# block 1

## config.mk

```make
export PLATFORM = sky130hd
export DESIGN_NAME = si_tag_gate
export DESIGN_NICKNAME = d
export VERILOG_FILES = /design/src/rtl/si_tag_gate.sv
export SDC_FILE = /design/constraint.sdc
export NUM_CORES = 1
export LEC_CHECK = 0
export CAP_MARGIN = 20
export CORE_MARGIN = 4
export CORE_UTILIZATION = 35
export CTS_CLUSTER_SIZE = 24
export DETAILED_ROUTE_END_ITERATION = 8
export HOLD_SLACK_MARGIN = 0.06
export MAX_ROUTING_LAYER = met4
export PLACE_DENSITY = 0.59
export SYNTH_ARGS = -nofsm -noshare
export SYNTH_HDL_FRONTEND = slang
export SYNTH_SLANG_ARGS = --single-unit
```

## constraint.sdc

```tcl
create_clock -name sys_clk -period 5.42 [get_ports sys_clk]
set_input_delay 1.355 -clock sys_clk [delete_from_list [all_inputs] [get_ports sys_clk]]
set_output_delay 1.355 -clock sys_clk [all_outputs]
set_load 0.02 [all_outputs]
```

## src/rtl/si_tag_gate.sv

```systemverilog
// rtl/si_tag_gate.sv - start/stop channel time gate on a tag stream with Wishbone config and counters
// Optional feature macro: SI_TAG_GATE_TIMEOUT_EN (closes an open gate once a tag arrives timeout units after it opened)

module si_tag_gate #(
  parameter int TS_WIDTH = 64,
  parameter int CH_WIDTH = 6
) (
  input  logic                sys_clk,
  input  logic                sys_clk_rst_n,
  input  logic                s_tvalid,
  output logic                s_tready,
  input  logic [TS_WIDTH-1:0] s_timestamp,
  input  logic [CH_WIDTH-1:0] s_channel,
  output logic                m_tvalid,
  input  logic                m_tready,
  output logic [TS_WIDTH-1:0] m_timestamp,
  output logic [CH_WIDTH-1:0] m_channel,
  input  logic                wb_cyc,
  input  logic                wb_stb,
  input  logic                wb_we,
  input  logic [7:0]          wb_adr,
  input  logic [31:0]         wb_dat_i,
  output logic [31:0]         wb_dat_o,
  output logic                wb_ack
);

  localparam logic [7:0] ADR_CTRL   = 8'd0;
  localparam logic [7:0] ADR_START  = 8'd1;
  localparam logic [7:0] ADR_STOP   = 8'd2;
  localparam logic [7:0] ADR_TO_LO  = 8'd3;
  localparam logic [7:0] ADR_TO_HI  = 8'd4;
  localparam logic [7:0] ADR_PASS   = 8'd5;
  localparam logic [7:0] ADR_DROP   = 8'd6;
  localparam logic [7:0] ADR_GATES  = 8'd7;
  localparam logic [7:0] ADR_STATUS = 8'd8;
  localparam logic [31:0] CNT_MAX   = 32'hFFFF_FFFF;

  typedef enum logic {ST_CLOSED = 1'b0, ST_OPEN = 1'b1} gate_state_t;

  gate_state_t         state_q;
  gate_state_t         state_d;
  logic                enable_q;
  logic [CH_WIDTH-1:0] start_ch_q;
  logic [CH_WIDTH-1:0] stop_ch_q;
  logic [31:0]         pass_cnt;
  logic [31:0]         drop_cnt;
  logic [31:0]         gates_cnt;

  logic                accept;
  logic                hit_start;
  logic                hit_stop;
  logic                expired;
  logic                gate_open;
  logic                fwd;
  logic                pass_ev;
  logic                drop_ev;
  logic                gate_ev;
  logic                wb_req;
  logic                wb_wr;
  logic                clear_cnt;
  logic [31:0]         rd_data;
  logic                unused_wb_bits;

  // Single-entry output slice: take a new tag whenever the slice is empty or draining
  assign s_tready  = !m_tvalid || m_tready;
  assign accept    = s_tvalid && s_tready;
  assign hit_start = (s_channel == start_ch_q);
  assign hit_stop  = (s_channel == stop_ch_q);

  // One register access per cyc/stb assertion; the ack cycle is the handshake completion
  assign wb_req    = wb_cyc && wb_stb && !wb_ack;
  assign wb_wr     = wb_req && wb_we;
  assign clear_cnt = wb_wr && (wb_adr == ADR_CTRL) && wb_dat_i[1];

  assign unused_wb_bits = &{1'b0, wb_dat_i};

`ifdef SI_TAG_GATE_TIMEOUT_EN
  localparam int CMP_W = (TS_WIDTH > 64) ? TS_WIDTH : 64;

  logic [63:0]         timeout_q;
  logic [TS_WIDTH-1:0] open_ts_q;
  logic [TS_WIDTH-1:0] elapsed;

  // Elapsed time wraps modulo the timestamp width, so a counter rollover still measures correctly
  assign elapsed = s_timestamp - open_ts_q;
  assign expired = (state_q == ST_OPEN) && (timeout_q != 64'd0) &&
                   (CMP_W'(elapsed) >= CMP_W'(timeout_q));

  // Timeout register halves, written independently
  always_ff @(posedge sys_clk or negedge sys_clk_rst_n) begin
    if (!sys_clk_rst_n) begin
      timeout_q <= 64'd0;
    end else if (wb_wr && (wb_adr == ADR_TO_LO)) begin
      timeout_q[31:0] <= wb_dat_i;
    end else if (wb_wr && (wb_adr == ADR_TO_HI)) begin
      timeout_q[63:32] <= wb_dat_i;
    end
  end

  // Remember when the gate opened so later tags can be aged against it
  always_ff @(posedge sys_clk or negedge sys_clk_rst_n) begin
    if (!sys_clk_rst_n) begin
      open_ts_q <= '0;
    end else if (gate_ev) begin
      open_ts_q <= s_timestamp;
    end
  end
`else
  assign expired = 1'b0;
`endif

  // An expired gate is treated as already closed when the current tag is evaluated
  assign gate_open = (state_q == ST_OPEN) && !expired;

  // Gate state register
  always_ff @(posedge sys_clk or negedge sys_clk_rst_n) begin
    if (!sys_clk_rst_n) begin
      state_q <= ST_CLOSED;
    end else begin
      state_q <= state_d;
    end
  end

  // Next gate state: bypass forces closed, otherwise one decision per accepted tag
  always_comb begin
    state_d = state_q;
    if (!enable_q) begin
      state_d = ST_CLOSED;
    end else if (accept) begin
      if (!gate_open) begin
        state_d = hit_start ? ST_OPEN : ST_CLOSED;
      end else if (hit_stop) begin
        state_d = ST_CLOSED;
      end
    end
  end

  // Per-tag actions: forward decision and counter events
  always_comb begin
    fwd     = 1'b0;
    pass_ev = 1'b0;
    drop_ev = 1'b0;
    gate_ev = 1'b0;
    if (accept) begin
      if (!enable_q) begin
        fwd = 1'b1;
      end else if (!gate_open) begin
        if (hit_start) begin
          gate_ev = 1'b1;
        end else begin
          drop_ev = 1'b1;
        end
      end else if (!hit_stop && !hit_start) begin
        fwd     = 1'b1;
        pass_ev = 1'b1;
      end
    end
  end

  // Output slice: load on forward, bubble on a swallowed tag, empty when the sink takes it
  always_ff @(posedge sys_clk or negedge sys_clk_rst_n) begin
    if (!sys_clk_rst_n) begin
      m_tvalid    <= 1'b0;
      m_timestamp <= '0;
      m_channel   <= '0;
    end else if (accept) begin
      m_tvalid <= fwd;
      if (fwd) begin
        m_timestamp <= s_timestamp;
        m_channel   <= s_channel;
      end
    end else if (m_tready) begin
      m_tvalid <= 1'b0;
    end
  end

  // Saturating event counters; a clear write overrides any same-cycle event
  always_ff @(posedge sys_clk or negedge sys_clk_rst_n) begin
    if (!sys_clk_rst_n) begin
      pass_cnt  <= 32'd0;
      drop_cnt  <= 32'd0;
      gates_cnt <= 32'd0;
    end else if (clear_cnt) begin
      pass_cnt  <= 32'd0;
      drop_cnt  <= 32'd0;
      gates_cnt <= 32'd0;
    end else begin
      if (pass_ev && (pass_cnt != CNT_MAX)) begin
        pass_cnt <= pass_cnt + 32'd1;
      end
      if (drop_ev && (drop_cnt != CNT_MAX)) begin
        drop_cnt <= drop_cnt + 32'd1;
      end
      if (gate_ev && (gates_cnt != CNT_MAX)) begin
        gates_cnt <= gates_cnt + 32'd1;
      end
    end
  end

  // Configuration registers; clear is a strobe and is not stored
  always_ff @(posedge sys_clk or negedge sys_clk_rst_n) begin
    if (!sys_clk_rst_n) begin
      enable_q   <= 1'b0;
      start_ch_q <= '0;
      stop_ch_q  <= CH_WIDTH'(1);
    end else if (wb_wr) begin
      case (wb_adr)
        ADR_CTRL:  enable_q   <= wb_dat_i[0];
        ADR_START: start_ch_q <= wb_dat_i[CH_WIDTH-1:0];
        ADR_STOP:  stop_ch_q  <= wb_dat_i[CH_WIDTH-1:0];
        default:   ;
      endcase
    end
  end

  // Register read mux; unmapped words read as zero
  always_comb begin
    rd_data = 32'd0;
    case (wb_adr)
      ADR_CTRL:   rd_data = {31'd0, enable_q};
      ADR_START:  rd_data = 32'(start_ch_q);
      ADR_STOP:   rd_data = 32'(stop_ch_q);
`ifdef SI_TAG_GATE_TIMEOUT_EN
      ADR_TO_LO:  rd_data = timeout_q[31:0];
      ADR_TO_HI:  rd_data = timeout_q[63:32];
`endif
      ADR_PASS:   rd_data = pass_cnt;
      ADR_DROP:   rd_data = drop_cnt;
      ADR_GATES:  rd_data = gates_cnt;
      ADR_STATUS: rd_data = {31'd0, state_q == ST_OPEN};
      default:    rd_data = 32'd0;
    endcase
  end

  // Wishbone ack pulse with registered read data
  always_ff @(posedge sys_clk or negedge sys_clk_rst_n) begin
    if (!sys_clk_rst_n) begin
      wb_ack   <= 1'b0;
      wb_dat_o <= 32'd0;
    end else begin
      wb_ack <= wb_req;
      if (wb_req) begin
        wb_dat_o <= rd_data;
      end
    end
  end

endmodule

```

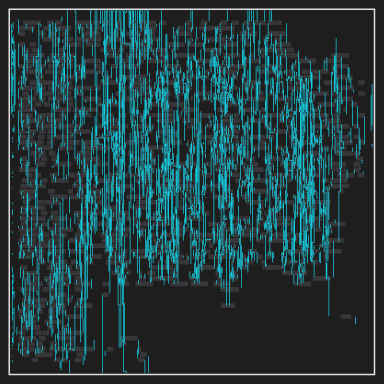
Fig. 1. Signal wires on met2 (block 1).
Scale: 2 px per µm. Cells faint in the background.
The wires run mostly vertical. 1095 nets have wire on it. The layer carries 14300 µm of wire. The longest straight run is 71.2 µm. The layer holds 47% of the routed length.
detailed-route via count: 8561
total wire length after detailed routing: 30300 µm
fraction of met2 tracks used by global routing: 29.5%

[layer usage]
| layer | global-route usage, % | up-vias | wire length [µm] |
|---|---|---|---|
| met1 | 23.3 | 4187 | 13100 |
| li1 | - | 4066 | - |
| met2 | 29.5 | 261 | 14300 |
| met4 | 4.50 | 0 | 826 |
| met5 | - | - | 0 |
| met3 | 5.15 | 47 | 2200 |
[cell type report]
cell class,count,area share (%)
multi-input combinational,729,35.7
antenna,2,0.0360
tap,390,3.51
inverter,10,0.270
clock inverter,8,0.926
timing repair buffer,213,15.2
sequential,214,38.5
clock buffer,40,5.92
==> metrics.log <==
[flow] summary of implementation run
INFO  metric run_status = completed
INFO  metric postSynth.asyncResetShare = 100%
INFO  metric simple_gate_share = 19.1%
INFO  metric syn-num-nets = 1130
INFO  metric port_buffers = 195
INFO  metric multi_input_comb_area = 0.00496 mm²
INFO  metric clock_tree_from_tritoncts = done
INFO  metric edf_count = 0
INFO  metric critical_path.reg2reg.endpoint = gates_cnt[30]
INFO  metric drt.antenna.violating_nets = 0
INFO  metric yosysSeqAreaShare = 50.7%
INFO  metric drt_first_pass_iters = 5
INFO  metric route.detailed.wl_per_inst = 18.9 µm
INFO  metric report.final.slew_viol_count = 0
INFO  metric fin_area = 0.0139 mm²
INFO  metric min_period = 4.08 ns
INFO  metric io_pins = 222
INFO  metric top_cells_by_count = 213 x dfrtp_1, 112 x mux2_2, 93 x nand2_1
INFO  metric grt_setup_unrepaired = no
INFO  metric registers.top_by_ff_count = m_timestamp
INFO  metric power_leader = clock
INFO  metric detailedRoute.firstIterationViolations = 562
INFO  metric drt_drc_violations_left = 0
INFO  metric reg2reg_from = start_ch_q[5]
INFO  metric min_from = wb_dat_o[27]
INFO  metric critPathMaxFanout = 6
INFO  metric post-cts-setup-buffers = 0
INFO  metric fin_worst_skew = 0.0149 ns
INFO  metric cp_cell_sequence = clkdlybuf4s50_1, nand2b_1, clkdlybuf4s50_1
INFO  metric coreArea = 0.0297 mm²
INFO  metric grt_first_pass_wirelength = 48300 µm
INFO  metric fa_ha_area_share = 0.355%
INFO  metric ctsHtreeMaxLevel = 1
INFO  metric hold_path.class = reg2reg
INFO  metric fin_ws = 1.34 ns
INFO  metric place_hpwl = 21200 µm

# block 2

Fig. 2: block 2, I/O nets highlighted
Scale: 2 px per µm.
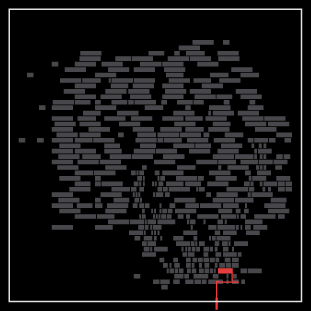
Fig. 3: block 2, the clock network
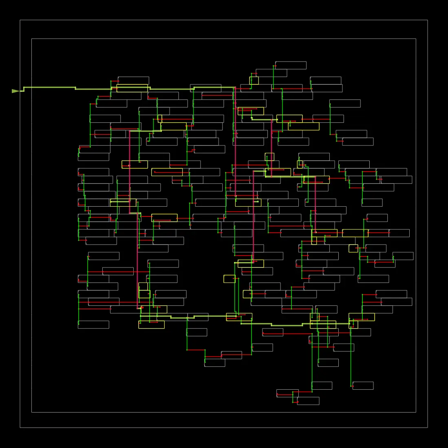
[config.mk]
export PLATFORM = sky130hd
export DESIGN_NAME = fifo_core_flat
export DESIGN_NICKNAME = d
export VERILOG_FILES = /design/src/rtl/fifo_core_if.sv /design/src/rtl/fifo_core.sv /design/src/flat_wrapper.sv
export SDC_FILE = /design/constraint.sdc
export NUM_CORES = 1
export LEC_CHECK = 0
export CAP_MARGIN = 0
export CORE_MARGIN = 4
export CORE_UTILIZATION = 33
export DETAILED_ROUTE_END_ITERATION = 10
export HOLD_SLACK_MARGIN = 0.08
export PLACE_DENSITY = 0.58
export SYNTH_ARGS = -nofsm -noshare
export SYNTH_HDL_FRONTEND = slang
export SYNTH_SLANG_ARGS = --single-unit
[constraint.sdc]
create_clock -name clk -period 2.6 [get_ports clk]
set_clock_uncertainty 0.2 [all_clocks]
set_input_delay 0.39 -clock clk [delete_from_list [all_inputs] [get_ports clk]]
set_output_delay 0.39 -clock clk [all_outputs]
set_load 0.05 [all_outputs]
[src/rtl/fifo_core_if.sv]
// Write/read/flag bundle between the FIFO driver/monitor and fifo_core.
// FIFO_ERR_FLAGS_EN adds the o_overflow/o_underflow pulse signals.
interface fifo_core_if #(
  parameter int DATA_W = 8
);
  logic              i_wren;
  logic [DATA_W-1:0] i_wrdata;
  logic              i_rden;
  logic [DATA_W-1:0] o_rddata;
  logic              o_full;
  logic              o_alm_full;
  logic              o_alm_empty;
  logic              o_empty;
`ifdef FIFO_ERR_FLAGS_EN
  logic              o_overflow;
  logic              o_underflow;

  modport master (
    output i_wren, i_wrdata, i_rden,
    input  o_rddata, o_full, o_alm_full, o_alm_empty, o_empty, o_overflow, o_underflow
  );
  modport slave (
    input  i_wren, i_wrdata, i_rden,
    output o_rddata, o_full, o_alm_full, o_alm_empty, o_empty, o_overflow, o_underflow
  );
`else
  modport master (
    output i_wren, i_wrdata, i_rden,
    input  o_rddata, o_full, o_alm_full, o_alm_empty, o_empty
  );
  modport slave (
    input  i_wren, i_wrdata, i_rden,
    output o_rddata, o_full, o_alm_full, o_alm_empty, o_empty
  );
`endif
endinterface

[src/rtl/fifo_core.sv]
// Single-clock FIFO with registered read data and registered status flags.
// Optional feature macro FIFO_ERR_FLAGS_EN: overflow/underflow rejection pulses.
module fifo_core #(
  parameter int DATA_W           = 8,
  parameter int DEPTH            = 16,
  parameter int ALM_FULL_MARGIN  = 2,
  parameter int ALM_EMPTY_MARGIN = 2
) (
  input  logic        clk,
  input  logic        rstn,
  fifo_core_if.slave  bus
);
  localparam int AW = $clog2(DEPTH);
  localparam int CW = AW + 1;
  localparam logic [CW-1:0] FULL_LVL = CW'(DEPTH);
  localparam logic [CW-1:0] AF_LVL   = CW'(DEPTH - ALM_FULL_MARGIN);
  localparam logic [CW-1:0] AE_LVL   = CW'(ALM_EMPTY_MARGIN);

  logic [DATA_W-1:0] mem_r [DEPTH];
  logic [AW-1:0]     wr_ptr_r;
  logic [AW-1:0]     rd_ptr_r;
  logic [CW-1:0]     count_r;
  logic [DATA_W-1:0] rddata_r;
  logic              full_r;
  logic              alm_full_r;
  logic              alm_empty_r;
  logic              empty_r;

  logic              wr_acc_s;
  logic              rd_acc_s;
  logic [CW-1:0]     count_nxt_s;

  // Acceptance uses the registered flags; all flags are derived from the post-edge count.
  always_comb begin
    wr_acc_s    = bus.i_wren & ~full_r;
    rd_acc_s    = bus.i_rden & ~empty_r;
    count_nxt_s = count_r;
    case ({wr_acc_s, rd_acc_s})
      2'b10:   count_nxt_s = count_r + CW'(1);
      2'b01:   count_nxt_s = count_r - CW'(1);
      default: count_nxt_s = count_r;
    endcase
  end

  // Storage array; not cleared on reset since the pointers make old entries unreachable.
  always_ff @(posedge clk) begin
    if (rstn && wr_acc_s) begin
      mem_r[wr_ptr_r] <= bus.i_wrdata;
    end
  end

  // Pointers, occupancy, read data and status flags.
  always_ff @(posedge clk) begin
    if (!rstn) begin
      wr_ptr_r    <= '0;
      rd_ptr_r    <= '0;
      count_r     <= '0;
      rddata_r    <= '0;
      full_r      <= 1'b0;
      alm_full_r  <= 1'b0;
      alm_empty_r <= 1'b1;
      empty_r     <= 1'b1;
    end else begin
      if (wr_acc_s) begin
        wr_ptr_r <= wr_ptr_r + AW'(1);
      end
      if (rd_acc_s) begin
        rd_ptr_r <= rd_ptr_r + AW'(1);
        rddata_r <= mem_r[rd_ptr_r];
      end
      count_r     <= count_nxt_s;
      full_r      <= (count_nxt_s == FULL_LVL);
      alm_full_r  <= (count_nxt_s >= AF_LVL);
      alm_empty_r <= (count_nxt_s <= AE_LVL);
      empty_r     <= (count_nxt_s == {CW{1'b0}});
    end
  end

  assign bus.o_rddata    = rddata_r;
  assign bus.o_full      = full_r;
  assign bus.o_alm_full  = alm_full_r;
  assign bus.o_alm_empty = alm_empty_r;
  assign bus.o_empty     = empty_r;

`ifdef FIFO_ERR_FLAGS_EN
  logic overflow_r;
  logic underflow_r;

  // One-cycle pulses for requests rejected at the previous edge.
  always_ff @(posedge clk) begin
    if (!rstn) begin
      overflow_r  <= 1'b0;
      underflow_r <= 1'b0;
    end else begin
      overflow_r  <= bus.i_wren & full_r;
      underflow_r <= bus.i_rden & empty_r;
    end
  end

  assign bus.o_overflow  = overflow_r;
  assign bus.o_underflow = underflow_r;
`endif
endmodule
[src/flat_wrapper.sv]
// flat-port wrapper written by rule: the top's interface ports become plain ports
module fifo_core_flat 
#(
  parameter int DATA_W           = 8,
  parameter int DEPTH            = 16,
  parameter int ALM_FULL_MARGIN  = 2,
  parameter int ALM_EMPTY_MARGIN = 2
)
  (clk, rstn, bus_i_wren, bus_i_wrdata, bus_i_rden, bus_o_rddata, bus_o_full, bus_o_alm_full, bus_o_alm_empty, bus_o_empty);
  fifo_core_if #(.DATA_W(DATA_W)) bus_i ();
  input  logic clk;
  input  logic rstn;
  input wire logic [$bits(bus_i.i_wren)-1:0] bus_i_wren;
  input wire logic [$bits(bus_i.i_wrdata)-1:0] bus_i_wrdata;
  input wire logic [$bits(bus_i.i_rden)-1:0] bus_i_rden;
  output wire logic [$bits(bus_i.o_rddata)-1:0] bus_o_rddata;
  output wire logic [$bits(bus_i.o_full)-1:0] bus_o_full;
  output wire logic [$bits(bus_i.o_alm_full)-1:0] bus_o_alm_full;
  output wire logic [$bits(bus_i.o_alm_empty)-1:0] bus_o_alm_empty;
  output wire logic [$bits(bus_i.o_empty)-1:0] bus_o_empty;
  assign bus_i.i_wren = bus_i_wren;
  assign bus_i.i_wrdata = bus_i_wrdata;
  assign bus_i.i_rden = bus_i_rden;
  assign bus_o_rddata = bus_i.o_rddata;
  assign bus_o_full = bus_i.o_full;
  assign bus_o_alm_full = bus_i.o_alm_full;
  assign bus_o_alm_empty = bus_i.o_alm_empty;
  assign bus_o_empty = bus_i.o_empty;
  fifo_core #(.DATA_W(DATA_W), .DEPTH(DEPTH), .ALM_FULL_MARGIN(ALM_FULL_MARGIN), .ALM_EMPTY_MARGIN(ALM_EMPTY_MARGIN)) u_core (.clk(clk), .rstn(rstn), .bus(bus_i));
endmodule
==> metrics.log <==
[flow] summary of implementation run
INFO  metric run_status = completed
INFO  metric cts_made_buffers = 17
INFO  metric ctsRootBufferMaster = clkbuf_16
INFO  metric cpLargestDelayFamily = simple AND/OR/NAND/NOR gates
INFO  metric power.share.combinational = 17.0%
INFO  metric tool_warnings = 29
INFO  metric groute.layer.met3.usage = 3.30%
INFO  metric worst_slew_pin_slew = 0.761 ns
INFO  metric final.period_utilization = 95.7%
INFO  metric startpoint = bus_i_wren
INFO  metric cp_slowest_cell = or4_1
INFO  metric reg2reg_from = u_core.bus.o_empty
INFO  metric most_common_cell = edfxtp_1
INFO  metric critical_path.endpoint = u_core.bus.o_full
INFO  metric p_leak = 2.51 nW
Notes on Fig. 2 above:
Key: red = bus_o_alm_full [bits 1, direction output, edge bottom, end cells 1, buffers 1, wire 25.1 µm]
number of buffer cells added on primary ports: 23
boundary pin count: 24

Notes on Fig. 3 above:
clk sink count: 153
layout clock buffer count: 17
clock insertion delay at the later pin of the skew report: 0.42 ns

-- layout make-up --
class | instances | area (µm²) | share of cell area [%]
clock buffers | 17 | 425 | 5.69
clock inverters | 15 | 188 | 2.51
inverters | 5 | 20.0 | 0.268
multi-input cells | 169 | 1670 | 22.4
flip-flops and latches | 153 | 4350 | 58.2
well taps | 229 | 287 | 3.84
repair buffers | 60 | 533 | 7.13
-- stage by stage --
step	setup WS, ns	total power, W	area [µm²]
CTS	0.124	0.00651	7470
detailed placement	-0.318	0.00398	6860
global route	0.0108	0.00671	7470
global placement	-0.216	0.00396	6860
floorplan	0.0694	0.00364	6230
finish	0.112	0.00645	7470

# block 3

Fig. 4: block 3, the clock network
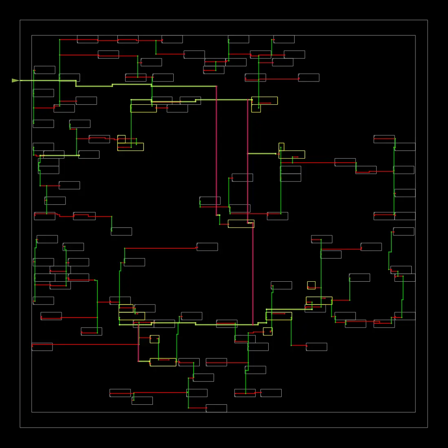
Fig. 5: block 3, routed clock nets over the placement
Scale: 3 px per µm.
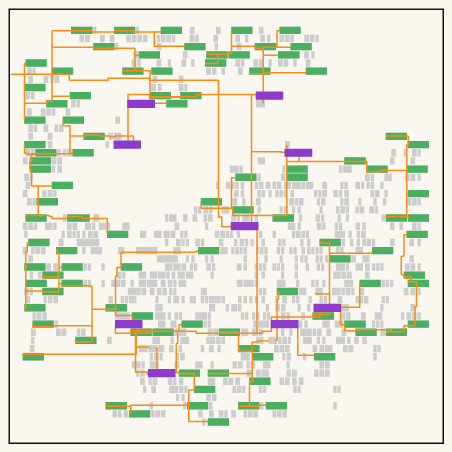
Fig. 6: block 3, cells coloured by class
Scale: 2 px per µm. Fill, decap, tap and diode cells in grey.
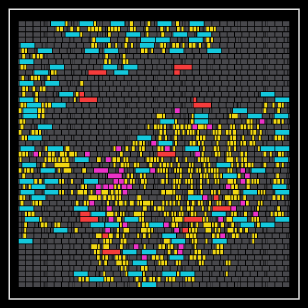
File: src/rtl/fetch_controller_if.sv
// Fetch-side bus bundle: instruction-memory request/response and decode handoff.
// master = fetch_controller, slave = memory/decode side.
interface fetch_controller_if;
    localparam int unsigned XLEN = 32;

    logic            imem_req_valid;
    logic [XLEN-1:0] imem_req_addr;
    logic            imem_req_ready;
    logic            imem_rsp_valid;
    logic [XLEN-1:0] imem_rsp_data;
    logic            dec_valid;
    logic [XLEN-1:0] dec_pc;
    logic [XLEN-1:0] dec_instr;
    logic            dec_ready;

    modport master (
        output imem_req_valid, imem_req_addr, dec_valid, dec_pc, dec_instr,
        input  imem_req_ready, imem_rsp_valid, imem_rsp_data, dec_ready
    );

    modport slave (
        input  imem_req_valid, imem_req_addr, dec_valid, dec_pc, dec_instr,
        output imem_req_ready, imem_rsp_valid, imem_rsp_data, dec_ready
    );
endinterface

File: src/rtl/fetch_controller.sv
// Fetch sequencer: owns the PC, issues one-outstanding imem requests, hands words to decode,
// and squashes wrong-path fetches on redirect. Optional trap redirect via `FETCH_TRAP_EN.
module fetch_controller #(
    parameter logic [31:0] RESET_PC = 32'h0000_0000
) (
    input  logic                clk,
    input  logic                rst,
    input  logic                redirect_en,
    input  logic [31:0]         redirect_pc,
`ifdef FETCH_TRAP_EN
    input  logic                trap_en,
    input  logic [31:0]         trap_vec,
    output logic                fetch_misaligned,
`endif
    fetch_controller_if.master  bus,
    output logic [31:0]         pc
);
    localparam int unsigned XLEN    = 32;
    localparam int unsigned PC_STEP = 4;

    typedef enum logic [1:0] {S_REQ, S_WAIT, S_HOLD} state_t;

    state_t          r_state, w_state_nxt;
    logic [XLEN-1:0] r_pc, w_pc_nxt;
    logic            r_drop, w_drop_nxt;
    logic [XLEN-1:0] r_dec_pc, w_dec_pc_nxt;
    logic [XLEN-1:0] r_dec_instr, w_dec_instr_nxt;

    logic            w_redir;
    logic [XLEN-1:0] w_target;
    logic            w_req_valid;
    logic            w_req_fire;

`ifdef FETCH_TRAP_EN
    logic r_misaligned, w_misaligned_nxt;

    // Trap wins over redirect; a misaligned redirect is diverted to the trap vector.
    assign w_redir          = trap_en | redirect_en;
    assign w_misaligned_nxt = ~trap_en & redirect_en & (|redirect_pc[1:0]);
    assign w_target         = (trap_en | w_misaligned_nxt) ? {trap_vec[XLEN-1:2], 2'b00}
                                                           : redirect_pc;
    assign fetch_misaligned = r_misaligned;
`else
    logic w_unused_pc_lsbs;

    assign w_redir          = redirect_en;
    assign w_target         = {redirect_pc[XLEN-1:2], 2'b00};
    assign w_unused_pc_lsbs = ^redirect_pc[1:0];
`endif

    assign w_req_valid        = (r_state == S_REQ) & ~rst;
    assign w_req_fire         = w_req_valid & bus.imem_req_ready;

    assign bus.imem_req_valid = w_req_valid;
    assign bus.imem_req_addr  = r_pc;
    // Combinational mask so a redirect squashes the held word in the same cycle.
    assign bus.dec_valid      = (r_state == S_HOLD) & ~w_redir & ~rst;
    assign bus.dec_pc         = r_dec_pc;
    assign bus.dec_instr      = r_dec_instr;
    assign pc                 = r_pc;

    always_ff @(posedge clk) begin
        if (rst) begin
            r_state     <= S_REQ;
            r_pc        <= RESET_PC;
            r_drop      <= 1'b0;
            r_dec_pc    <= '0;
            r_dec_instr <= '0;
        end else begin
            r_state     <= w_state_nxt;
            r_pc        <= w_pc_nxt;
            r_drop      <= w_drop_nxt;
            r_dec_pc    <= w_dec_pc_nxt;
            r_dec_instr <= w_dec_instr_nxt;
        end
    end

`ifdef FETCH_TRAP_EN
    always_ff @(posedge clk) begin
        if (rst) r_misaligned <= 1'b0;
        else     r_misaligned <= w_misaligned_nxt;
    end
`endif

    always_comb begin
        w_state_nxt     = r_state;
        w_pc_nxt        = r_pc;
        w_drop_nxt      = r_drop;
        w_dec_pc_nxt    = r_dec_pc;
        w_dec_instr_nxt = r_dec_instr;

        unique case (r_state)
            S_REQ: begin
                if (w_redir) w_pc_nxt = w_target;
                // A redirect racing an accepted request leaves a stale response in flight.
                if (w_req_fire) begin
                    w_state_nxt = S_WAIT;
                    w_drop_nxt  = w_redir;
                end
            end
            S_WAIT: begin
                if (w_redir) begin
                    w_pc_nxt   = w_target;
                    w_drop_nxt = 1'b1;
                end
                if (bus.imem_rsp_valid) begin
                    if (r_drop || w_redir) begin
                        w_drop_nxt  = 1'b0;
                        w_state_nxt = S_REQ;
                    end else begin
                        w_dec_instr_nxt = bus.imem_rsp_data;
                        w_dec_pc_nxt    = r_pc;
                        w_pc_nxt        = r_pc + XLEN'(PC_STEP);
                        w_state_nxt     = S_HOLD;
                    end
                end
            end
            S_HOLD: begin
                if (w_redir) begin
                    w_pc_nxt    = w_target;
                    w_state_nxt = S_REQ;
                end else if (bus.dec_ready) begin
                    w_state_nxt = S_REQ;
                end
            end
            default: w_state_nxt = S_REQ;
        endcase
    end
endmodule
File: src/flat_wrapper.sv
// flat-port wrapper written by rule: the top's interface ports become plain ports
module fetch_controller_flat 
#(
    parameter logic [31:0] RESET_PC = 32'h0000_0000
)
  (clk, rst, redirect_en, redirect_pc, pc, bus_imem_req_valid, bus_imem_req_addr, bus_dec_valid, bus_dec_pc, bus_dec_instr, bus_imem_req_ready, bus_imem_rsp_valid, bus_imem_rsp_data, bus_dec_ready);
  fetch_controller_if bus_i ();
  input  logic clk;
  input  logic rst;
  input  logic redirect_en;
  input  logic [31:0] redirect_pc;
  output logic [31:0] pc;
  output wire logic [$bits(bus_i.imem_req_valid)-1:0] bus_imem_req_valid;
  output wire logic [$bits(bus_i.imem_req_addr)-1:0] bus_imem_req_addr;
  output wire logic [$bits(bus_i.dec_valid)-1:0] bus_dec_valid;
  output wire logic [$bits(bus_i.dec_pc)-1:0] bus_dec_pc;
  output wire logic [$bits(bus_i.dec_instr)-1:0] bus_dec_instr;
  input wire logic [$bits(bus_i.imem_req_ready)-1:0] bus_imem_req_ready;
  input wire logic [$bits(bus_i.imem_rsp_valid)-1:0] bus_imem_rsp_valid;
  input wire logic [$bits(bus_i.imem_rsp_data)-1:0] bus_imem_rsp_data;
  input wire logic [$bits(bus_i.dec_ready)-1:0] bus_dec_ready;
  assign bus_imem_req_valid = bus_i.imem_req_valid;
  assign bus_imem_req_addr = bus_i.imem_req_addr;
  assign bus_dec_valid = bus_i.dec_valid;
  assign bus_dec_pc = bus_i.dec_pc;
  assign bus_dec_instr = bus_i.dec_instr;
  assign bus_i.imem_req_ready = bus_imem_req_ready;
  assign bus_i.imem_rsp_valid = bus_imem_rsp_valid;
  assign bus_i.imem_rsp_data = bus_imem_rsp_data;
  assign bus_i.dec_ready = bus_dec_ready;
  fetch_controller #(.RESET_PC(RESET_PC)) u_core (.clk(clk), .rst(rst), .redirect_en(redirect_en), .redirect_pc(redirect_pc), .bus(bus_i), .pc(pc));
endmodule
File: config.mk
export PLATFORM = sky130hd
export DESIGN_NAME = fetch_controller_flat
export DESIGN_NICKNAME = d
export VERILOG_FILES = /design/src/rtl/fetch_controller_if.sv /design/src/rtl/fetch_controller.sv /design/src/flat_wrapper.sv
export SDC_FILE = /design/constraint.sdc
export NUM_CORES = 1
export LEC_CHECK = 0
export ABC_AREA = 1
export CAP_MARGIN = 15
export CORE_MARGIN = 4
export CORE_UTILIZATION = 29
export CTS_CLUSTER_DIAMETER = 40
export CTS_CLUSTER_SIZE = 20
export DETAILED_ROUTE_END_ITERATION = 7
export DONT_BUFFER_PORTS = 1
export MAX_ROUTING_LAYER = met4
export PLACE_DENSITY = 0.54
export SYNTH_ARGS = -nofsm -noshare
export SYNTH_HDL_FRONTEND = slang
export SYNTH_SLANG_ARGS = --single-unit
File: constraint.sdc
create_clock -name clk -period 2.1 [get_ports clk]
set_clock_uncertainty 0.15 [all_clocks]
set_input_delay 0.63 -clock clk [delete_from_list [all_inputs] [get_ports clk]]
set_output_delay 0.63 -clock clk [all_outputs]
set_load 0.01 [all_outputs]
==> metrics.log <==
[flow] summary of implementation run
INFO  metric run_status = completed
INFO  metric fp.dieW = 144 µm
INFO  metric groute.layer.met3.usage = 5.06%
INFO  metric cpLargestDelayFamily = flip-flops
INFO  metric grt_overflow = 0
INFO  metric first_global_vias = 4923
INFO  metric critical_path.reg2reg.endpoint = u_core.bus.dec_pc[24]
INFO  metric nNonClkInverters = 51
INFO  metric power_clock = 0.00166 W
INFO  metric report.final.slew_viol_count = 0
INFO  metric clock_tree_from_tritoncts = done
INFO  metric achievable-frequency = 499 MHz
INFO  metric grt_setup_unrepaired = no
INFO  metric final-clk-cell-share = 4.89%
INFO  metric max-vdd-ir-drop = 0.364 mV
INFO  metric power_report.internal_total = 0.00292 W
INFO  metric sum_neg_setup_slack = 0 ns
INFO  metric hold_path_end = u_core.bus.dec_pc[16]
## Picture notes: Fig. 4
number of flip-flops and latches: 99
layout clock buffer count: 10

## Picture notes: Fig. 5
Key: purple = clock-net drivers [count 9]; green = flip-flops [count 99]; orange = clock wires [length 1540 µm]
There are 10 routed clock nets. Position of the flops: widely spread.
clock insertion delay at the later pin of the skew report: 0.36 ns
share of total power in the clock network: 41.0%

## Picture notes: Fig. 6
Key: cyan = registers [cells 99]; red = clock drivers and dummy loads [cells 16]; magenta = remaining buffers and delay cells [cells 45]; yellow = remaining logic cells [cells 636]
fraction of standard cell area that is sequential: 34.0%
final core utilization: 32.3%

synth_stat cells:
cell type and number:
a21oi_1 109, a21oi_2 3, a221oi_1 3, a32oi_1 1
buf_1 1, buf_2 12, buf_4 39, buf_6 2
clkbuf_1 26, clkbuf_8 1, dfxtp_1 99, dlygate4sd1_1 1
ha_1 1, inv_1 47, inv_2 4, nand2_1 247
nand2_2 4, nand2_4 1, nand3_1 80, nand3_2 3
nand4_1 3, nor2_1 45, nor2_2 5, nor2_4 3
nor3_1 3, nor3_2 1, nor4_1 1, o211ai_1 1
o21ai_0 58, o21ai_1 1, or2_2 1, xor2_1 11

# block 4

`config.mk`:
```
export PLATFORM = sky130hd
export DESIGN_NAME = alu_seq
export DESIGN_NICKNAME = d
export VERILOG_FILES = /design/src/rtl/alu_seq_pkg.sv /design/src/rtl/alu_seq_digit.sv /design/src/rtl/alu_seq.sv
export SDC_FILE = /design/constraint.sdc
export NUM_CORES = 1
export LEC_CHECK = 0
export ABC_CLOCK_PERIOD_IN_PS = 5600
export CELL_PAD_IN_SITES_DETAIL_PLACEMENT = 1
export CELL_PAD_IN_SITES_GLOBAL_PLACEMENT = 2
export CORE_MARGIN = 5
export CORE_UTILIZATION = 30
export CTS_BUF_LIST = sky130_fd_sc_hd__clkbuf_4 sky130_fd_sc_hd__clkbuf_8
export CTS_CLUSTER_SIZE = 28
export DETAILED_ROUTE_END_ITERATION = 8
export GPL_TIMING_DRIVEN = 0
export PLACE_DENSITY_LB_ADDON = 0.1
export REMOVE_ABC_BUFFERS = 1
export SYNTH_ARGS = -nofsm -noshare
export SYNTH_HDL_FRONTEND = slang
export SYNTH_SLANG_ARGS = --single-unit
```
`constraint.sdc`:
```
create_clock -name clk -period 5.6 [get_ports clk]
set_clock_uncertainty 0.05 [all_clocks]
set_input_delay 1.12 -clock clk [delete_from_list [all_inputs] [get_ports clk]]
set_output_delay 1.12 -clock clk [all_outputs]
set_load 0.05 [all_outputs]
```
`src/rtl/alu_seq_pkg.sv`:
```
// Shared constants for the nibble-serial ALU: opcode values, FSM state encoding and
// the decimal-adjust constants used by the digit slice.
package alu_seq_pkg;

    typedef enum logic [3:0] {
        OP_ADC = 4'd0,
        OP_SBC = 4'd1,
        OP_AND = 4'd2,
        OP_ORA = 4'd3,
        OP_EOR = 4'd4,
        OP_LSR = 4'd5,
        OP_ASL = 4'd6,
        OP_ROL = 4'd7,
        OP_ROR = 4'd8
    } op_e;

    typedef enum logic [1:0] {
        S_IDLE = 2'd0,
        S_CALC = 2'd1,
        S_DONE = 2'd2
    } state_e;

    // Largest legal decimal digit and the correction added/subtracted past it
    localparam int unsigned DEC_LIMIT = 9;
    localparam int unsigned DEC_ADJ   = 6;

endpackage

```
`src/rtl/alu_seq_digit.sv`:
```
// One-nibble add/subtract slice with optional decimal adjust.
// Decimal correction exists only when ALU_SEQ_BCD_EN is defined; otherwise bcd is ignored.
module alu_seq_digit
    import alu_seq_pkg::*;
(
    input  logic [3:0] x,
    input  logic [3:0] y,
    input  logic       cin,
    input  logic       sub,
    input  logic       bcd,
    output logic [3:0] digit,
    output logic       cout,
    output logic       bin_cout,
    output logic       msb_cin
);

    logic [3:0] y_eff;
    logic [4:0] raw;

    assign y_eff    = sub ? ~y : y;
    assign raw      = {1'b0, x} + {1'b0, y_eff} + {4'd0, cin};
    assign bin_cout = raw[4];
    // Carry into bit 3 recovered from the sum bit; feeds signed overflow of the top digit
    assign msb_cin  = x[3] ^ y_eff[3] ^ raw[3];

`ifdef ALU_SEQ_BCD_EN
    // Decimal adjust: ADC corrects sums above 9, SBC corrects on a digit borrow
    always_comb begin
        digit = raw[3:0];
        cout  = raw[4];
        if (bcd && !sub && (raw > 5'(DEC_LIMIT))) begin
            digit = raw[3:0] + 4'(DEC_ADJ);
            cout  = 1'b1;
        end else if (bcd && sub && !raw[4]) begin
            digit = raw[3:0] - 4'(DEC_ADJ);
        end
    end
`else
    logic unused_bcd;
    assign unused_bcd = bcd;

    // Binary only: no correction logic
    always_comb begin
        digit = raw[3:0];
        cout  = raw[4];
    end
`endif

endmodule

```
`src/rtl/alu_seq.sv`:
```
// Handshaked 6502-style ALU. ADC/SBC run one nibble per clock, digit 0 on the accept edge;
// logic, shift and illegal ops complete on the accept edge.
// Optional decimal mode: define ALU_SEQ_BCD_EN.
module alu_seq
    import alu_seq_pkg::*;
#(
    parameter int unsigned WIDTH = 8
) (
    input  logic             clk,
    input  logic             rst,
    input  logic             in_valid,
    output logic             in_ready,
    input  logic [3:0]       op,
    input  logic [WIDTH-1:0] a,
    input  logic [WIDTH-1:0] b,
    input  logic             cin,
    input  logic             bcd,
    output logic             out_valid,
    input  logic             out_ready,
    output logic [WIDTH-1:0] result,
    output logic             n,
    output logic             v,
    output logic             z,
    output logic             c,
    output logic             hc
);

    localparam int unsigned NIB = WIDTH / 4;
    localparam int unsigned CW  = (NIB > 1) ? $clog2(NIB) : 1;

    state_e           state_q, state_d;
    logic [CW-1:0]    cnt_q, cnt_d;
    logic             carry_q, carry_d;
    logic [WIDTH-1:0] a_q, a_d, b_q, b_d;
    logic [3:0]       op_q, op_d;
    logic             bcd_q, bcd_d;
    logic [WIDTH-1:0] result_q, result_d;
    logic             n_q, n_d, v_q, v_d, z_q, z_d, c_q, c_d, hc_q, hc_d;

    logic             bcd_in;
    logic [CW+1:0]    dsel;
    logic [3:0]       dx, dy, dig;
    logic             dci, dsub, dbcd, dcout, dbin, dmsb;
    logic [WIDTH-1:0] arith_res, quick_res;
    logic             quick_c, is_arith;

`ifdef ALU_SEQ_BCD_EN
    assign bcd_in = bcd;
`else
    logic unused_bcd;
    assign unused_bcd = bcd;
    assign bcd_in     = 1'b0;
`endif

    assign in_ready  = (state_q == S_IDLE);
    assign out_valid = (state_q == S_DONE);
    assign result    = result_q;
    assign n         = n_q;
    assign v         = v_q;
    assign z         = z_q;
    assign c         = c_q;
    assign hc        = hc_q;

    assign is_arith = (op == OP_ADC) || (op == OP_SBC);
    assign dsel     = (state_q == S_CALC) ? {cnt_q, 2'b00} : '0;

    // Digit operands: raw inputs on the accept cycle, registered operands while in CALC
    always_comb begin
        if (state_q == S_CALC) begin
            dx   = a_q[dsel +: 4];
            dy   = b_q[dsel +: 4];
            dci  = carry_q;
            dsub = (op_q == OP_SBC);
            dbcd = bcd_q;
        end else begin
            dx   = a[3:0];
            dy   = b[3:0];
            dci  = cin;
            dsub = (op == OP_SBC);
            dbcd = bcd_in;
        end
    end

    alu_seq_digit u_digit (
        .x        (dx),
        .y        (dy),
        .cin      (dci),
        .sub      (dsub),
        .bcd      (dbcd),
        .digit    (dig),
        .cout     (dcout),
        .bin_cout (dbin),
        .msb_cin  (dmsb)
    );

    // Partial arithmetic result with the current digit merged in (cleared on accept)
    always_comb begin
        arith_res = (state_q == S_CALC) ? result_q : '0;
        arith_res[dsel +: 4] = dig;
    end

    // Single-cycle logic/shift results; illegal ops yield zero with c = 0
    always_comb begin
        quick_res = '0;
        quick_c   = 1'b0;
        case (op)
            OP_AND:  begin quick_res = a & b; quick_c = cin; end
            OP_ORA:  begin quick_res = a | b; quick_c = cin; end
            OP_EOR:  begin quick_res = a ^ b; quick_c = cin; end
            OP_LSR:  begin quick_res = {1'b0, a[WIDTH-1:1]}; quick_c = a[0];       end
            OP_ASL:  begin quick_res = {a[WIDTH-2:0], 1'b0}; quick_c = a[WIDTH-1]; end
            OP_ROL:  begin quick_res = {a[WIDTH-2:0], cin};  quick_c = a[WIDTH-1]; end
            OP_ROR:  begin quick_res = {cin, a[WIDTH-1:1]};  quick_c = a[0];       end
            default: begin quick_res = '0; quick_c = 1'b0; end
        endcase
    end

    // Next-state, operand capture and flag update
    always_comb begin
        state_d  = state_q;
        cnt_d    = cnt_q;
        carry_d  = carry_q;
        a_d      = a_q;
        b_d      = b_q;
        op_d     = op_q;
        bcd_d    = bcd_q;
        result_d = result_q;
        n_d      = n_q;
        v_d      = v_q;
        z_d      = z_q;
        c_d      = c_q;
        hc_d     = hc_q;
        unique case (state_q)
            S_IDLE: begin
                if (in_valid) begin
                    a_d   = a;
                    b_d   = b;
                    op_d  = op;
                    bcd_d = bcd_in;
                    if (is_arith) begin
                        result_d = arith_res;
                        carry_d  = dcout;
                        hc_d     = dcout;
                        cnt_d    = CW'(1);
                        if (NIB == 1) begin
                            c_d     = dcout;
                            v_d     = dmsb ^ dbin;
                            n_d     = arith_res[WIDTH-1];
                            z_d     = (arith_res == '0);
                            cnt_d   = '0;
                            state_d = S_DONE;
                        end else begin
                            state_d = S_CALC;
                        end
                    end else begin
                        result_d = quick_res;
                        c_d      = quick_c;
                        v_d      = 1'b0;
                        hc_d     = 1'b0;
                        n_d      = quick_res[WIDTH-1];
                        z_d      = (quick_res == '0);
                        state_d  = S_DONE;
                    end
                end
            end
            S_CALC: begin
                result_d = arith_res;
                carry_d  = dcout;
                if (cnt_q == CW'(NIB - 1)) begin
                    c_d     = dcout;
                    v_d     = dmsb ^ dbin;
                    n_d     = arith_res[WIDTH-1];
                    z_d     = (arith_res == '0);
                    cnt_d   = '0;
                    state_d = S_DONE;
                end else begin
                    cnt_d = cnt_q + CW'(1);
                end
            end
            S_DONE: begin
                if (out_ready) begin
                    state_d = S_IDLE;
                end
            end
            default: state_d = S_IDLE;
        endcase
    end

    // State and datapath registers; reset abandons any operation in flight
    always_ff @(posedge clk or posedge rst) begin
        if (rst) begin
            state_q  <= S_IDLE;
            cnt_q    <= '0;
            carry_q  <= 1'b0;
            a_q      <= '0;
            b_q      <= '0;
            op_q     <= '0;
            bcd_q    <= 1'b0;
            result_q <= '0;
            n_q      <= 1'b0;
            v_q      <= 1'b0;
            z_q      <= 1'b0;
            c_q      <= 1'b0;
            hc_q     <= 1'b0;
        end else begin
            state_q  <= state_d;
            cnt_q    <= cnt_d;
            carry_q  <= carry_d;
            a_q      <= a_d;
            b_q      <= b_d;
            op_q     <= op_d;
            bcd_q    <= bcd_d;
            result_q <= result_d;
            n_q      <= n_d;
            v_q      <= v_d;
            z_q      <= z_d;
            c_q      <= c_d;
            hc_q     <= hc_d;
        end
    end

endmodule

```
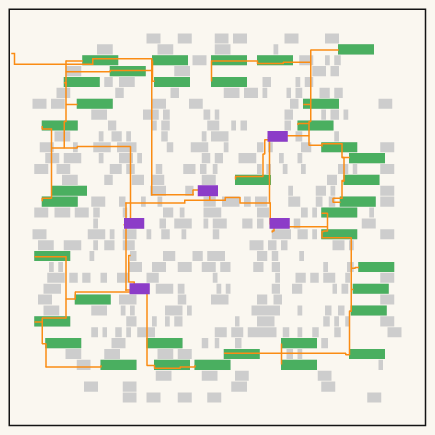
Fig. 7. Routed clock nets over the placement (block 4).
Scale: 4 px per µm.
Key: green = flip-flops [count 37]; purple = clock-net drivers [count 5]; orange = clock wires [length 647 µm]
There are 6 routed clock nets.
clock insertion delay at the later pin of the skew report: 0.29 ns
clock group power: 0.000216 W
share of total power in the clock network: 19.3%

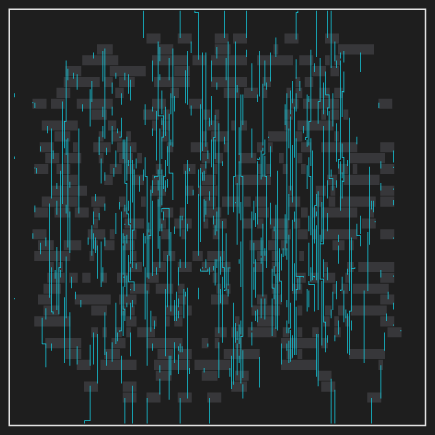
Fig. 8. Signal wires on met2 (block 4).
Scale: 4 px per µm. Cells faint in the background.
The wires run mostly vertical. The layer holds 47% of the routed length. The longest straight run is 52.4 µm. The layer carries 3480 µm of wire. 299 nets have wire on it.
detailed-route via count: 2144
fraction of met2 tracks used by global routing: 22.7%
total wire length after detailed routing: 7400 µm

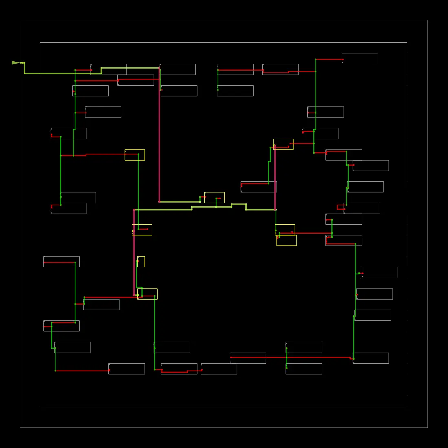
Fig. 9. The clock network (block 4).
clk sink count: 37
number of buffers added by the clock tree synthesis step: 5
number of flip-flops and latches: 37

==> metrics.log <==
[flow] summary of implementation run
INFO  metric coreArea = 0.00864 mm²
INFO  metric drt_first_pass_iters = 4
INFO  metric placement.setup.worst_slack = 0.0586 ns
INFO  metric critical_path.startpoint_type = input port
INFO  metric final_layout_size_suffix_gt1_share = 10.4%
INFO  metric post-cts-setup-buffers = 0
INFO  metric cp.required = 5.75 ns
INFO  metric num_antenna_cells = 0
INFO  metric top_usage_layer = met2
INFO  metric hold_path.class = reg2reg
INFO  metric dpl-instance-area = 0.00307 mm²
INFO  metric fin_ws = 0.367 ns
INFO  metric route.detailed.wl_per_inst = 17.5 µm
INFO  metric synth.distinct_cells = 44
INFO  metric cp_slowest_cell = nor3_1
INFO  metric timing.hold.ws = 0.434 ns
INFO  metric antenna_found_initial = 0
INFO  metric groute.layer.met3.usage = 2.99%
INFO  metric io_pins = 41
INFO  metric netlist_logic_family_top = AND-OR/OR-AND gates
INFO  metric slew_headroom = 23.8%
INFO  metric drt.antenna.violating_nets = 0
INFO  metric synth.mux.area_fraction = 12.4%
INFO  metric crit_path_max_incr_delay = 0.83 ns
INFO  metric grt_use_met1 = 19.3%
INFO  metric ff_latch_area = 926 µm²
INFO  metric first_global_vias = 2244
INFO  metric port_buffers = 39
INFO  metric final.period_utilization = 93.4%
INFO  metric syn_to_final_growth = 20.4%
INFO  metric max-cap-violations = 0
INFO  metric n_clock_buffer = 7
INFO  metric worst_reg_to_reg_path_cell_count = 11
INFO  metric startpoint = op[1]
INFO  metric synth.yosys.warnings = 0
INFO  metric cts_max_path_buffers = 2
INFO  metric grt_overflow = 0
INFO  metric comb-cell-share = 48.4%
INFO  metric drt_drc_violations_left = 0
INFO  metric whs_path_depth = 2
INFO  metric run_status = completed
INFO  metric power = 0.00112 W
INFO  metric synthFlopType = dfrtp_1
-- Yosys cell counts, drive strengths merged (8+ instances only) --
cell / n / area share, %
clkbuf: 9 / 1.3
nand2b: 11 / 2.6
dfrtp: 37 / 35
inv: 22 / 3.1
buf: 8 / 2.0
mux2: 21 / 9.0
nor2: 19 / 2.7
ha: 19 / 9.0
nand2: 29 / 4.2
mux2i: 9 / 3.4
a21oi: 13 / 2.5
o21ai: 21 / 4.0
-- state kept, by name, summed over array words and instances (netlist names) --
name     cells
a_q          8
b_q          8
c            1
carry_q      1
cnt_q        1
hc           1
n            1
op_q         4
result       8
state_q      2
v            1
z            1

# block 5

===== config.mk =====
export PLATFORM = sky130hd
export DESIGN_NAME = ofifo
export DESIGN_NICKNAME = d
export VERILOG_FILES = /design/src/rtl/ofifo.sv
export SDC_FILE = /design/constraint.sdc
export NUM_CORES = 2
export LEC_CHECK = 0
export CAP_MARGIN = 20
export CORE_MARGIN = 2
export CORE_UTILIZATION = 40
export DETAILED_ROUTE_END_ITERATION = 8
export PLACE_DENSITY = 0.52
export SYNTH_ARGS = -nofsm -noshare
export SYNTH_HDL_FRONTEND = slang
export SYNTH_SLANG_ARGS = --single-unit

===== constraint.sdc =====
create_clock -name clk -period 3.6 [get_ports clk]
set_input_delay 0.9 -clock clk [delete_from_list [all_inputs] [get_ports clk]]
set_output_delay 0.9 -clock clk [all_outputs]
set_load 0.02 [all_outputs]

===== src/rtl/ofifo.sv =====
// Output-side row collector for the MAC array: one FIFO per column, skewed
// column writes are re-aligned and popped one complete row at a time.
module ofifo #(
    parameter int col     = 8,
    parameter int bw_psum = 12,
    parameter int depth   = 16
) (
    input  logic                   clk,
    input  logic                   reset,
    input  logic [col-1:0]         wr,
    input  logic [col*bw_psum-1:0] in,
    input  logic                   rd,
    output logic [col*bw_psum-1:0] out,
    output logic                   o_valid,
    output logic                   o_full,
    output logic                   o_rd_ack,
    output logic                   o_overflow
);

    localparam int pw = $clog2(depth);
    localparam int ow = pw + 1;
    localparam logic [ow-1:0] occ_max = ow'(depth);

    logic [bw_psum-1:0] mem    [col][depth];
    logic [pw-1:0]      wr_ptr [col];
    logic [pw-1:0]      rd_ptr [col];
    logic [ow-1:0]      occ    [col];

    logic [col-1:0] lane_nonempty;
    logic [col-1:0] lane_full;
    logic [col-1:0] wr_acc;
    logic [col-1:0] wr_drop;
    logic           pop;

    always_comb begin
        lane_nonempty = '0;
        lane_full     = '0;
        for (int k = 0; k < col; k++) begin
            lane_nonempty[k] = (occ[k] != '0);
            lane_full[k]     = (occ[k] == occ_max);
        end
    end

    // Handshake: o_valid means every lane holds a head entry; a pop is taken
    // on any edge where rd=1 and o_valid=1, and o_rd_ack marks the new row on out.
    assign o_valid = &lane_nonempty;
    assign o_full  = |lane_full;
    assign pop     = rd && o_valid;

    // A full lane still takes a write when the shared pop frees a slot this edge.
    always_comb begin
        wr_acc  = '0;
        wr_drop = '0;
        for (int k = 0; k < col; k++) begin
            wr_acc[k]  = wr[k] && (!lane_full[k] || pop);
            wr_drop[k] = wr[k] && lane_full[k] && !pop;
        end
    end

    always_ff @(posedge clk) begin
        for (int k = 0; k < col; k++) begin
            if (wr_acc[k]) begin
                mem[k][wr_ptr[k]] <= in[k*bw_psum +: bw_psum];
            end
        end
    end

    always_ff @(posedge clk or negedge reset) begin
        if (!reset) begin
            for (int k = 0; k < col; k++) begin
                wr_ptr[k] <= '0;
                rd_ptr[k] <= '0;
                occ[k]    <= '0;
            end
            out        <= '0;
            o_rd_ack   <= 1'b0;
            o_overflow <= 1'b0;
        end else begin
            o_rd_ack <= pop;
            if (|wr_drop) begin
                o_overflow <= 1'b1;
            end
            for (int k = 0; k < col; k++) begin
                if (wr_acc[k]) begin
                    wr_ptr[k] <= wr_ptr[k] + 1'b1;
                end
                if (pop) begin
                    rd_ptr[k]                    <= rd_ptr[k] + 1'b1;
                    out[k*bw_psum +: bw_psum]    <= mem[k][rd_ptr[k]];
                end
                case ({wr_acc[k], pop})
                    2'b10:   occ[k] <= occ[k] + 1'b1;
                    2'b01:   occ[k] <= occ[k] - 1'b1;
                    default: occ[k] <= occ[k];
                endcase
            end
        end
    end

endmodule

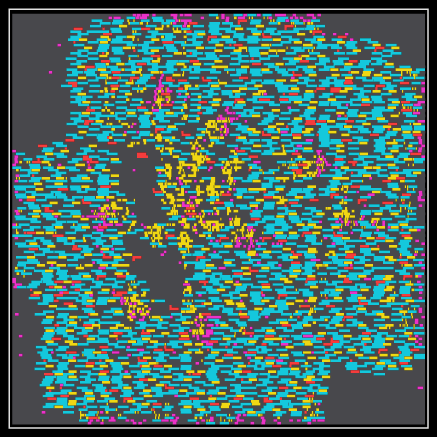
Fig. 10. Cells coloured by class (block 5).
Scale: 1 px per µm. Fill, decap, tap and diode cells in grey.
Key: red = clock drivers and dummy loads [cells 345]; yellow = remaining logic cells [cells 1467]; magenta = remaining buffers and delay cells [cells 447]; cyan = registers [cells 1738]
final core utilization: 47.7%
area of the core: 0.169 mm²
design area: 0.0808 mm²
fraction of standard cell area that is sequential: 63.4%

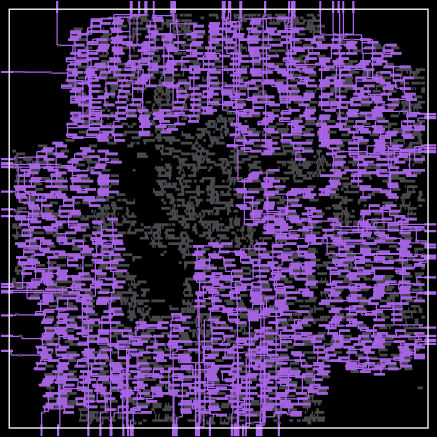
Fig. 11. I/O nets highlighted (block 5).
Scale: 1 px per µm.
Key: purple = in [bits 96, direction input, edge 30 bottom, 29 top, 22 right, 15 left, end cells 1536, buffers 96, wire 21.0 mm]
number of buffer cells added on primary ports: 206
boundary pin count: 207

==> metrics.log <==
[flow] summary of implementation run
INFO  metric max-vdd-ir-drop = 0.598 mV
INFO  metric synth.yosys.warnings = 0
INFO  metric report.final.slew_viol_count = 0
INFO  metric ctsHtreeMaxLevel = 4
INFO  metric run_status = completed
INFO  metric fp-row-count = 151
INFO  metric layout.cells.most_common = edfxtp_1
INFO  metric routed_via_density = 5.27
INFO  metric antenna_found_initial = 16
INFO  metric gp_routability_congestion = 0.772
INFO  metric num_vias = 32800
INFO  metric fin_cells = 6219
INFO  metric placed_cells = 5866
INFO  metric amount_of_wire_on_met3_after_detailed_routing = 5640 µm
INFO  metric post_synth_ao_oa_area_fraction = 1.82%
INFO  metric setup_cp_type = reg2out
==> registers in the layout (all words and copies together) (netlist names) <==
register    flops
out            96
mem          1536
o_overflow      1
rd_ptr         32
occ            40
o_rd_ack        1
wr_ptr         32
==> power by group <==
part / switching (W) / total (W) / internal (W) / leakage [nW]
logic: 0.0101 / 0.0199 / 0.00981 / 8.17
registers: 0.00270 / 0.0277 / 0.0250 / 16.3
clock network: 0.00774 / 0.0184 / 0.0106 / 2.87
total: 0.0206 / 0.0660 / 0.0454 / 27.3

# block 6

## src/rtl/seg7_pkg.sv

```systemverilog
// ---------------------------------------------------------------------------
// seg7_pkg
// Shared definitions for seven-segment display blocks.
//   - SEG_0..SEG_9, SEG_BLANK : active-low segment patterns, bit order
//                               {g,f,e,d,c,b,a}.
//   - cnt_width()             : register width for a counter that runs
//                               0..limit-1 (never narrower than 1 bit).
// ---------------------------------------------------------------------------
package seg7_pkg;

    localparam logic [6:0] SEG_0     = 7'b1000000;
    localparam logic [6:0] SEG_1     = 7'b1111001;
    localparam logic [6:0] SEG_2     = 7'b0100100;
    localparam logic [6:0] SEG_3     = 7'b0110000;
    localparam logic [6:0] SEG_4     = 7'b0011001;
    localparam logic [6:0] SEG_5     = 7'b0010010;
    localparam logic [6:0] SEG_6     = 7'b0000010;
    localparam logic [6:0] SEG_7     = 7'b1111000;
    localparam logic [6:0] SEG_8     = 7'b0000000;
    localparam logic [6:0] SEG_9     = 7'b0010000;
    localparam logic [6:0] SEG_BLANK = 7'b1111111;

    // A limit of 1 still needs a 1-bit register so the counter stays legal.
    function automatic int cnt_width(input int limit);
        int w;
        w = $clog2(limit);
        return (w < 1) ? 1 : w;
    endfunction

endpackage

```

## src/rtl/bcd_seg7_counter_if.sv

```systemverilog
// ---------------------------------------------------------------------------
// bcd_seg7_counter_if
// Control and display bundle of bcd_seg7_counter.
//   en, up, clear : run enable, count direction, synchronous clear
//   value         : registered BCD count, digit 0 in [3:0]
//   wrap          : one-cycle pulse when the count wraps
//   seg, an, dp   : active-low segments, anodes and decimal point
// Handshake: none. Controls are level-sensitive and sampled on every
// rising clock edge; all outputs are registered and valid every cycle
// outside reset.
// master = controller/board side, slave = the counter.
// ---------------------------------------------------------------------------
interface bcd_seg7_counter_if #(
    parameter int DIGITS = 4
);
    logic                  en;
    logic                  up;
    logic                  clear;
    logic [4*DIGITS-1:0]   value;
    logic                  wrap;
    logic [6:0]            seg;
    logic [DIGITS-1:0]     an;
    logic                  dp;

    modport master (
        output en, up, clear,
        input  value, wrap, seg, an, dp
    );

    modport slave (
        input  en, up, clear,
        output value, wrap, seg, an, dp
    );
endinterface

```

## src/rtl/seg7_decode.sv

```systemverilog
// ---------------------------------------------------------------------------
// seg7_decode
// Combinational BCD to seven-segment decoder, common-anode (active-low).
//   i_bcd : 4-bit BCD digit
//   o_seg : {g,f,e,d,c,b,a}, 0 = segment lit. Codes 10..15 are blank.
// ---------------------------------------------------------------------------
module seg7_decode
    import seg7_pkg::*;
(
    input  logic [3:0] i_bcd,
    output logic [6:0] o_seg
);

    always_comb begin
        o_seg = SEG_BLANK;
        case (i_bcd)
            4'd0:    o_seg = SEG_0;
            4'd1:    o_seg = SEG_1;
            4'd2:    o_seg = SEG_2;
            4'd3:    o_seg = SEG_3;
            4'd4:    o_seg = SEG_4;
            4'd5:    o_seg = SEG_5;
            4'd6:    o_seg = SEG_6;
            4'd7:    o_seg = SEG_7;
            4'd8:    o_seg = SEG_8;
            4'd9:    o_seg = SEG_9;
            default: o_seg = SEG_BLANK;
        endcase
    end

endmodule

```

## src/rtl/bcd_seg7_counter.sv

```systemverilog
// ---------------------------------------------------------------------------
// bcd_seg7_counter
// DIGITS-wide BCD up/down counter advanced by a two-stage prescaler
// (clocks -> ms ticks -> count steps), with a free-running scanned
// common-anode seven-segment output.
//   clk, rst : system clock; asynchronous active-high reset
//   bus      : slave side of bcd_seg7_counter_if
//              en/up/clear in; value/wrap/seg/an/dp out
// Parameters: CLK_PER_MS (>=2), MS_PER_STEP (>=1), DIGITS (1..8),
//             SCAN_DIV (>=1).
// ---------------------------------------------------------------------------
module bcd_seg7_counter
    import seg7_pkg::*;
#(
    parameter int CLK_PER_MS  = 100000,
    parameter int MS_PER_STEP = 1000,
    parameter int DIGITS      = 4,
    parameter int SCAN_DIV    = 100000
) (
    input  logic               clk,
    input  logic               rst,
    bcd_seg7_counter_if.slave  bus
);

    localparam int MS_W  = cnt_width(CLK_PER_MS);
    localparam int ST_W  = cnt_width(MS_PER_STEP);
    localparam int SC_W  = cnt_width(SCAN_DIV);
    localparam int DIG_W = cnt_width(DIGITS);

    logic [MS_W-1:0]       r_ms_cnt;
    logic [ST_W-1:0]       r_st_cnt;
    logic [SC_W-1:0]       r_sc_cnt;
    logic [DIG_W-1:0]      r_digit;
    logic [4*DIGITS-1:0]   r_value;
    logic                  r_wrap;
    logic [6:0]            r_seg;
    logic [DIGITS-1:0]     r_an;

    logic                  w_ms_tick;
    logic                  w_step;
    logic [4*DIGITS-1:0]   w_value_next;
    logic                  w_carry;
    logic [3:0]            w_sel_digit;
    logic [6:0]            w_sel_seg;

    // ---------------- prescaler decode ----------------
    assign w_ms_tick = bus.en && (r_ms_cnt == MS_W'(CLK_PER_MS - 1));
    assign w_step    = w_ms_tick && (r_st_cnt == ST_W'(MS_PER_STEP - 1));

    // ---------------- BCD ripple chain ----------------
    // w_carry enters digit 0 set (the step itself) and stays set only while
    // every lower digit rolled over; if it survives the last digit the whole
    // count wrapped.
    always_comb begin
        w_value_next = r_value;
        w_carry      = 1'b1;
        for (int i = 0; i < DIGITS; i++) begin
            if (w_carry) begin
                if (bus.up) begin
                    if (r_value[4*i +: 4] == 4'd9) begin
                        w_value_next[4*i +: 4] = 4'd0;
                    end else begin
                        w_value_next[4*i +: 4] = r_value[4*i +: 4] + 4'd1;
                        w_carry = 1'b0;
                    end
                end else begin
                    if (r_value[4*i +: 4] == 4'd0) begin
                        w_value_next[4*i +: 4] = 4'd9;
                    end else begin
                        w_value_next[4*i +: 4] = r_value[4*i +: 4] - 4'd1;
                        w_carry = 1'b0;
                    end
                end
            end
        end
    end

    // ---------------- prescalers and count ----------------
    always_ff @(posedge clk or posedge rst) begin
        if (rst) begin
            r_ms_cnt <= '0;
            r_st_cnt <= '0;
            r_value  <= '0;
            r_wrap   <= 1'b0;
        end else if (bus.clear) begin
            r_ms_cnt <= '0;
            r_st_cnt <= '0;
            r_value  <= '0;
            r_wrap   <= 1'b0;
        end else begin
            r_wrap <= 1'b0;
            if (w_ms_tick) begin
                r_ms_cnt <= '0;
                if (w_step) begin
                    r_st_cnt <= '0;
                end else begin
                    r_st_cnt <= r_st_cnt + 1'b1;
                end
            end else if (bus.en) begin
                r_ms_cnt <= r_ms_cnt + 1'b1;
            end
            if (w_step) begin
                r_value <= w_value_next;
                r_wrap  <= w_carry;
            end
        end
    end

    // ---------------- scanner (ignores en/clear) ----------------
    always_ff @(posedge clk or posedge rst) begin
        if (rst) begin
            r_sc_cnt <= '0;
            r_digit  <= '0;
        end else if (r_sc_cnt == SC_W'(SCAN_DIV - 1)) begin
            r_sc_cnt <= '0;
            if (r_digit == DIG_W'(DIGITS - 1)) begin
                r_digit <= '0;
            end else begin
                r_digit <= r_digit + 1'b1;
            end
        end else begin
            r_sc_cnt <= r_sc_cnt + 1'b1;
        end
    end

    // Mux written as a compare loop so DIGITS=1 needs no out-of-range slice.
    always_comb begin
        w_sel_digit = r_value[3:0];
        for (int i = 0; i < DIGITS; i++) begin
            if (r_digit == DIG_W'(i)) begin
                w_sel_digit = r_value[4*i +: 4];
            end
        end
    end

    seg7_decode u_decode (
        .i_bcd (w_sel_digit),
        .o_seg (w_sel_seg)
    );

    // Display lags value/digit by one cycle so the pins come straight from flops.
    always_ff @(posedge clk or posedge rst) begin
        if (rst) begin
            r_seg <= SEG_0;
            r_an  <= ~DIGITS'(1);
        end else begin
            r_seg <= w_sel_seg;
            r_an  <= ~(DIGITS'(1) << r_digit);
        end
    end

    assign bus.value = r_value;
    assign bus.wrap  = r_wrap;
    assign bus.seg   = r_seg;
    assign bus.an    = r_an;
    assign bus.dp    = 1'b1;

endmodule

```

## src/flat_wrapper.sv

```systemverilog
// flat-port wrapper written by rule: the top's interface ports become plain ports
module bcd_seg7_counter_flat import seg7_pkg::*;
#(
    parameter int CLK_PER_MS  = 100000,
    parameter int MS_PER_STEP = 1000,
    parameter int DIGITS      = 4,
    parameter int SCAN_DIV    = 100000
)
  (clk, rst, bus_en, bus_up, bus_clear, bus_value, bus_wrap, bus_seg, bus_an, bus_dp);
  bcd_seg7_counter_if #(.DIGITS(DIGITS)) bus_i ();
  input  logic clk;
  input  logic rst;
  input wire logic [$bits(bus_i.en)-1:0] bus_en;
  input wire logic [$bits(bus_i.up)-1:0] bus_up;
  input wire logic [$bits(bus_i.clear)-1:0] bus_clear;
  output wire logic [$bits(bus_i.value)-1:0] bus_value;
  output wire logic [$bits(bus_i.wrap)-1:0] bus_wrap;
  output wire logic [$bits(bus_i.seg)-1:0] bus_seg;
  output wire logic [$bits(bus_i.an)-1:0] bus_an;
  output wire logic [$bits(bus_i.dp)-1:0] bus_dp;
  assign bus_i.en = bus_en;
  assign bus_i.up = bus_up;
  assign bus_i.clear = bus_clear;
  assign bus_value = bus_i.value;
  assign bus_wrap = bus_i.wrap;
  assign bus_seg = bus_i.seg;
  assign bus_an = bus_i.an;
  assign bus_dp = bus_i.dp;
  bcd_seg7_counter #(.CLK_PER_MS(CLK_PER_MS), .MS_PER_STEP(MS_PER_STEP), .DIGITS(DIGITS), .SCAN_DIV(SCAN_DIV)) u_core (.clk(clk), .rst(rst), .bus(bus_i));
endmodule
```

## config.mk

```make
export PLATFORM = sky130hd
export DESIGN_NAME = bcd_seg7_counter_flat
export DESIGN_NICKNAME = d
export VERILOG_FILES = /design/src/rtl/seg7_pkg.sv /design/src/rtl/bcd_seg7_counter_if.sv /design/src/rtl/seg7_decode.sv /design/src/rtl/bcd_seg7_counter.sv /design/src/flat_wrapper.sv
export SDC_FILE = /design/constraint.sdc
export NUM_CORES = 1
export LEC_CHECK = 0
export ABC_AREA = 1
export CORE_AREA = 2 2 92 94
export DETAILED_ROUTE_END_ITERATION = 8
export DIE_AREA = 0 0 94 96
export PLACE_DENSITY = 0.8
export SYNTH_ARGS = -nofsm -noshare
export SYNTH_HDL_FRONTEND = slang
export SYNTH_SLANG_ARGS = --single-unit
```

## constraint.sdc

```tcl
create_clock -name clk -period 7.69 [get_ports clk]
set_clock_uncertainty 0.2 [all_clocks]
set_input_delay 1.538 -clock clk [delete_from_list [all_inputs] [get_ports clk]]
set_output_delay 1.538 -clock clk [all_outputs]
set_load 0.02 [all_outputs]
```

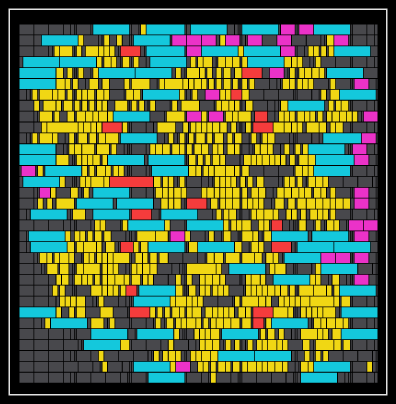
Fig. 12. Cells coloured by class (block 6).
Scale: 4 px per µm. Fill, decap, tap and diode cells in grey.
Key: red = clock drivers and dummy loads [cells 16]; cyan = registers [cells 74]; yellow = remaining logic cells [cells 590]; magenta = remaining buffers and delay cells [cells 33]
design area: 0.00532 mm²
final core utilization: 66.1%
fraction of standard cell area that is sequential: 34.9%
Rows: 33
area of the core: 0.00805 mm²

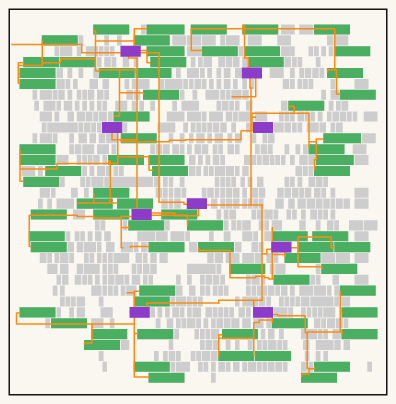
Fig. 13. Routed clock nets over the placement (block 6).
Scale: 4 px per µm.
Key: green = flip-flops [count 74]; orange = clock wires [length 932 µm]; purple = clock-net drivers [count 9]
Position of the flops: widely spread.
clock insertion delay at the later pin of the skew report: 0.36 ns
share of total power in the clock network: 40.9%
clock group power: 0.000308 W

==> metrics.log <==
[flow] summary of implementation run
INFO  metric synthesis.area = 0.00475 mm²
INFO  metric hold_path_end = u_core.r_sc_cnt[0]
INFO  metric ff_latch_area = 0.00186 mm²
INFO  metric sequentialPower = 0.000396 W
INFO  metric ctsRootBufferMaster = clkbuf_8
INFO  metric groute.layer.met3.usage = 4.78%
INFO  metric critical_path.endpoint = u_core.bus.value[13]
INFO  metric multi_input_comb_area = 0.00244 mm²
INFO  metric io_pins = 34
INFO  metric power_report.internal_total = 0.000556 W
INFO  metric signal_buffers = 33
INFO  metric drt_first_pass_iters = 6
INFO  metric port_buffers = 32
INFO  metric final.period_utilization = 46.9%
INFO  metric avg_synthesized_cell_area = 7.02 µm²
INFO  metric power.share.combinational = 6.4%
INFO  metric netlist_logic_family_top = simple AND/OR/NAND/NOR gates
INFO  metric worst_slew_pin_slew = 0.910 ns
INFO  metric cts_made_buffers = 9
INFO  metric gp_routability_congestion = 0.876
INFO  metric p_sw_share = 26.1%
INFO  metric syn_to_final_growth = 12.0%
INFO  metric first_global_vias = 4065
INFO  metric hold_viol_final = 0
INFO  metric run_status = completed
INFO  metric most_common_cell = nand2_1
INFO  metric p_leak = 2.61 nW
INFO  metric fa_ha_area_share = 2.11%
INFO  metric synthDominantCellAreaShare = 36.9%
INFO  metric fin_cells = 818
INFO  metric cts_max_path_buffers = 2
INFO  metric mostFrequentLayoutCells = 175 x nand2_1, 90 x inv_1, 87 x nor2_1, 70 x dfrtp_1, 69 x nand3_1
INFO  metric yosys-stat-cells = 676
-- flip-flops by register name, indices dropped and copies added (netlist names) --
name              count
u_core.r_digit        2
u_core.r_st_cnt      10
u_core.bus.an         4
u_core.bus.wrap       1
u_core.r_ms_cnt      17
u_core.r_sc_cnt      17
u_core.bus.seg        7
u_core.bus.value     16
-- metal layers --
metal / up-vias / part of all wire, %
met5: - / 0
met3: 25 / 5.8
li1: 2242 / -
met4: 0 / 2.4
met1: 2057 / 47
met2: 140 / 45

# block 7

Fig. 14: block 7, the clock network
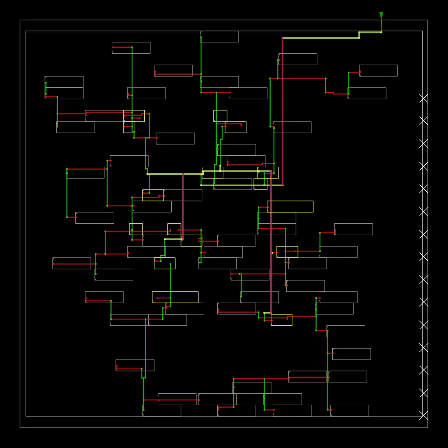
Fig. 15: block 7, routed clock nets over the placement
Scale: 4 px per µm.
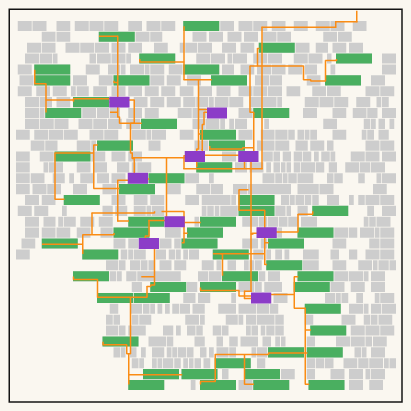
Fig. 16: block 7, I/O nets highlighted
Scale: 4 px per µm.
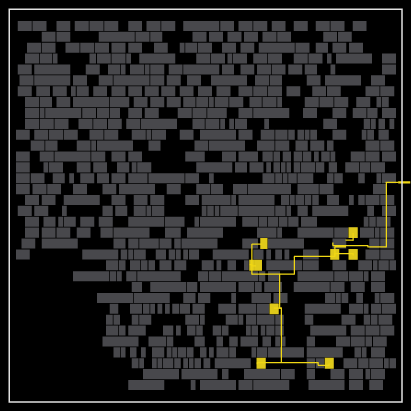
### config.mk
export PLATFORM = sky130hd
export DESIGN_NAME = udp_tx_arbiter
export DESIGN_NICKNAME = d
export VERILOG_FILES = /design/src/rtl/udp_tx_arbiter.sv
export SDC_FILE = /design/constraint.sdc
export NUM_CORES = 1
export LEC_CHECK = 0
export CORE_UTILIZATION = 41
export DETAILED_ROUTE_END_ITERATION = 8
export PLACE_DENSITY = 0.79
export REMOVE_ABC_BUFFERS = 1
export SLEW_MARGIN = 20
export SYNTH_ARGS = -nofsm -noshare
export SYNTH_HDL_FRONTEND = slang
export SYNTH_SLANG_ARGS = --single-unit
### constraint.sdc
create_clock -name clock -period 3.9 [get_ports clock]
set_input_delay 0.78 -clock clock [delete_from_list [all_inputs] [get_ports clock]]
set_output_delay 0.78 -clock clock [all_outputs]
set_load 0.005 [all_outputs]
### src/rtl/udp_tx_arbiter.sv
`default_nettype none
// ============================================================================
// Module      : udp_tx_arbiter
// Description : Round-robin arbiter sharing the single UDP transmit path of
//               the network block among NUM_REQ packet sources. One source is
//               granted per frame, its length/port_ID are latched, its byte
//               stream is multiplexed, and the next grant is held off until
//               the frame ends and an inter-packet gap has elapsed.
// Options     : UDP_ARB_STRICT_PRIO_EN - requester 0 wins whenever it asks;
//               requesters 1..NUM_REQ-1 round-robin among themselves.
// Revision    : 1.0 - initial release
// ============================================================================
module udp_tx_arbiter #(
  parameter int NUM_REQ        = 4,
  parameter int GAP_CYCLES     = 12,
  parameter int TIMEOUT_CYCLES = 65535
) (
  input  logic                   clock,
  input  logic                   reset,
  input  logic [NUM_REQ-1:0]     req,
  input  logic [16*NUM_REQ-1:0]  req_length,
  input  logic [8*NUM_REQ-1:0]   req_data,
  input  logic [8*NUM_REQ-1:0]   req_port_id,
  input  logic                   udp_tx_enable,
  input  logic                   udp_tx_active,
  output logic                   udp_tx_request,
  output logic [15:0]            udp_tx_length,
  output logic [7:0]             udp_tx_data,
  output logic [7:0]             port_ID,
  output logic [NUM_REQ-1:0]     grant,
  output logic [NUM_REQ-1:0]     data_strobe,
  output logic [NUM_REQ-1:0]     done,
  output logic                   timeout
);

  localparam int IDX_W = $clog2(NUM_REQ);

`ifdef UDP_ARB_STRICT_PRIO_EN
  // Requester 0 sits outside the rotation; the pointer cycles over 1..N-1.
  localparam int c_first = 1;
`else
  localparam int c_first = 0;
`endif

  localparam int               c_scan_n    = NUM_REQ - c_first;
  localparam logic [IDX_W:0]   c_num_req   = (IDX_W+1)'(NUM_REQ);
  localparam logic [IDX_W:0]   c_wrap      = (IDX_W+1)'(NUM_REQ - c_first);
  localparam logic [IDX_W-1:0] c_first_idx = IDX_W'(c_first);
  localparam logic [IDX_W-1:0] c_last_idx  = IDX_W'(NUM_REQ - 1);
  localparam logic [IDX_W-1:0] c_one_idx   = IDX_W'(1);
  localparam logic [15:0]      c_gap       = 16'(GAP_CYCLES);
  localparam logic [15:0]      c_timeout   = 16'(TIMEOUT_CYCLES);

  typedef enum logic [1:0] {
    ST_IDLE    = 2'd0,
    ST_REQUEST = 2'd1,
    ST_SEND    = 2'd2,
    ST_GAP     = 2'd3
  } state_t;

  state_t             r_state;
  logic [IDX_W-1:0]   r_rr_ptr;
  logic [IDX_W-1:0]   r_owner;
  logic [15:0]        r_cnt;
  logic               r_active_q;
  logic               r_active_seen;

  logic               w_found;
  logic [IDX_W-1:0]   w_sel;
  logic [IDX_W-1:0]   w_base;
  logic [IDX_W:0]     w_scan;
  logic [NUM_REQ-1:0] w_onehot;
  logic [15:0]        w_sel_len;
  logic [7:0]         w_sel_port;
  logic [IDX_W-1:0]   w_next_ptr;

  // Pick the first pending requester at or after the round-robin pointer.
  always_comb begin
    w_found = 1'b0;
    w_sel   = '0;
    w_base  = (r_rr_ptr == '0) ? c_first_idx : r_rr_ptr;
    w_scan  = '0;
    for (int k = 0; k < c_scan_n; k++) begin
      w_scan = {1'b0, w_base} + (IDX_W+1)'(k);
      if (w_scan >= c_num_req) begin
        w_scan = w_scan - c_wrap;
      end
      if (!w_found && req[w_scan[IDX_W-1:0]]) begin
        w_found = 1'b1;
        w_sel   = w_scan[IDX_W-1:0];
      end
    end
`ifdef UDP_ARB_STRICT_PRIO_EN
    if (req[0]) begin
      w_found = 1'b1;
      w_sel   = '0;
    end
`endif
  end

  // Decode the selected index into a one-hot grant and its length/port slices.
  always_comb begin
    w_onehot   = '0;
    w_sel_len  = 16'h0000;
    w_sel_port = 8'h00;
    for (int i = 0; i < NUM_REQ; i++) begin
      if (w_sel == IDX_W'(i)) begin
        w_onehot[i] = 1'b1;
        w_sel_len   = req_length[16*i +: 16];
        w_sel_port  = req_port_id[8*i +: 8];
      end
    end
  end

  // Pointer value after the current owner's turn ends (frame done or abort).
  always_comb begin
    if (r_owner == c_last_idx) begin
      w_next_ptr = c_first_idx;
    end else begin
      w_next_ptr = r_owner + c_one_idx;
    end
`ifdef UDP_ARB_STRICT_PRIO_EN
    if (r_owner == '0) begin
      w_next_ptr = r_rr_ptr;
    end
`endif
  end

  // Byte stream of the current owner; zero while nobody owns the path.
  always_comb begin
    udp_tx_data = 8'h00;
    for (int i = 0; i < NUM_REQ; i++) begin
      if (grant[i]) begin
        udp_tx_data = req_data[8*i +: 8];
      end
    end
  end

  assign data_strobe = grant & {NUM_REQ{udp_tx_enable}};

  // Grant FSM: IDLE -> REQUEST -> SEND -> GAP, with abort from REQUEST to GAP.
  always_ff @(posedge clock or posedge reset) begin
    if (reset) begin
      r_state        <= ST_IDLE;
      r_rr_ptr       <= '0;
      r_owner        <= '0;
      r_cnt          <= 16'h0000;
      r_active_q     <= 1'b0;
      r_active_seen  <= 1'b0;
      grant          <= '0;
      done           <= '0;
      timeout        <= 1'b0;
      udp_tx_request <= 1'b0;
      udp_tx_length  <= 16'h0000;
      port_ID        <= 8'h00;
    end else begin
      done       <= '0;
      timeout    <= 1'b0;
      // Registered copy of the busy flag; frame end is its registered fall.
      r_active_q <= udp_tx_active;
      case (r_state)
        ST_IDLE: begin
          if (w_found) begin
            grant          <= w_onehot;
            r_owner        <= w_sel;
            udp_tx_length  <= w_sel_len;
            port_ID        <= w_sel_port;
            r_cnt          <= c_timeout;
            udp_tx_request <= 1'b1;
            r_state        <= ST_REQUEST;
          end
        end
        ST_REQUEST: begin
          if (udp_tx_enable) begin
            udp_tx_request <= 1'b0;
            r_active_seen  <= 1'b0;
            r_state        <= ST_SEND;
          end else if (r_cnt <= 16'd1) begin
            // Network never answered: give up this turn without a done pulse.
            timeout        <= 1'b1;
            grant          <= '0;
            udp_tx_request <= 1'b0;
            r_rr_ptr       <= w_next_ptr;
            r_cnt          <= c_gap;
            r_state        <= ST_GAP;
          end else begin
            r_cnt <= r_cnt - 16'd1;
          end
        end
        ST_SEND: begin
          if (r_active_q) begin
            r_active_seen <= 1'b1;
          end else if (r_active_seen) begin
            done     <= grant;
            grant    <= '0;
            r_rr_ptr <= w_next_ptr;
            r_cnt    <= c_gap;
            r_state  <= ST_GAP;
          end
        end
        ST_GAP: begin
          // A count of 0 or 1 both leave after this single cycle.
          if (r_cnt <= 16'd1) begin
            r_cnt   <= 16'h0000;
            r_state <= ST_IDLE;
          end else begin
            r_cnt <= r_cnt - 16'd1;
          end
        end
        default: r_state <= ST_IDLE;
      endcase
    end
  end

endmodule
`default_nettype wire

==> metrics.log <==
[flow] summary of implementation run
INFO  metric final_layout_size_suffix_gt1_share = 6.14%
INFO  metric grt_max_degree = 51
INFO  metric numClockSinks = 58
INFO  metric run_status = finished with violations
INFO  metric top_usage_layer = met2
INFO  metric grt_first_pass_wirelength = 19300 µm
INFO  metric path_clk_slew = 0.08 ns
INFO  metric power_report.internal_total = 0.00257 W
INFO  metric final.period_utilization = 84.6%
INFO  metric postCtsHoldBufs = 0
INFO  metric fp-row-count = 34
INFO  metric met1Wirelength = 4800 µm
INFO  metric fp.dieW = 97.8 µm
INFO  metric die_y = 97.8 µm
INFO  metric max-cap-violations = 0
INFO  metric grt_overflow = 0
INFO  metric synthesis.area = 0.00376 mm²
INFO  metric dpl-instance-area = 0.00565 mm²
INFO  metric cp_cell_sequence = nor2b_1, a22oi_1, nor2_1, a21oi_1, o21ai_0, clkdlybuf4s50_1
INFO  metric yosys-stat-cells = 413
INFO  metric synth.distinct_cells = 48
INFO  metric yosysSeqAreaShare = 38.6%
INFO  metric drt_drc_violations_left = 30
INFO  metric synthDominantCellAreaShare = 38.6%
INFO  metric antenna_found_initial = 0
INFO  metric report.final.slew_viol_count = 0
INFO  metric cp.arrival = 2.52 ns
INFO  metric ys_seq_elements = 58
INFO  metric total_wire_length_after_detailed_routing = 12000 µm
INFO  metric cp_num_buf_inv = 1
INFO  metric timing.hold.ws = 0.482 ns
INFO  metric hold_path_end = r_owner[1]
INFO  metric critPathMaxFanout = 13
INFO  metric critical_path.reg2reg.endpoint = udp_tx_length[15]
INFO  metric yosysTopAreaCell = dfrtp_1
INFO  metric fin_cells = 694
INFO  metric fin_ws = 0.602 ns
INFO  metric violations = design-rule violations
INFO  metric routed_via_density = 5.65
## Picture notes: Fig. 14
layout clock buffer count: 9
number of flip-flops and latches: 58
clock insertion delay at the later pin of the skew report: 0.34 ns
Layout Skew: 0.00940 ns
number of buffers added by the clock tree synthesis step: 9

## Picture notes: Fig. 15
Key: orange = clock wires [length 815 µm]; purple = clock-net drivers [count 9]; green = flip-flops [count 58]
There are 10 routed clock nets.
share of total power in the clock network: 14.5%
clock group power: 0.000633 W

## Picture notes: Fig. 16
Key: yellow = udp_tx_enable [bits 1, direction input, edge right, end cells 9, buffers 1, wire 128 µm]
boundary pin count: 182
number of buffer cells added on primary ports: 181

[final cells by class]
class	instances	area, µm²	area share, %
timing repair buffer	187	1870	31.8
tap	108	135	2.30
inverter	9	35.0	0.596
clock inverter	7	103	1.74
sequential	58	1450	24.7
multi-input combinational	316	2160	36.8
clock buffer	9	124	2.11
[cells by family after synthesis]
logic type | share of synthesized area [%]
AOI/OAI and AO/OA | 23.0
adders and majority gates | 2.99
buffers and inverters | 4.19
DFF | 38.6
muxes | 15.8
and+or+nand+nor | 15.6

# block 8

Fig. 17: block 8, routed clock nets over the placement
Scale: 6 px per µm.
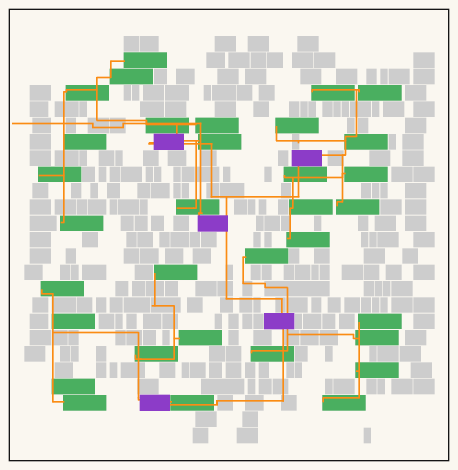
Fig. 18: block 8, the clock network
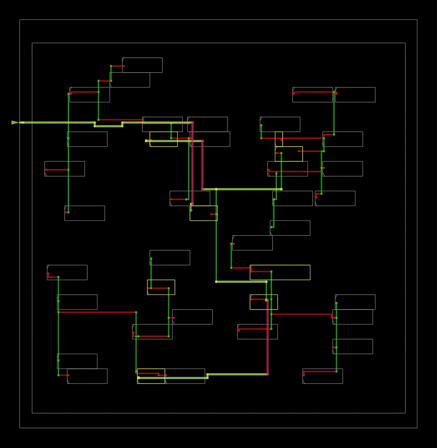
`src/rtl/control_unit.sv`:
```
// Fetch/decode/execute sequencer for the 8-bit accumulator machine.
// Owns PC, IR, MAR, ACC and latched flags; talks to an external ALU and a sync 256x8 memory.
module control_unit #(
    parameter logic [7:0] RST_PC = 8'h00
) (
    input  logic       clk_i,
    input  logic       rst_ni,
    input  logic       run_i,
    output logic [7:0] mem_addr_o,
    output logic       mem_rd_o,
    output logic       mem_wr_o,
    input  logic [7:0] mem_data_i,
    output logic [7:0] mem_data_o,
    output logic [7:0] alu_x_o,
    output logic [7:0] alu_y_o,
    output logic [2:0] alu_op_o,
    input  logic [7:0] alu_r_i,
    input  logic [1:0] alu_flags_i,
    output logic [7:0] pc_o,
    output logic [7:0] acc_o,
    output logic [1:0] flags_o,
    output logic       halted_o,
    output logic       illegal_o
);

    typedef enum logic [2:0] {
        FETCH,
        DECODE,
        FETCHA,
        LOADA,
        STORE,
        READ,
        EXEC,
        HALT
    } state_t;

    localparam logic [3:0] OP_NOP = 4'h0;
    localparam logic [3:0] OP_LDA = 4'h1;
    localparam logic [3:0] OP_STA = 4'h2;
    localparam logic [3:0] OP_ADD = 4'h3;
    localparam logic [3:0] OP_SUB = 4'h4;
    localparam logic [3:0] OP_JMP = 4'h5;
    localparam logic [3:0] OP_JZ  = 4'h6;
    localparam logic [3:0] OP_JC  = 4'h7;
    localparam logic [3:0] OP_HLT = 4'hF;

    localparam logic [2:0] ALU_ADD = 3'b000;
    localparam logic [2:0] ALU_SUB = 3'b001;
    localparam logic [2:0] ALU_LDA = 3'b010;

    state_t     state_reg, state_next;
    logic [7:0] pc_reg, pc_next;
    // Only the opcode nibble of the instruction byte is ever decoded, so only it is kept.
    logic [3:0] ir_reg, ir_next;
    logic [7:0] mar_reg, mar_next;
    logic [7:0] acc_reg, acc_next;
    logic [1:0] flags_reg, flags_next;
    logic [3:0] dec_op;

    assign dec_op = mem_data_i[7:4];

    always_ff @(posedge clk_i) begin
        if (!rst_ni) begin
            state_reg <= FETCH;
            pc_reg    <= RST_PC;
            ir_reg    <= 4'h0;
            mar_reg   <= 8'h00;
            acc_reg   <= 8'h00;
            flags_reg <= 2'b00;
        end else begin
            state_reg <= state_next;
            pc_reg    <= pc_next;
            ir_reg    <= ir_next;
            mar_reg   <= mar_next;
            acc_reg   <= acc_next;
            flags_reg <= flags_next;
        end
    end

    always_comb begin
        state_next = state_reg;
        pc_next    = pc_reg;
        ir_next    = ir_reg;
        mar_next   = mar_reg;
        acc_next   = acc_reg;
        flags_next = flags_reg;
        mem_addr_o = pc_reg;
        mem_rd_o   = 1'b0;
        mem_wr_o   = 1'b0;
        alu_op_o   = ALU_ADD;

        case (state_reg)
            FETCH: begin
                if (run_i) begin
                    mem_rd_o   = 1'b1;
                    state_next = DECODE;
                end
            end
            DECODE: begin
                ir_next = dec_op;
                pc_next = pc_reg + 8'h01;
                if (dec_op == OP_NOP) begin
                    state_next = FETCH;
                end else if (dec_op == OP_HLT || dec_op[3]) begin
                    state_next = HALT;
                end else begin
                    state_next = FETCHA;
                end
            end
            FETCHA: begin
                mem_rd_o   = 1'b1;
                state_next = LOADA;
            end
            LOADA: begin
                mar_next = mem_data_i;
                pc_next  = pc_reg + 8'h01;
                case (ir_reg)
                    OP_JMP, OP_JZ, OP_JC: begin
                        // Conditions use the latched flags, never the live ALU flags.
                        if ((ir_reg == OP_JMP) ||
                            (ir_reg == OP_JZ && flags_reg[0]) ||
                            (ir_reg == OP_JC && flags_reg[1])) begin
                            pc_next = mem_data_i;
                        end
                        state_next = FETCH;
                    end
                    OP_STA:  state_next = STORE;
                    default: state_next = READ;
                endcase
            end
            STORE: begin
                mem_addr_o = mar_reg;
                mem_wr_o   = 1'b1;
                state_next = FETCH;
            end
            READ: begin
                mem_addr_o = mar_reg;
                mem_rd_o   = 1'b1;
                state_next = EXEC;
            end
            EXEC: begin
                case (ir_reg)
                    OP_ADD:  alu_op_o = ALU_ADD;
                    OP_SUB:  alu_op_o = ALU_SUB;
                    default: alu_op_o = ALU_LDA;
                endcase
                acc_next      = alu_r_i;
                flags_next[0] = alu_flags_i[0];
                // A load keeps the carry from the last arithmetic operation.
                if (ir_reg != OP_LDA) begin
                    flags_next[1] = alu_flags_i[1];
                end
                state_next = FETCH;
            end
            default: state_next = HALT;
        endcase

        if (!rst_ni) begin
            mem_rd_o = 1'b0;
            mem_wr_o = 1'b0;
            alu_op_o = ALU_ADD;
        end
    end

    assign mem_data_o = acc_reg;
    assign alu_x_o    = acc_reg;
    assign alu_y_o    = mem_data_i;
    assign pc_o       = pc_reg;
    assign acc_o      = acc_reg;
    assign flags_o    = flags_reg;
    assign halted_o   = (state_reg == HALT);
    assign illegal_o  = (state_reg == HALT) && ir_reg[3] && (ir_reg != OP_HLT);

endmodule

```
`config.mk`:
```
export PLATFORM = sky130hd
export DESIGN_NAME = control_unit
export DESIGN_NICKNAME = d
export VERILOG_FILES = /design/src/rtl/control_unit.sv
export SDC_FILE = /design/constraint.sdc
export NUM_CORES = 1
export LEC_CHECK = 0
export CAP_MARGIN = 20
export CORE_AREA = 2 2 71 73
export CTS_CLUSTER_SIZE = 16
export DETAILED_ROUTE_END_ITERATION = 16
export DIE_AREA = 0 0 73 75
export GPL_TIMING_DRIVEN = 1
export MAX_ROUTING_LAYER = met4
export PLACE_DENSITY = 0.77
export SYNTH_ARGS = -nofsm -noshare
export SYNTH_HDL_FRONTEND = slang
export SYNTH_SLANG_ARGS = --single-unit
export TNS_END_PERCENT = 50
```
`constraint.sdc`:
```
create_clock -name clk_i -period 2.4 [get_ports clk_i]
set_input_delay 0.72 -clock clk_i [delete_from_list [all_inputs] [get_ports clk_i]]
set_output_delay 0.72 -clock clk_i [all_outputs]
set_load 0.03 [all_outputs]
```
==> metrics.log <==
[flow] summary of implementation run
INFO  metric ff_latch_area = 661 µm²
INFO  metric grt_use_met1 = 23.3%
INFO  metric detailedRoute.firstIterationViolations = 58
INFO  metric synth.distinct_cells = 48
INFO  metric synthesis.area = 0.00195 mm²
INFO  metric ys_chip_area = 0.00195 mm²
INFO  metric first_global_vias = 1737
INFO  metric top_usage_layer = met2
INFO  metric drt.antenna.violating_nets = 0
INFO  metric fp-row-count = 25
INFO  metric setup_cp_type = reg2out
INFO  metric synth.yosys.warnings = 0
INFO  metric achievable-frequency = 431 MHz
INFO  metric hold_viol_final = 0
INFO  metric worst_slew_pin_slew = 0.761 ns
INFO  metric fp.dieW = 73 µm
INFO  metric timing.hold.ws = 0.460 ns
INFO  metric seq-cell-share = 24.1%
INFO  metric gp_routability_congestion = 0.823
INFO  metric path_clk_slew = 0.07 ns
INFO  metric syn_to_final_growth = 40.7%
INFO  metric run_status = completed
INFO  metric avg_synthesized_cell_area = 7.77 µm²
About Fig. 17:
Key: green = flip-flops [count 33]; orange = clock wires [length 462 µm]; purple = clock-net drivers [count 5]
Position of the flops: widely spread. There are 6 routed clock nets.
Layout Skew: 0.00496 ns
clock insertion delay at the later pin of the skew report: 0.29 ns

About Fig. 18:
clk sink count: 33
number of buffers added by the clock tree synthesis step: 5
clock group power: 0.000545 W

==> logic make-up after synthesis <==
kind of cell	synth area share, %
compound gates	17.8
fa+ha+maj	0.641
buf+inv	14.3
flops	33.9
mux	7.70
other cells	0.192
simple gates	25.5
==> path summary, 6_finish.rpt <==
check	from	endpoint	slack, ns	cells past startpoint
min reg2reg	mar_reg[2]	mar_reg[2]	0.46	2
max reg2reg	ir_reg[0]	pc_o[6]	0.63	4
max	state_reg[1]	mem_addr_o[2]	0.08	4
min	mar_reg[2]	mar_reg[2]	0.46	2

# block 9

Fig. 19: block 9, the clock network
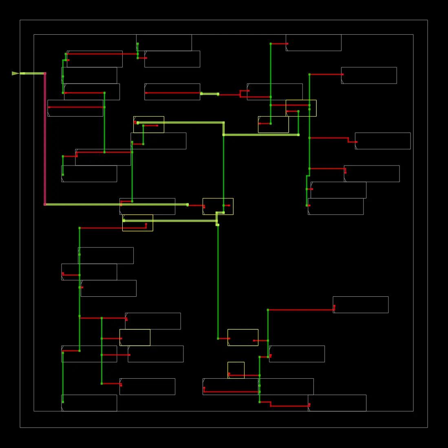
## src/rtl/line_clear_ctrl.sv

```systemverilog
// line_clear_ctrl: removes full rows from the playfield grid after a piece
// locks. It scans rows bottom-up and copies every surviving row down to the
// next free destination row. The rows left over at the top are then zeroed.
// Grid access is gated by draw_finish, so storage is never touched while a
// frame is being drawn.
//
// Optional build macro: LINE_CLEAR_TOTAL_EN adds a saturating 16-bit running
// total of cleared lines on output total_lines.
//
// state | meaning
// ------+-------------------------------------------------------------
// IDLE  | waiting for start; outputs quiet
// READ  | issue row read of src (only while draw_finish=1)
// WAIT  | storage returns the row; capture it
// EVAL  | full row: count it; else copy it to dst (needs draw_finish=1)
// FILL  | zero rows dst..0 vacated by the compaction
// DONE  | one-cycle done pulse, publish lines_cleared
module line_clear_ctrl #(
    parameter int ROWS = 12,
    parameter int COLS = 12
) (
    input  logic            vga_clk,
    input  logic            rst,
    input  logic            start,
    input  logic            draw_finish,
    output logic            busy,
    output logic            done,
    output logic [3:0]      lines_cleared,
    output logic            rd_en,
    output logic [3:0]      rd_row,
    input  logic [COLS-1:0] rd_data,
    output logic            wr_en,
    output logic [3:0]      wr_row,
    output logic [COLS-1:0] wr_data
`ifdef LINE_CLEAR_TOTAL_EN
    ,
    output logic [15:0]     total_lines
`endif
);

    localparam logic [3:0] LAST_ROW = 4'(ROWS - 1);

    typedef enum logic [2:0] {
        IDLE,
        READ,
        WAIT,
        EVAL,
        FILL,
        DONE
    } state_t;

    state_t          state;
    state_t          state_next;
    logic [3:0]      src;
    logic [3:0]      dst;
    logic [3:0]      count;
    logic [COLS-1:0] row;
    logic            row_full;
    logic            eval_go;

    assign row_full = &row;
    // A full row needs no storage access, so it never waits for draw_finish.
    assign eval_go  = (state == EVAL) && (row_full || draw_finish);

    // State register.
    always_ff @(posedge vga_clk or posedge rst) begin
        if (rst) begin
            state <= IDLE;
        end else begin
            state <= state_next;
        end
    end

    // Next-state decode and storage port drive; ports idle at zero.
    always_comb begin
        state_next = state;
        busy       = (state != IDLE);
        done       = 1'b0;
        rd_en      = 1'b0;
        rd_row     = 4'd0;
        wr_en      = 1'b0;
        wr_row     = 4'd0;
        wr_data    = '0;
        case (state)
            IDLE: begin
                if (start) begin
                    state_next = READ;
                end
            end
            READ: begin
                if (draw_finish) begin
                    rd_en      = 1'b1;
                    rd_row     = src;
                    state_next = WAIT;
                end
            end
            WAIT: begin
                state_next = EVAL;
            end
            EVAL: begin
                if (eval_go) begin
                    if (!row_full) begin
                        wr_en   = 1'b1;
                        wr_row  = dst;
                        wr_data = row;
                    end
                    if (src != 4'd0) begin
                        state_next = READ;
                    end else if (row_full || (count != 4'd0)) begin
                        state_next = FILL;
                    end else begin
                        state_next = DONE;
                    end
                end
            end
            FILL: begin
                if (draw_finish) begin
                    wr_en  = 1'b1;
                    wr_row = dst;
                    if (dst == 4'd0) begin
                        state_next = DONE;
                    end
                end
            end
            DONE: begin
                done       = 1'b1;
                state_next = IDLE;
            end
            default: begin
                state_next = IDLE;
            end
        endcase
    end

    // Scan pointers, captured row, line count and published result.
    always_ff @(posedge vga_clk or posedge rst) begin
        if (rst) begin
            src           <= 4'd0;
            dst           <= 4'd0;
            count         <= 4'd0;
            row           <= '0;
            lines_cleared <= 4'd0;
        end else begin
            case (state)
                IDLE: begin
                    if (start) begin
                        src           <= LAST_ROW;
                        dst           <= LAST_ROW;
                        count         <= 4'd0;
                        lines_cleared <= 4'd0;
                    end
                end
                WAIT: begin
                    row <= rd_data;
                end
                EVAL: begin
                    if (eval_go) begin
                        if (row_full) begin
                            count <= count + 4'd1;
                        end else begin
                            dst <= dst - 4'd1;
                        end
                        if (src != 4'd0) begin
                            src <= src - 4'd1;
                        end
                    end
                end
                FILL: begin
                    if (draw_finish && (dst != 4'd0)) begin
                        dst <= dst - 4'd1;
                    end
                end
                DONE: begin
                    lines_cleared <= count;
                end
                default: begin
                end
            endcase
        end
    end

`ifdef LINE_CLEAR_TOTAL_EN
    logic [16:0] total_sum;

    assign total_sum = {1'b0, total_lines} + {13'd0, count};

    // Running total of cleared lines, pinned at all-ones once it overflows.
    always_ff @(posedge vga_clk or posedge rst) begin
        if (rst) begin
            total_lines <= 16'd0;
        end else if (state == DONE) begin
            total_lines <= total_sum[16] ? 16'hFFFF : total_sum[15:0];
        end
    end
`endif

endmodule

```

## config.mk

```make
export PLATFORM = sky130hd
export DESIGN_NAME = line_clear_ctrl
export DESIGN_NICKNAME = d
export VERILOG_FILES = /design/src/rtl/line_clear_ctrl.sv
export SDC_FILE = /design/constraint.sdc
export NUM_CORES = 1
export LEC_CHECK = 0
export CAP_MARGIN = 30
export CORE_MARGIN = 2
export CORE_UTILIZATION = 45
export DETAILED_ROUTE_END_ITERATION = 6
export PLACE_DENSITY = 0.75
export SLEW_MARGIN = 30
export SYNTH_ARGS = -nofsm -noshare
export SYNTH_HDL_FRONTEND = slang
export SYNTH_SLANG_ARGS = --single-unit
```

## constraint.sdc

```tcl
create_clock -name vga_clk -period 1.77 [get_ports vga_clk]
set_input_delay 0.354 -clock vga_clk [delete_from_list [all_inputs] [get_ports vga_clk]]
set_output_delay 0.354 -clock vga_clk [all_outputs]
set_load 0.02 [all_outputs]
```

==> metrics.log <==
[flow] summary of implementation run
INFO  metric run_status = finished with violations
INFO  metric violations = negative setup slack
INFO  metric placement.setup.worst_slack = -0.678 ns
INFO  metric setup_violations = 32
INFO  metric ys_sh_xor = 0%
INFO  metric setup_cp_type = reg2out
INFO  metric ff_latch_area = 777 µm²
INFO  metric synthFlopType = dfrtp_1
INFO  metric critPathMaxFanout = 6
INFO  metric top_cells_by_count = 31 x dfrtp_1, 22 x and2_1, 12 x mux2_2
INFO  metric grtUsageTotal = 25.4%
INFO  metric grt_first_pass_wirelength = 8600 µm
INFO  metric cts_resized = 133
INFO  metric final.period_utilization = 114%
INFO  metric routed-wl-met2 = 3310 µm
INFO  metric yosys-stat-cells = 171
INFO  metric layout.cells.most_common = buf_4
INFO  metric power_leader = combinational cells
INFO  metric amount_of_wire_on_met3_after_detailed_routing = 302 µm
INFO  metric fa_ha_area_share = 2.74%
INFO  metric placed_cells = 304
INFO  metric met2_usage = 42.8%
INFO  metric cp_cell_sequence = buf_6, or3b_4, a21oi_4, and2_4, buf_6
INFO  metric synth.distinct_cells = 55
INFO  metric reg2reg_from = state[2]
INFO  metric fin_ws = -0.253 ns
INFO  metric power.combinational.total = 0.00316 W
INFO  metric simple_gate_share = 22.3%
INFO  metric synth.yosys.warnings = 0
INFO  metric final_layout_size_suffix_gt1_share = 58.0%
INFO  metric cts_max_path_buffers = 2
INFO  metric max-vdd-ir-drop = 0.865 mV
INFO  metric seq-cell-share = 24.3%
INFO  metric ys_seq_elements = 31
INFO  metric die_y = 67.7 µm
INFO  metric crit_path_max_incr_delay = 0.41 ns
INFO  metric final-clk-cell-share = 3.25%
INFO  metric postSynth.asyncResetShare = 100%
INFO  metric slew_headroom = 71.9%
INFO  metric post_synth_ao_oa_area_fraction = 18.9%
INFO  metric critical_path.reg2reg.endpoint = dst[1]
INFO  metric cpLargestDelayFamily = simple AND/OR/NAND/NOR gates
INFO  metric fp-row-count = 23
Notes on Fig. 19 above:
clk sink count: 31
layout clock buffer count: 7
number of buffers added by the clock tree synthesis step: 5

## metrics by stage
stage          power (W)  util, %
3_5_place_dp     0.00362     68.2
4_1_cts          0.00435     72.9
6_report         0.00504     81.1
2_1_floorplan    0.00251        -
3_3_place_gp     0.00352     68.2
5_1_grt          0.00531     81.1
## sequential cells by signal, summed over array words and instances (netlist names)
name,cells
row,12
count,4
dst,4
lines_cleared,4
src,4
state,3
## cell families after synthesis
group	Yosys count
and+or+nand+nor	59
DFF	31
AOI/OAI and AO/OA	44
buffers and inverters	19
muxes	14
adders and majority gates	4

# block 10

--- src/rtl/read_logic.sv ---
// Read side of a synchronous FIFO: pop control, read pointer, occupancy and status flags.
// Define FIFO_ERROR_FLAG_EN to build the sticky underflow/overflow flag.
module read_logic #(
  parameter int MEM_SIZE  = 4,
  parameter int WORD_SIZE = 6,
  parameter int PTR_L     = 3,
  parameter int AE_THRESH = 1,
  parameter int AF_THRESH = 3
) (
  input  logic                 clk,
  input  logic                 reset,
  input  logic                 fifo_rd,
  input  logic                 fifo_wr,
  input  logic                 push,
  input  logic [WORD_SIZE-1:0] mem_data,
  output logic [PTR_L-1:0]     rd_ptr,
  output logic                 pop,
  output logic [WORD_SIZE-1:0] data_out,
  output logic                 valid_out,
  output logic                 fifo_empty,
  output logic                 fifo_full,
  output logic                 almost_empty,
  output logic                 almost_full,
  output logic                 fifo_error
);

  localparam logic [PTR_L:0] FULL_CNT = (PTR_L+1)'(MEM_SIZE);
  localparam logic [PTR_L:0] AE_CNT   = (PTR_L+1)'(AE_THRESH);
  localparam logic [PTR_L:0] AF_CNT   = (PTR_L+1)'(AF_THRESH);
  localparam logic [PTR_L-1:0] LAST   = PTR_L'(MEM_SIZE-1);

  logic [PTR_L:0] count;

  // flags decode the registered count only
  assign fifo_empty   = (count == '0);
  assign fifo_full    = (count == FULL_CNT);
  assign almost_empty = (count <= AE_CNT);
  assign almost_full  = (count >= AF_CNT);

  assign pop = !reset && fifo_rd && !fifo_empty;

  always_ff @(posedge clk) begin
    if (reset) begin
      rd_ptr    <= '0;
      count     <= '0;
      data_out  <= '0;
      valid_out <= 1'b0;
    end else begin
      valid_out <= pop;
      if (pop) begin
        data_out <= mem_data;
        rd_ptr   <= (rd_ptr == LAST) ? '0 : rd_ptr + 1'b1;
      end
      // a push that lands on a full FIFO without a pop is dropped
      if (push && !pop && !fifo_full)
        count <= count + 1'b1;
      else if (pop && !push)
        count <= count - 1'b1;
    end
  end

`ifdef FIFO_ERROR_FLAG_EN
  logic err;

  always_ff @(posedge clk) begin
    if (reset)
      err <= 1'b0;
    else if ((fifo_rd && fifo_empty) ||
             (fifo_wr && fifo_full && !fifo_rd))
      err <= 1'b1;
  end

  assign fifo_error = err;
`else
  logic unused_wr;

  assign unused_wr  = fifo_wr;
  assign fifo_error = 1'b0;
`endif

endmodule

--- config.mk ---
export PLATFORM = sky130hd
export DESIGN_NAME = read_logic
export DESIGN_NICKNAME = d
export VERILOG_FILES = /design/src/rtl/read_logic.sv
export SDC_FILE = /design/constraint.sdc
export NUM_CORES = 1
export LEC_CHECK = 0
export CORE_MARGIN = 1.5
export CORE_UTILIZATION = 40
export CTS_BUF_LIST = sky130_fd_sc_hd__clkbuf_4 sky130_fd_sc_hd__clkbuf_8
export DETAILED_ROUTE_END_ITERATION = 6
export PLACE_DENSITY = 0.73
export SYNTH_ARGS = -nofsm -noshare
export SYNTH_HDL_FRONTEND = slang
export SYNTH_SLANG_ARGS = --single-unit
--- constraint.sdc ---
create_clock -name clk -period 2.4 [get_ports clk]
set_input_delay 0.48 -clock clk [delete_from_list [all_inputs] [get_ports clk]]
set_output_delay 0.48 -clock clk [all_outputs]
set_load 0.005 [all_outputs]
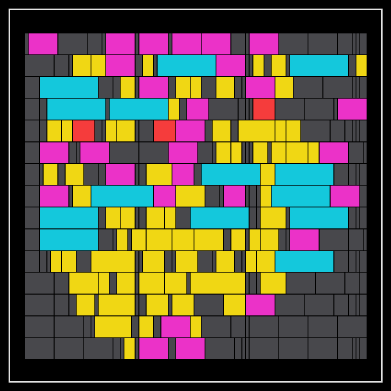
Fig. 20. Cells coloured by class (block 10).
Scale: 8 px per µm. Fill, decap, tap and diode cells in grey.
Key: red = clock-net drivers [cells 3]; magenta = remaining buffers and delay cells [cells 28]; yellow = remaining logic cells [cells 70]; cyan = registers [cells 14]
area of the core: 0.00175 mm²
design area: 0.00105 mm²
Rows: 15
fraction of standard cell area that is sequential: 26.8%

==> metrics.log <==
[flow] summary of implementation run
INFO  metric nNonClkInverters = 6
INFO  metric comb-cell-share = 40.1%
INFO  metric critPathMaxFanout = 6
INFO  metric synth.top_cells.by_area = dfxtp_1 37%, ha_1 6.6%, nand2b_1 5.8%, nand2_1 4.5%, o21ai_0 4.0%
INFO  metric dominant_cells = logic gates
INFO  metric max-vdd-ir-drop = 0.510 mV
INFO  metric worst_reg_to_reg_path_cell_count = 7
INFO  metric fillerInstances = 165
INFO  metric drt_first_pass_iters = 3
INFO  metric cp.required = 1.92 ns
INFO  metric design.seq.count = 14
INFO  metric post_synth_ao_oa_area_fraction = 17.6%
INFO  metric floorplan.initialDensity = 43.2%
INFO  metric multi_input_comb_area = 420 µm²
INFO  metric setup_violations = 0
INFO  metric grt_setup_unrepaired = no
INFO  metric min_from = rd_ptr[2]
INFO  metric regToRegSetupSlack = 0.67 ns
INFO  metric die_y = 46.4 µm
INFO  metric cp_num_buf_inv = 2
INFO  metric run_status = completed
INFO  metric grtUsageTotal = 16.3%
INFO  metric placement.setup.worst_slack = 0.196 ns
INFO  metric hold_path.class = reg2reg
INFO  metric cp.arrival = 1.78 ns
INFO  metric clock_tree_from_tritoncts = done
INFO  metric power = 0.000624 W
INFO  metric yosys-stat-cells = 89
INFO  metric die-area = 0.00215 mm²
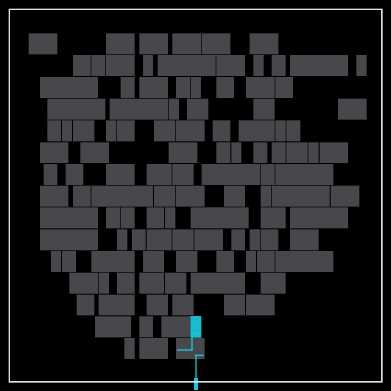
Fig. 21. I/O nets highlighted (block 10).
Scale: 8 px per µm.
Key: cyan = fifo_full [bits 1, direction output, edge bottom, end cells 1, buffers 1, wire 8.40 µm]
number of buffer cells added on primary ports: 24
boundary pin count: 27

[metal layers]
layer  GRT usage (%)  routed length (µm)  vias up
li1                -                   -      357
met1            20.2                 707      321
met2            25.8                 779       16
met3            5.10                  66        2
met4            6.86                  27        0
met5               0                   0        -
[sequential cells by signal, indices dropped and copies added, names as in the netlist]
register and count:
rd_ptr 3, count 4, data_out 6, valid_out 1
[repair_timing]
action / CTS / global route
setup endpoints to repair: 1 / 2
hold buffers: 0 / 0
gates resized: 0 / 2
setup buffers: 1 / 0
[report_power, final]
part	internal, W	switching, W
logic	0.000132	0.0000880
clock network	0.0000580	0.0000656
registers	0.000257	0.0000229

# block 11

Fig. 22: block 11, the clock network
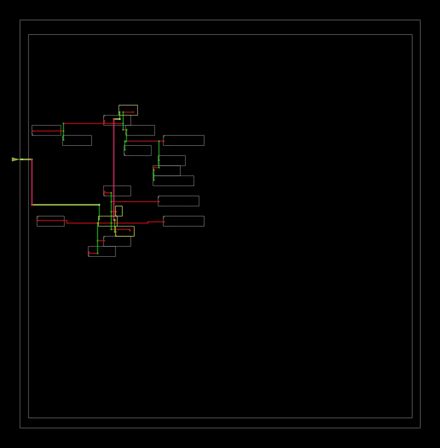
Fig. 23: block 11, routed clock nets over the placement
Scale: 4 px per µm.
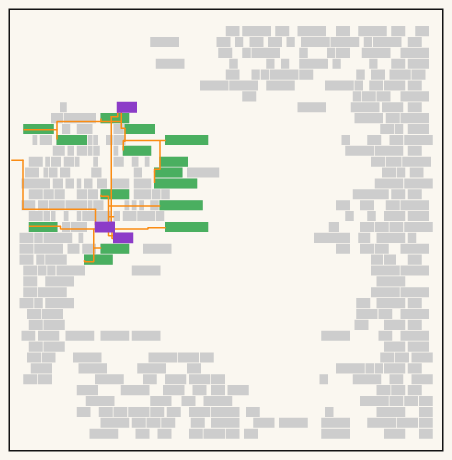
**src/rtl/proc_mem_arbiter_if.sv**
```systemverilog
// Request/response bundle shared by the imem/dmem requesters, the arbiter and the memory port.
// The slave modport is the arbiter's view; the master modport is the environment's.
interface proc_mem_arbiter_if;
  logic        imemreq_val;
  logic        imemreq_rdy;
  logic [31:0] imemreq_addr;
  logic        imemresp_val;
  logic [31:0] imemresp_data;

  logic        dmemreq_val;
  logic        dmemreq_rdy;
  logic        dmemreq_type;
  logic [31:0] dmemreq_addr;
  logic [31:0] dmemreq_wdata;
  logic        dmemresp_val;
  logic [31:0] dmemresp_data;

  logic        memreq_val;
  logic        memreq_rdy;
  logic        memreq_type;
  logic [31:0] memreq_addr;
  logic [31:0] memreq_wdata;
  logic        memresp_val;
  logic [31:0] memresp_data;

  modport slave (
    input  imemreq_val, imemreq_addr,
    input  dmemreq_val, dmemreq_type, dmemreq_addr, dmemreq_wdata,
    input  memreq_rdy, memresp_val, memresp_data,
    output imemreq_rdy, imemresp_val, imemresp_data,
    output dmemreq_rdy, dmemresp_val, dmemresp_data,
    output memreq_val, memreq_type, memreq_addr, memreq_wdata
  );

  modport master (
    output imemreq_val, imemreq_addr,
    output dmemreq_val, dmemreq_type, dmemreq_addr, dmemreq_wdata,
    output memreq_rdy, memresp_val, memresp_data,
    input  imemreq_rdy, imemresp_val, imemresp_data,
    input  dmemreq_rdy, dmemresp_val, dmemresp_data,
    input  memreq_val, memreq_type, memreq_addr, memreq_wdata
  );
endinterface

```
**src/rtl/proc_mem_arbiter.sv**
```systemverilog
// Round-robin arbiter sharing one memory port between imem and dmem, with an in-order tag FIFO
// routing responses. Define PROC_MEM_ARBITER_PERF_CNT_EN to add grant/conflict counters.
module proc_mem_arbiter #(
  parameter int unsigned p_max_outstanding = 4
) (
  input  logic                clk,
  input  logic                rst,
  proc_mem_arbiter_if.slave   bus,
  output logic                resp_err
`ifdef PROC_MEM_ARBITER_PERF_CNT_EN
  ,
  output logic [31:0]         perf_imem_grants,
  output logic [31:0]         perf_dmem_grants,
  output logic [31:0]         perf_conflicts
`endif
);

  localparam int unsigned PtrW = (p_max_outstanding > 1) ? $clog2(p_max_outstanding) : 1;
  localparam int unsigned CntW = PtrW + 1;

  typedef enum logic {PrioImem = 1'b0, PrioDmem = 1'b1} prio_e;

  logic [PtrW-1:0] wr_ptr_q, wr_ptr_d;
  logic [PtrW-1:0] rd_ptr_q, rd_ptr_d;
  logic [CntW-1:0] count_q, count_d;
  prio_e           prio_q, prio_d;
  logic            resp_err_q, resp_err_d;
  logic            tags_q [p_max_outstanding];

  logic full, empty, both_val;
  logic gnt_i, gnt_d;
  logic fire, pop, head_tag;

  assign full     = (count_q == CntW'(p_max_outstanding));
  assign empty    = (count_q == '0);
  assign both_val = bus.imemreq_val && bus.dmemreq_val;
  assign head_tag = tags_q[rd_ptr_q];

  // Grants are suppressed during reset so no handshake output toggles while state is cleared.
  always_comb begin
    gnt_i = 1'b0;
    gnt_d = 1'b0;
    if (!rst && !full) begin
      if (both_val) begin
        gnt_d = (prio_q == PrioDmem);
        gnt_i = (prio_q == PrioImem);
      end else begin
        gnt_i = bus.imemreq_val;
        gnt_d = bus.dmemreq_val;
      end
    end
  end

  assign bus.memreq_val   = gnt_i || gnt_d;
  assign bus.memreq_type  = gnt_d ? bus.dmemreq_type  : 1'b0;
  assign bus.memreq_addr  = gnt_d ? bus.dmemreq_addr  : bus.imemreq_addr;
  assign bus.memreq_wdata = gnt_d ? bus.dmemreq_wdata : 32'h0;

  assign bus.imemreq_rdy = gnt_i && bus.memreq_rdy;
  assign bus.dmemreq_rdy = gnt_d && bus.memreq_rdy;

  assign fire = bus.memreq_val && bus.memreq_rdy;
  assign pop  = !rst && bus.memresp_val && !empty;

  assign bus.imemresp_val  = pop && !head_tag;
  assign bus.dmemresp_val  = pop && head_tag;
  assign bus.imemresp_data = bus.memresp_data;
  assign bus.dmemresp_data = bus.memresp_data;

  assign resp_err = resp_err_q;

  always_comb begin
    wr_ptr_d   = wr_ptr_q;
    rd_ptr_d   = rd_ptr_q;
    count_d    = count_q;
    prio_d     = prio_q;
    resp_err_d = resp_err_q;

    if (fire) wr_ptr_d = wr_ptr_q + PtrW'(1);
    if (pop)  rd_ptr_d = rd_ptr_q + PtrW'(1);

    unique case ({fire, pop})
      2'b10:   count_d = count_q + CntW'(1);
      2'b01:   count_d = count_q - CntW'(1);
      default: count_d = count_q;
    endcase

    // Round-robin only advances when there was an actual contest.
    if (fire && both_val) begin
      if (gnt_d) prio_d = PrioImem;
      else       prio_d = PrioDmem;
    end

    if (bus.memresp_val && empty) resp_err_d = 1'b1;
  end

  always_ff @(posedge clk) begin
    if (rst) begin
      wr_ptr_q   <= '0;
      rd_ptr_q   <= '0;
      count_q    <= '0;
      prio_q     <= PrioDmem;
      resp_err_q <= 1'b0;
    end else begin
      wr_ptr_q   <= wr_ptr_d;
      rd_ptr_q   <= rd_ptr_d;
      count_q    <= count_d;
      prio_q     <= prio_d;
      resp_err_q <= resp_err_d;
    end
  end

  // Tag storage needs no reset: entries are only read while count_q says they are live.
  always_ff @(posedge clk) begin
    if (fire) tags_q[wr_ptr_q] <= gnt_d;
  end

`ifdef PROC_MEM_ARBITER_PERF_CNT_EN
  logic [31:0] perf_imem_q, perf_dmem_q, perf_conf_q;

  always_ff @(posedge clk) begin
    if (rst) begin
      perf_imem_q <= '0;
      perf_dmem_q <= '0;
      perf_conf_q <= '0;
    end else begin
      if (fire && gnt_i)      perf_imem_q <= perf_imem_q + 32'd1;
      if (fire && gnt_d)      perf_dmem_q <= perf_dmem_q + 32'd1;
      if (both_val && !full)  perf_conf_q <= perf_conf_q + 32'd1;
    end
  end

  assign perf_imem_grants = perf_imem_q;
  assign perf_dmem_grants = perf_dmem_q;
  assign perf_conflicts   = perf_conf_q;
`endif

endmodule

```
**src/flat_wrapper.sv**
```systemverilog
// flat-port wrapper written by rule: the top's interface ports become plain ports
module proc_mem_arbiter_flat 
#(
  parameter int unsigned p_max_outstanding = 4
)
  (clk, rst, resp_err, bus_imemreq_val, bus_imemreq_addr, bus_dmemreq_val, bus_dmemreq_type, bus_dmemreq_addr, bus_dmemreq_wdata, bus_memreq_rdy, bus_memresp_val, bus_memresp_data, bus_imemreq_rdy, bus_imemresp_val, bus_imemresp_data, bus_dmemreq_rdy, bus_dmemresp_val, bus_dmemresp_data, bus_memreq_val, bus_memreq_type, bus_memreq_addr, bus_memreq_wdata);
  proc_mem_arbiter_if bus_i ();
  input  logic clk;
  input  logic rst;
  output logic resp_err;
  input wire logic [$bits(bus_i.imemreq_val)-1:0] bus_imemreq_val;
  input wire logic [$bits(bus_i.imemreq_addr)-1:0] bus_imemreq_addr;
  input wire logic [$bits(bus_i.dmemreq_val)-1:0] bus_dmemreq_val;
  input wire logic [$bits(bus_i.dmemreq_type)-1:0] bus_dmemreq_type;
  input wire logic [$bits(bus_i.dmemreq_addr)-1:0] bus_dmemreq_addr;
  input wire logic [$bits(bus_i.dmemreq_wdata)-1:0] bus_dmemreq_wdata;
  input wire logic [$bits(bus_i.memreq_rdy)-1:0] bus_memreq_rdy;
  input wire logic [$bits(bus_i.memresp_val)-1:0] bus_memresp_val;
  input wire logic [$bits(bus_i.memresp_data)-1:0] bus_memresp_data;
  output wire logic [$bits(bus_i.imemreq_rdy)-1:0] bus_imemreq_rdy;
  output wire logic [$bits(bus_i.imemresp_val)-1:0] bus_imemresp_val;
  output wire logic [$bits(bus_i.imemresp_data)-1:0] bus_imemresp_data;
  output wire logic [$bits(bus_i.dmemreq_rdy)-1:0] bus_dmemreq_rdy;
  output wire logic [$bits(bus_i.dmemresp_val)-1:0] bus_dmemresp_val;
  output wire logic [$bits(bus_i.dmemresp_data)-1:0] bus_dmemresp_data;
  output wire logic [$bits(bus_i.memreq_val)-1:0] bus_memreq_val;
  output wire logic [$bits(bus_i.memreq_type)-1:0] bus_memreq_type;
  output wire logic [$bits(bus_i.memreq_addr)-1:0] bus_memreq_addr;
  output wire logic [$bits(bus_i.memreq_wdata)-1:0] bus_memreq_wdata;
  assign bus_i.imemreq_val = bus_imemreq_val;
  assign bus_i.imemreq_addr = bus_imemreq_addr;
  assign bus_i.dmemreq_val = bus_dmemreq_val;
  assign bus_i.dmemreq_type = bus_dmemreq_type;
  assign bus_i.dmemreq_addr = bus_dmemreq_addr;
  assign bus_i.dmemreq_wdata = bus_dmemreq_wdata;
  assign bus_i.memreq_rdy = bus_memreq_rdy;
  assign bus_i.memresp_val = bus_memresp_val;
  assign bus_i.memresp_data = bus_memresp_data;
  assign bus_imemreq_rdy = bus_i.imemreq_rdy;
  assign bus_imemresp_val = bus_i.imemresp_val;
  assign bus_imemresp_data = bus_i.imemresp_data;
  assign bus_dmemreq_rdy = bus_i.dmemreq_rdy;
  assign bus_dmemresp_val = bus_i.dmemresp_val;
  assign bus_dmemresp_data = bus_i.dmemresp_data;
  assign bus_memreq_val = bus_i.memreq_val;
  assign bus_memreq_type = bus_i.memreq_type;
  assign bus_memreq_addr = bus_i.memreq_addr;
  assign bus_memreq_wdata = bus_i.memreq_wdata;
  proc_mem_arbiter #(.p_max_outstanding(p_max_outstanding)) u_core (.clk(clk), .rst(rst), .bus(bus_i), .resp_err(resp_err));
endmodule
```
**config.mk**
```make
export PLATFORM = sky130hd
export DESIGN_NAME = proc_mem_arbiter_flat
export DESIGN_NICKNAME = d
export VERILOG_FILES = /design/src/rtl/proc_mem_arbiter_if.sv /design/src/rtl/proc_mem_arbiter.sv /design/src/flat_wrapper.sv
export SDC_FILE = /design/constraint.sdc
export NUM_CORES = 1
export LEC_CHECK = 0
export CAP_MARGIN = 5
export CORE_AREA = 2 2 106 108
export DETAILED_ROUTE_END_ITERATION = 10
export DIE_AREA = 0 0 108 110
export HOLD_SLACK_MARGIN = 0.15
export PLACE_DENSITY = 0.76
export SYNTH_ARGS = -nofsm -noshare
export SYNTH_HDL_FRONTEND = slang
export SYNTH_SLANG_ARGS = --single-unit
```
**constraint.sdc**
```tcl
create_clock -name clk -period 2.2 [get_ports clk]
set_input_delay 0.22 -clock clk [delete_from_list [all_inputs] [get_ports clk]]
set_output_delay 0.22 -clock clk [all_outputs]
set_load 0.05 [all_outputs]
```
==> metrics.log <==
[flow] summary of implementation run
INFO  metric first_global_vias = 1949
INFO  metric reg2reg_from = u_core.count_q[0]
INFO  metric design.seq.count = 15
INFO  metric die-area = 0.0119 mm²
INFO  metric fin_area = 0.00435 mm²
INFO  metric syn_inst = 212
INFO  metric io_pins = 270
INFO  metric grt_setup_unrepaired = yes
INFO  metric comb.multi_input.count = 113
INFO  metric num_antenna_cells = 0
INFO  metric place_hpwl = 6160 µm
INFO  metric fillerInstances = 991
INFO  metric synth.yosys.warnings = 0
INFO  metric synth.mux.area_fraction = 26.0%
INFO  metric synthDominantCellAreaShare = 23.9%
INFO  metric num_tap_cells = 140
INFO  metric fin_cells = 474
INFO  metric synthFlopType = dfxtp_1
INFO  metric setup_cp_type = reg2reg
INFO  metric numClockSinks = 15
INFO  metric hold_path.class = in2out
INFO  metric min_period = 2.19 ns
INFO  metric signal_buffers = 191
INFO  metric grtUsageTotal = 11.0%
INFO  metric sum_neg_setup_slack = 0 ns
INFO  metric num-nets-final = 476
INFO  metric gp_routability_congestion = 0.864
INFO  metric nNonClkInverters = 11
INFO  metric run_status = completed
INFO  metric hold_viol_final = 0
INFO  metric grt_first_pass_wirelength = 10200 µm
INFO  metric critical_path.endpoint = u_core.count_q[2]
INFO  metric drt_drc_violations_left = 0
INFO  metric clock_tree_from_tritoncts = done
INFO  metric top_layer_used = met4
INFO  metric postCtsHoldBufs = 0
INFO  metric final_layout_size_suffix_gt1_share = 42.2%
INFO  metric groute.layer.met3.usage = 4.12%
INFO  metric critPathMaxFanout = 5
Notes on Fig. 22 above:
clock insertion delay at the later pin of the skew report: 0.25 ns
Layout Skew: 0.00160 ns

Notes on Fig. 23 above:
Key: green = flip-flops [count 15]; purple = clock-net drivers [count 3]; orange = clock wires [length 218 µm]
There are 4 routed clock nets.
share of total power in the clock network: 13.3%
clock group power: 0.000224 W

[power by group]
group	switching, W	internal (W)
registers	0.0000170	0.000304
clock network	0.0000991	0.000125
logic	0.000517	0.000627
total	0.000633	0.00106
[worst max-delay path, cell delays in order (launching register included)]
cell     delay, ns
dfxtp_2       0.34
or3b_4        0.43
and3_4        0.17
inv_1         0.05
ha_2          0.17
inv_1         0.05
fa_2          0.33
xor2_1        0.15
or3_1         0.33
a21oi_2       0.11


## Gallery

Cells coloured by class.
picture 1
Scale: 4 px per µm. Fill, decap, tap and diode cells in grey.
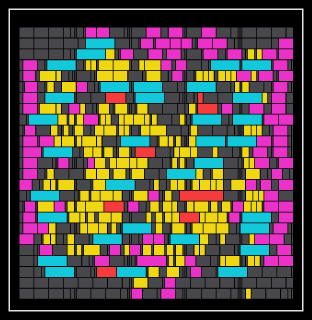
picture 2
Scale: 6 px per µm. Fill, decap, tap and diode cells in grey.
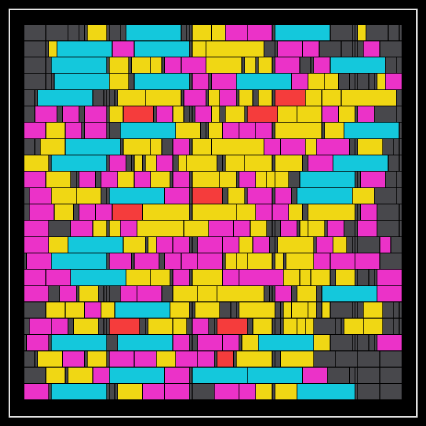
picture 3
Scale: 3 px per µm. Fill, decap, tap and diode cells in grey.
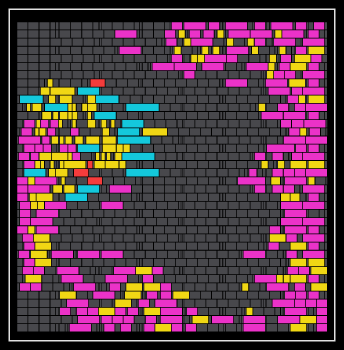
picture 4
Scale: 4 px per µm. Fill, decap, tap and diode cells in grey.
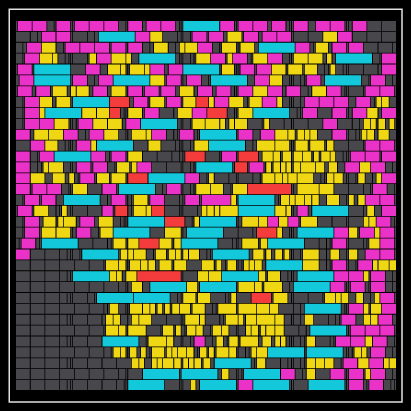
picture 5
Scale: 2 px per µm. Fill, decap, tap and diode cells in grey.
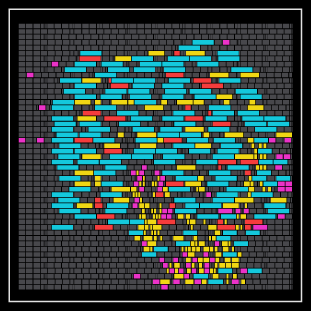
picture 6
Scale: 2 px per µm. Fill, decap, tap and diode cells in grey.
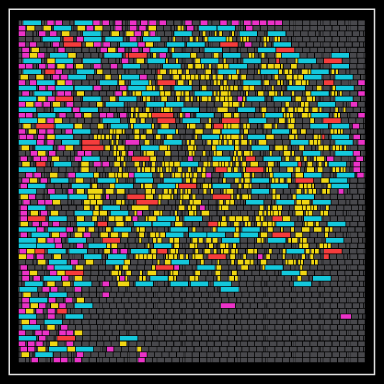
The one with the fewest sequential cells is picture 3.
The one with the most cells is picture 6.
- picture 6 = block 1
- picture 2 = block 9
- picture 3 = block 11
- picture 1 = block 8
- picture 4 = block 7
- picture 5 = block 2


==> gallery <==
Signal wires on met2.
Plate I
Scale: 6 px per µm. Cells faint in the background.
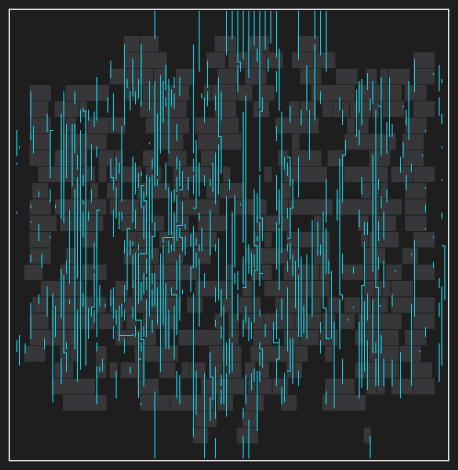
Plate II
Scale: 3 px per µm. Cells faint in the background.
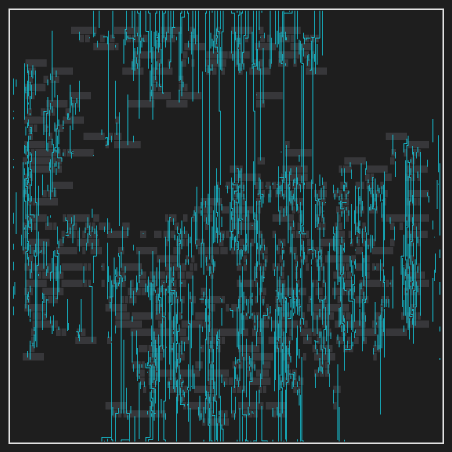
Plate III
Scale: 4 px per µm. Cells faint in the background.
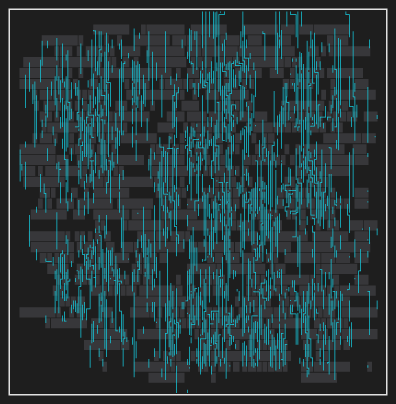
Plate IV
Scale: 6 px per µm. Cells faint in the background.
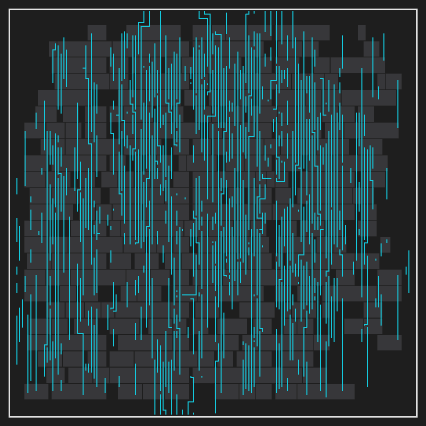
Plate V
Scale: 10 px per µm. Cells faint in the background.
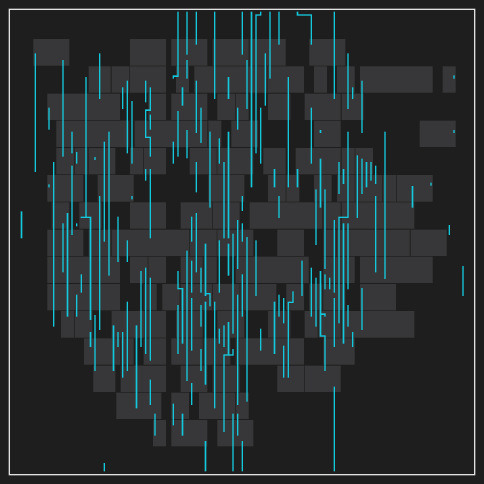
Plate VI
Scale: 3 px per µm. Cells faint in the background.
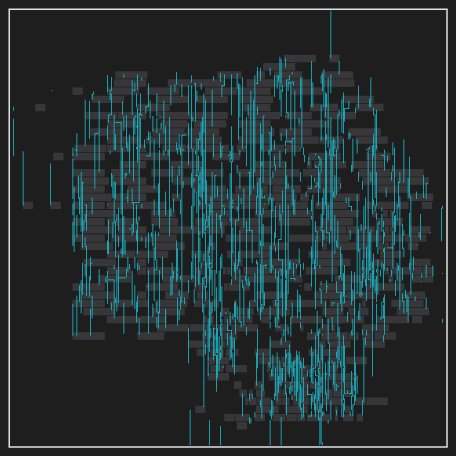
- block 6 = Plate III
- block 8 = Plate I
- block 9 = Plate IV
- block 10 = Plate V
- block 2 = Plate VI
- block 3 = Plate II
The one with the smallest die is Plate V.

Power figures rest on the tool's default switching activity, not on a simulated workload.
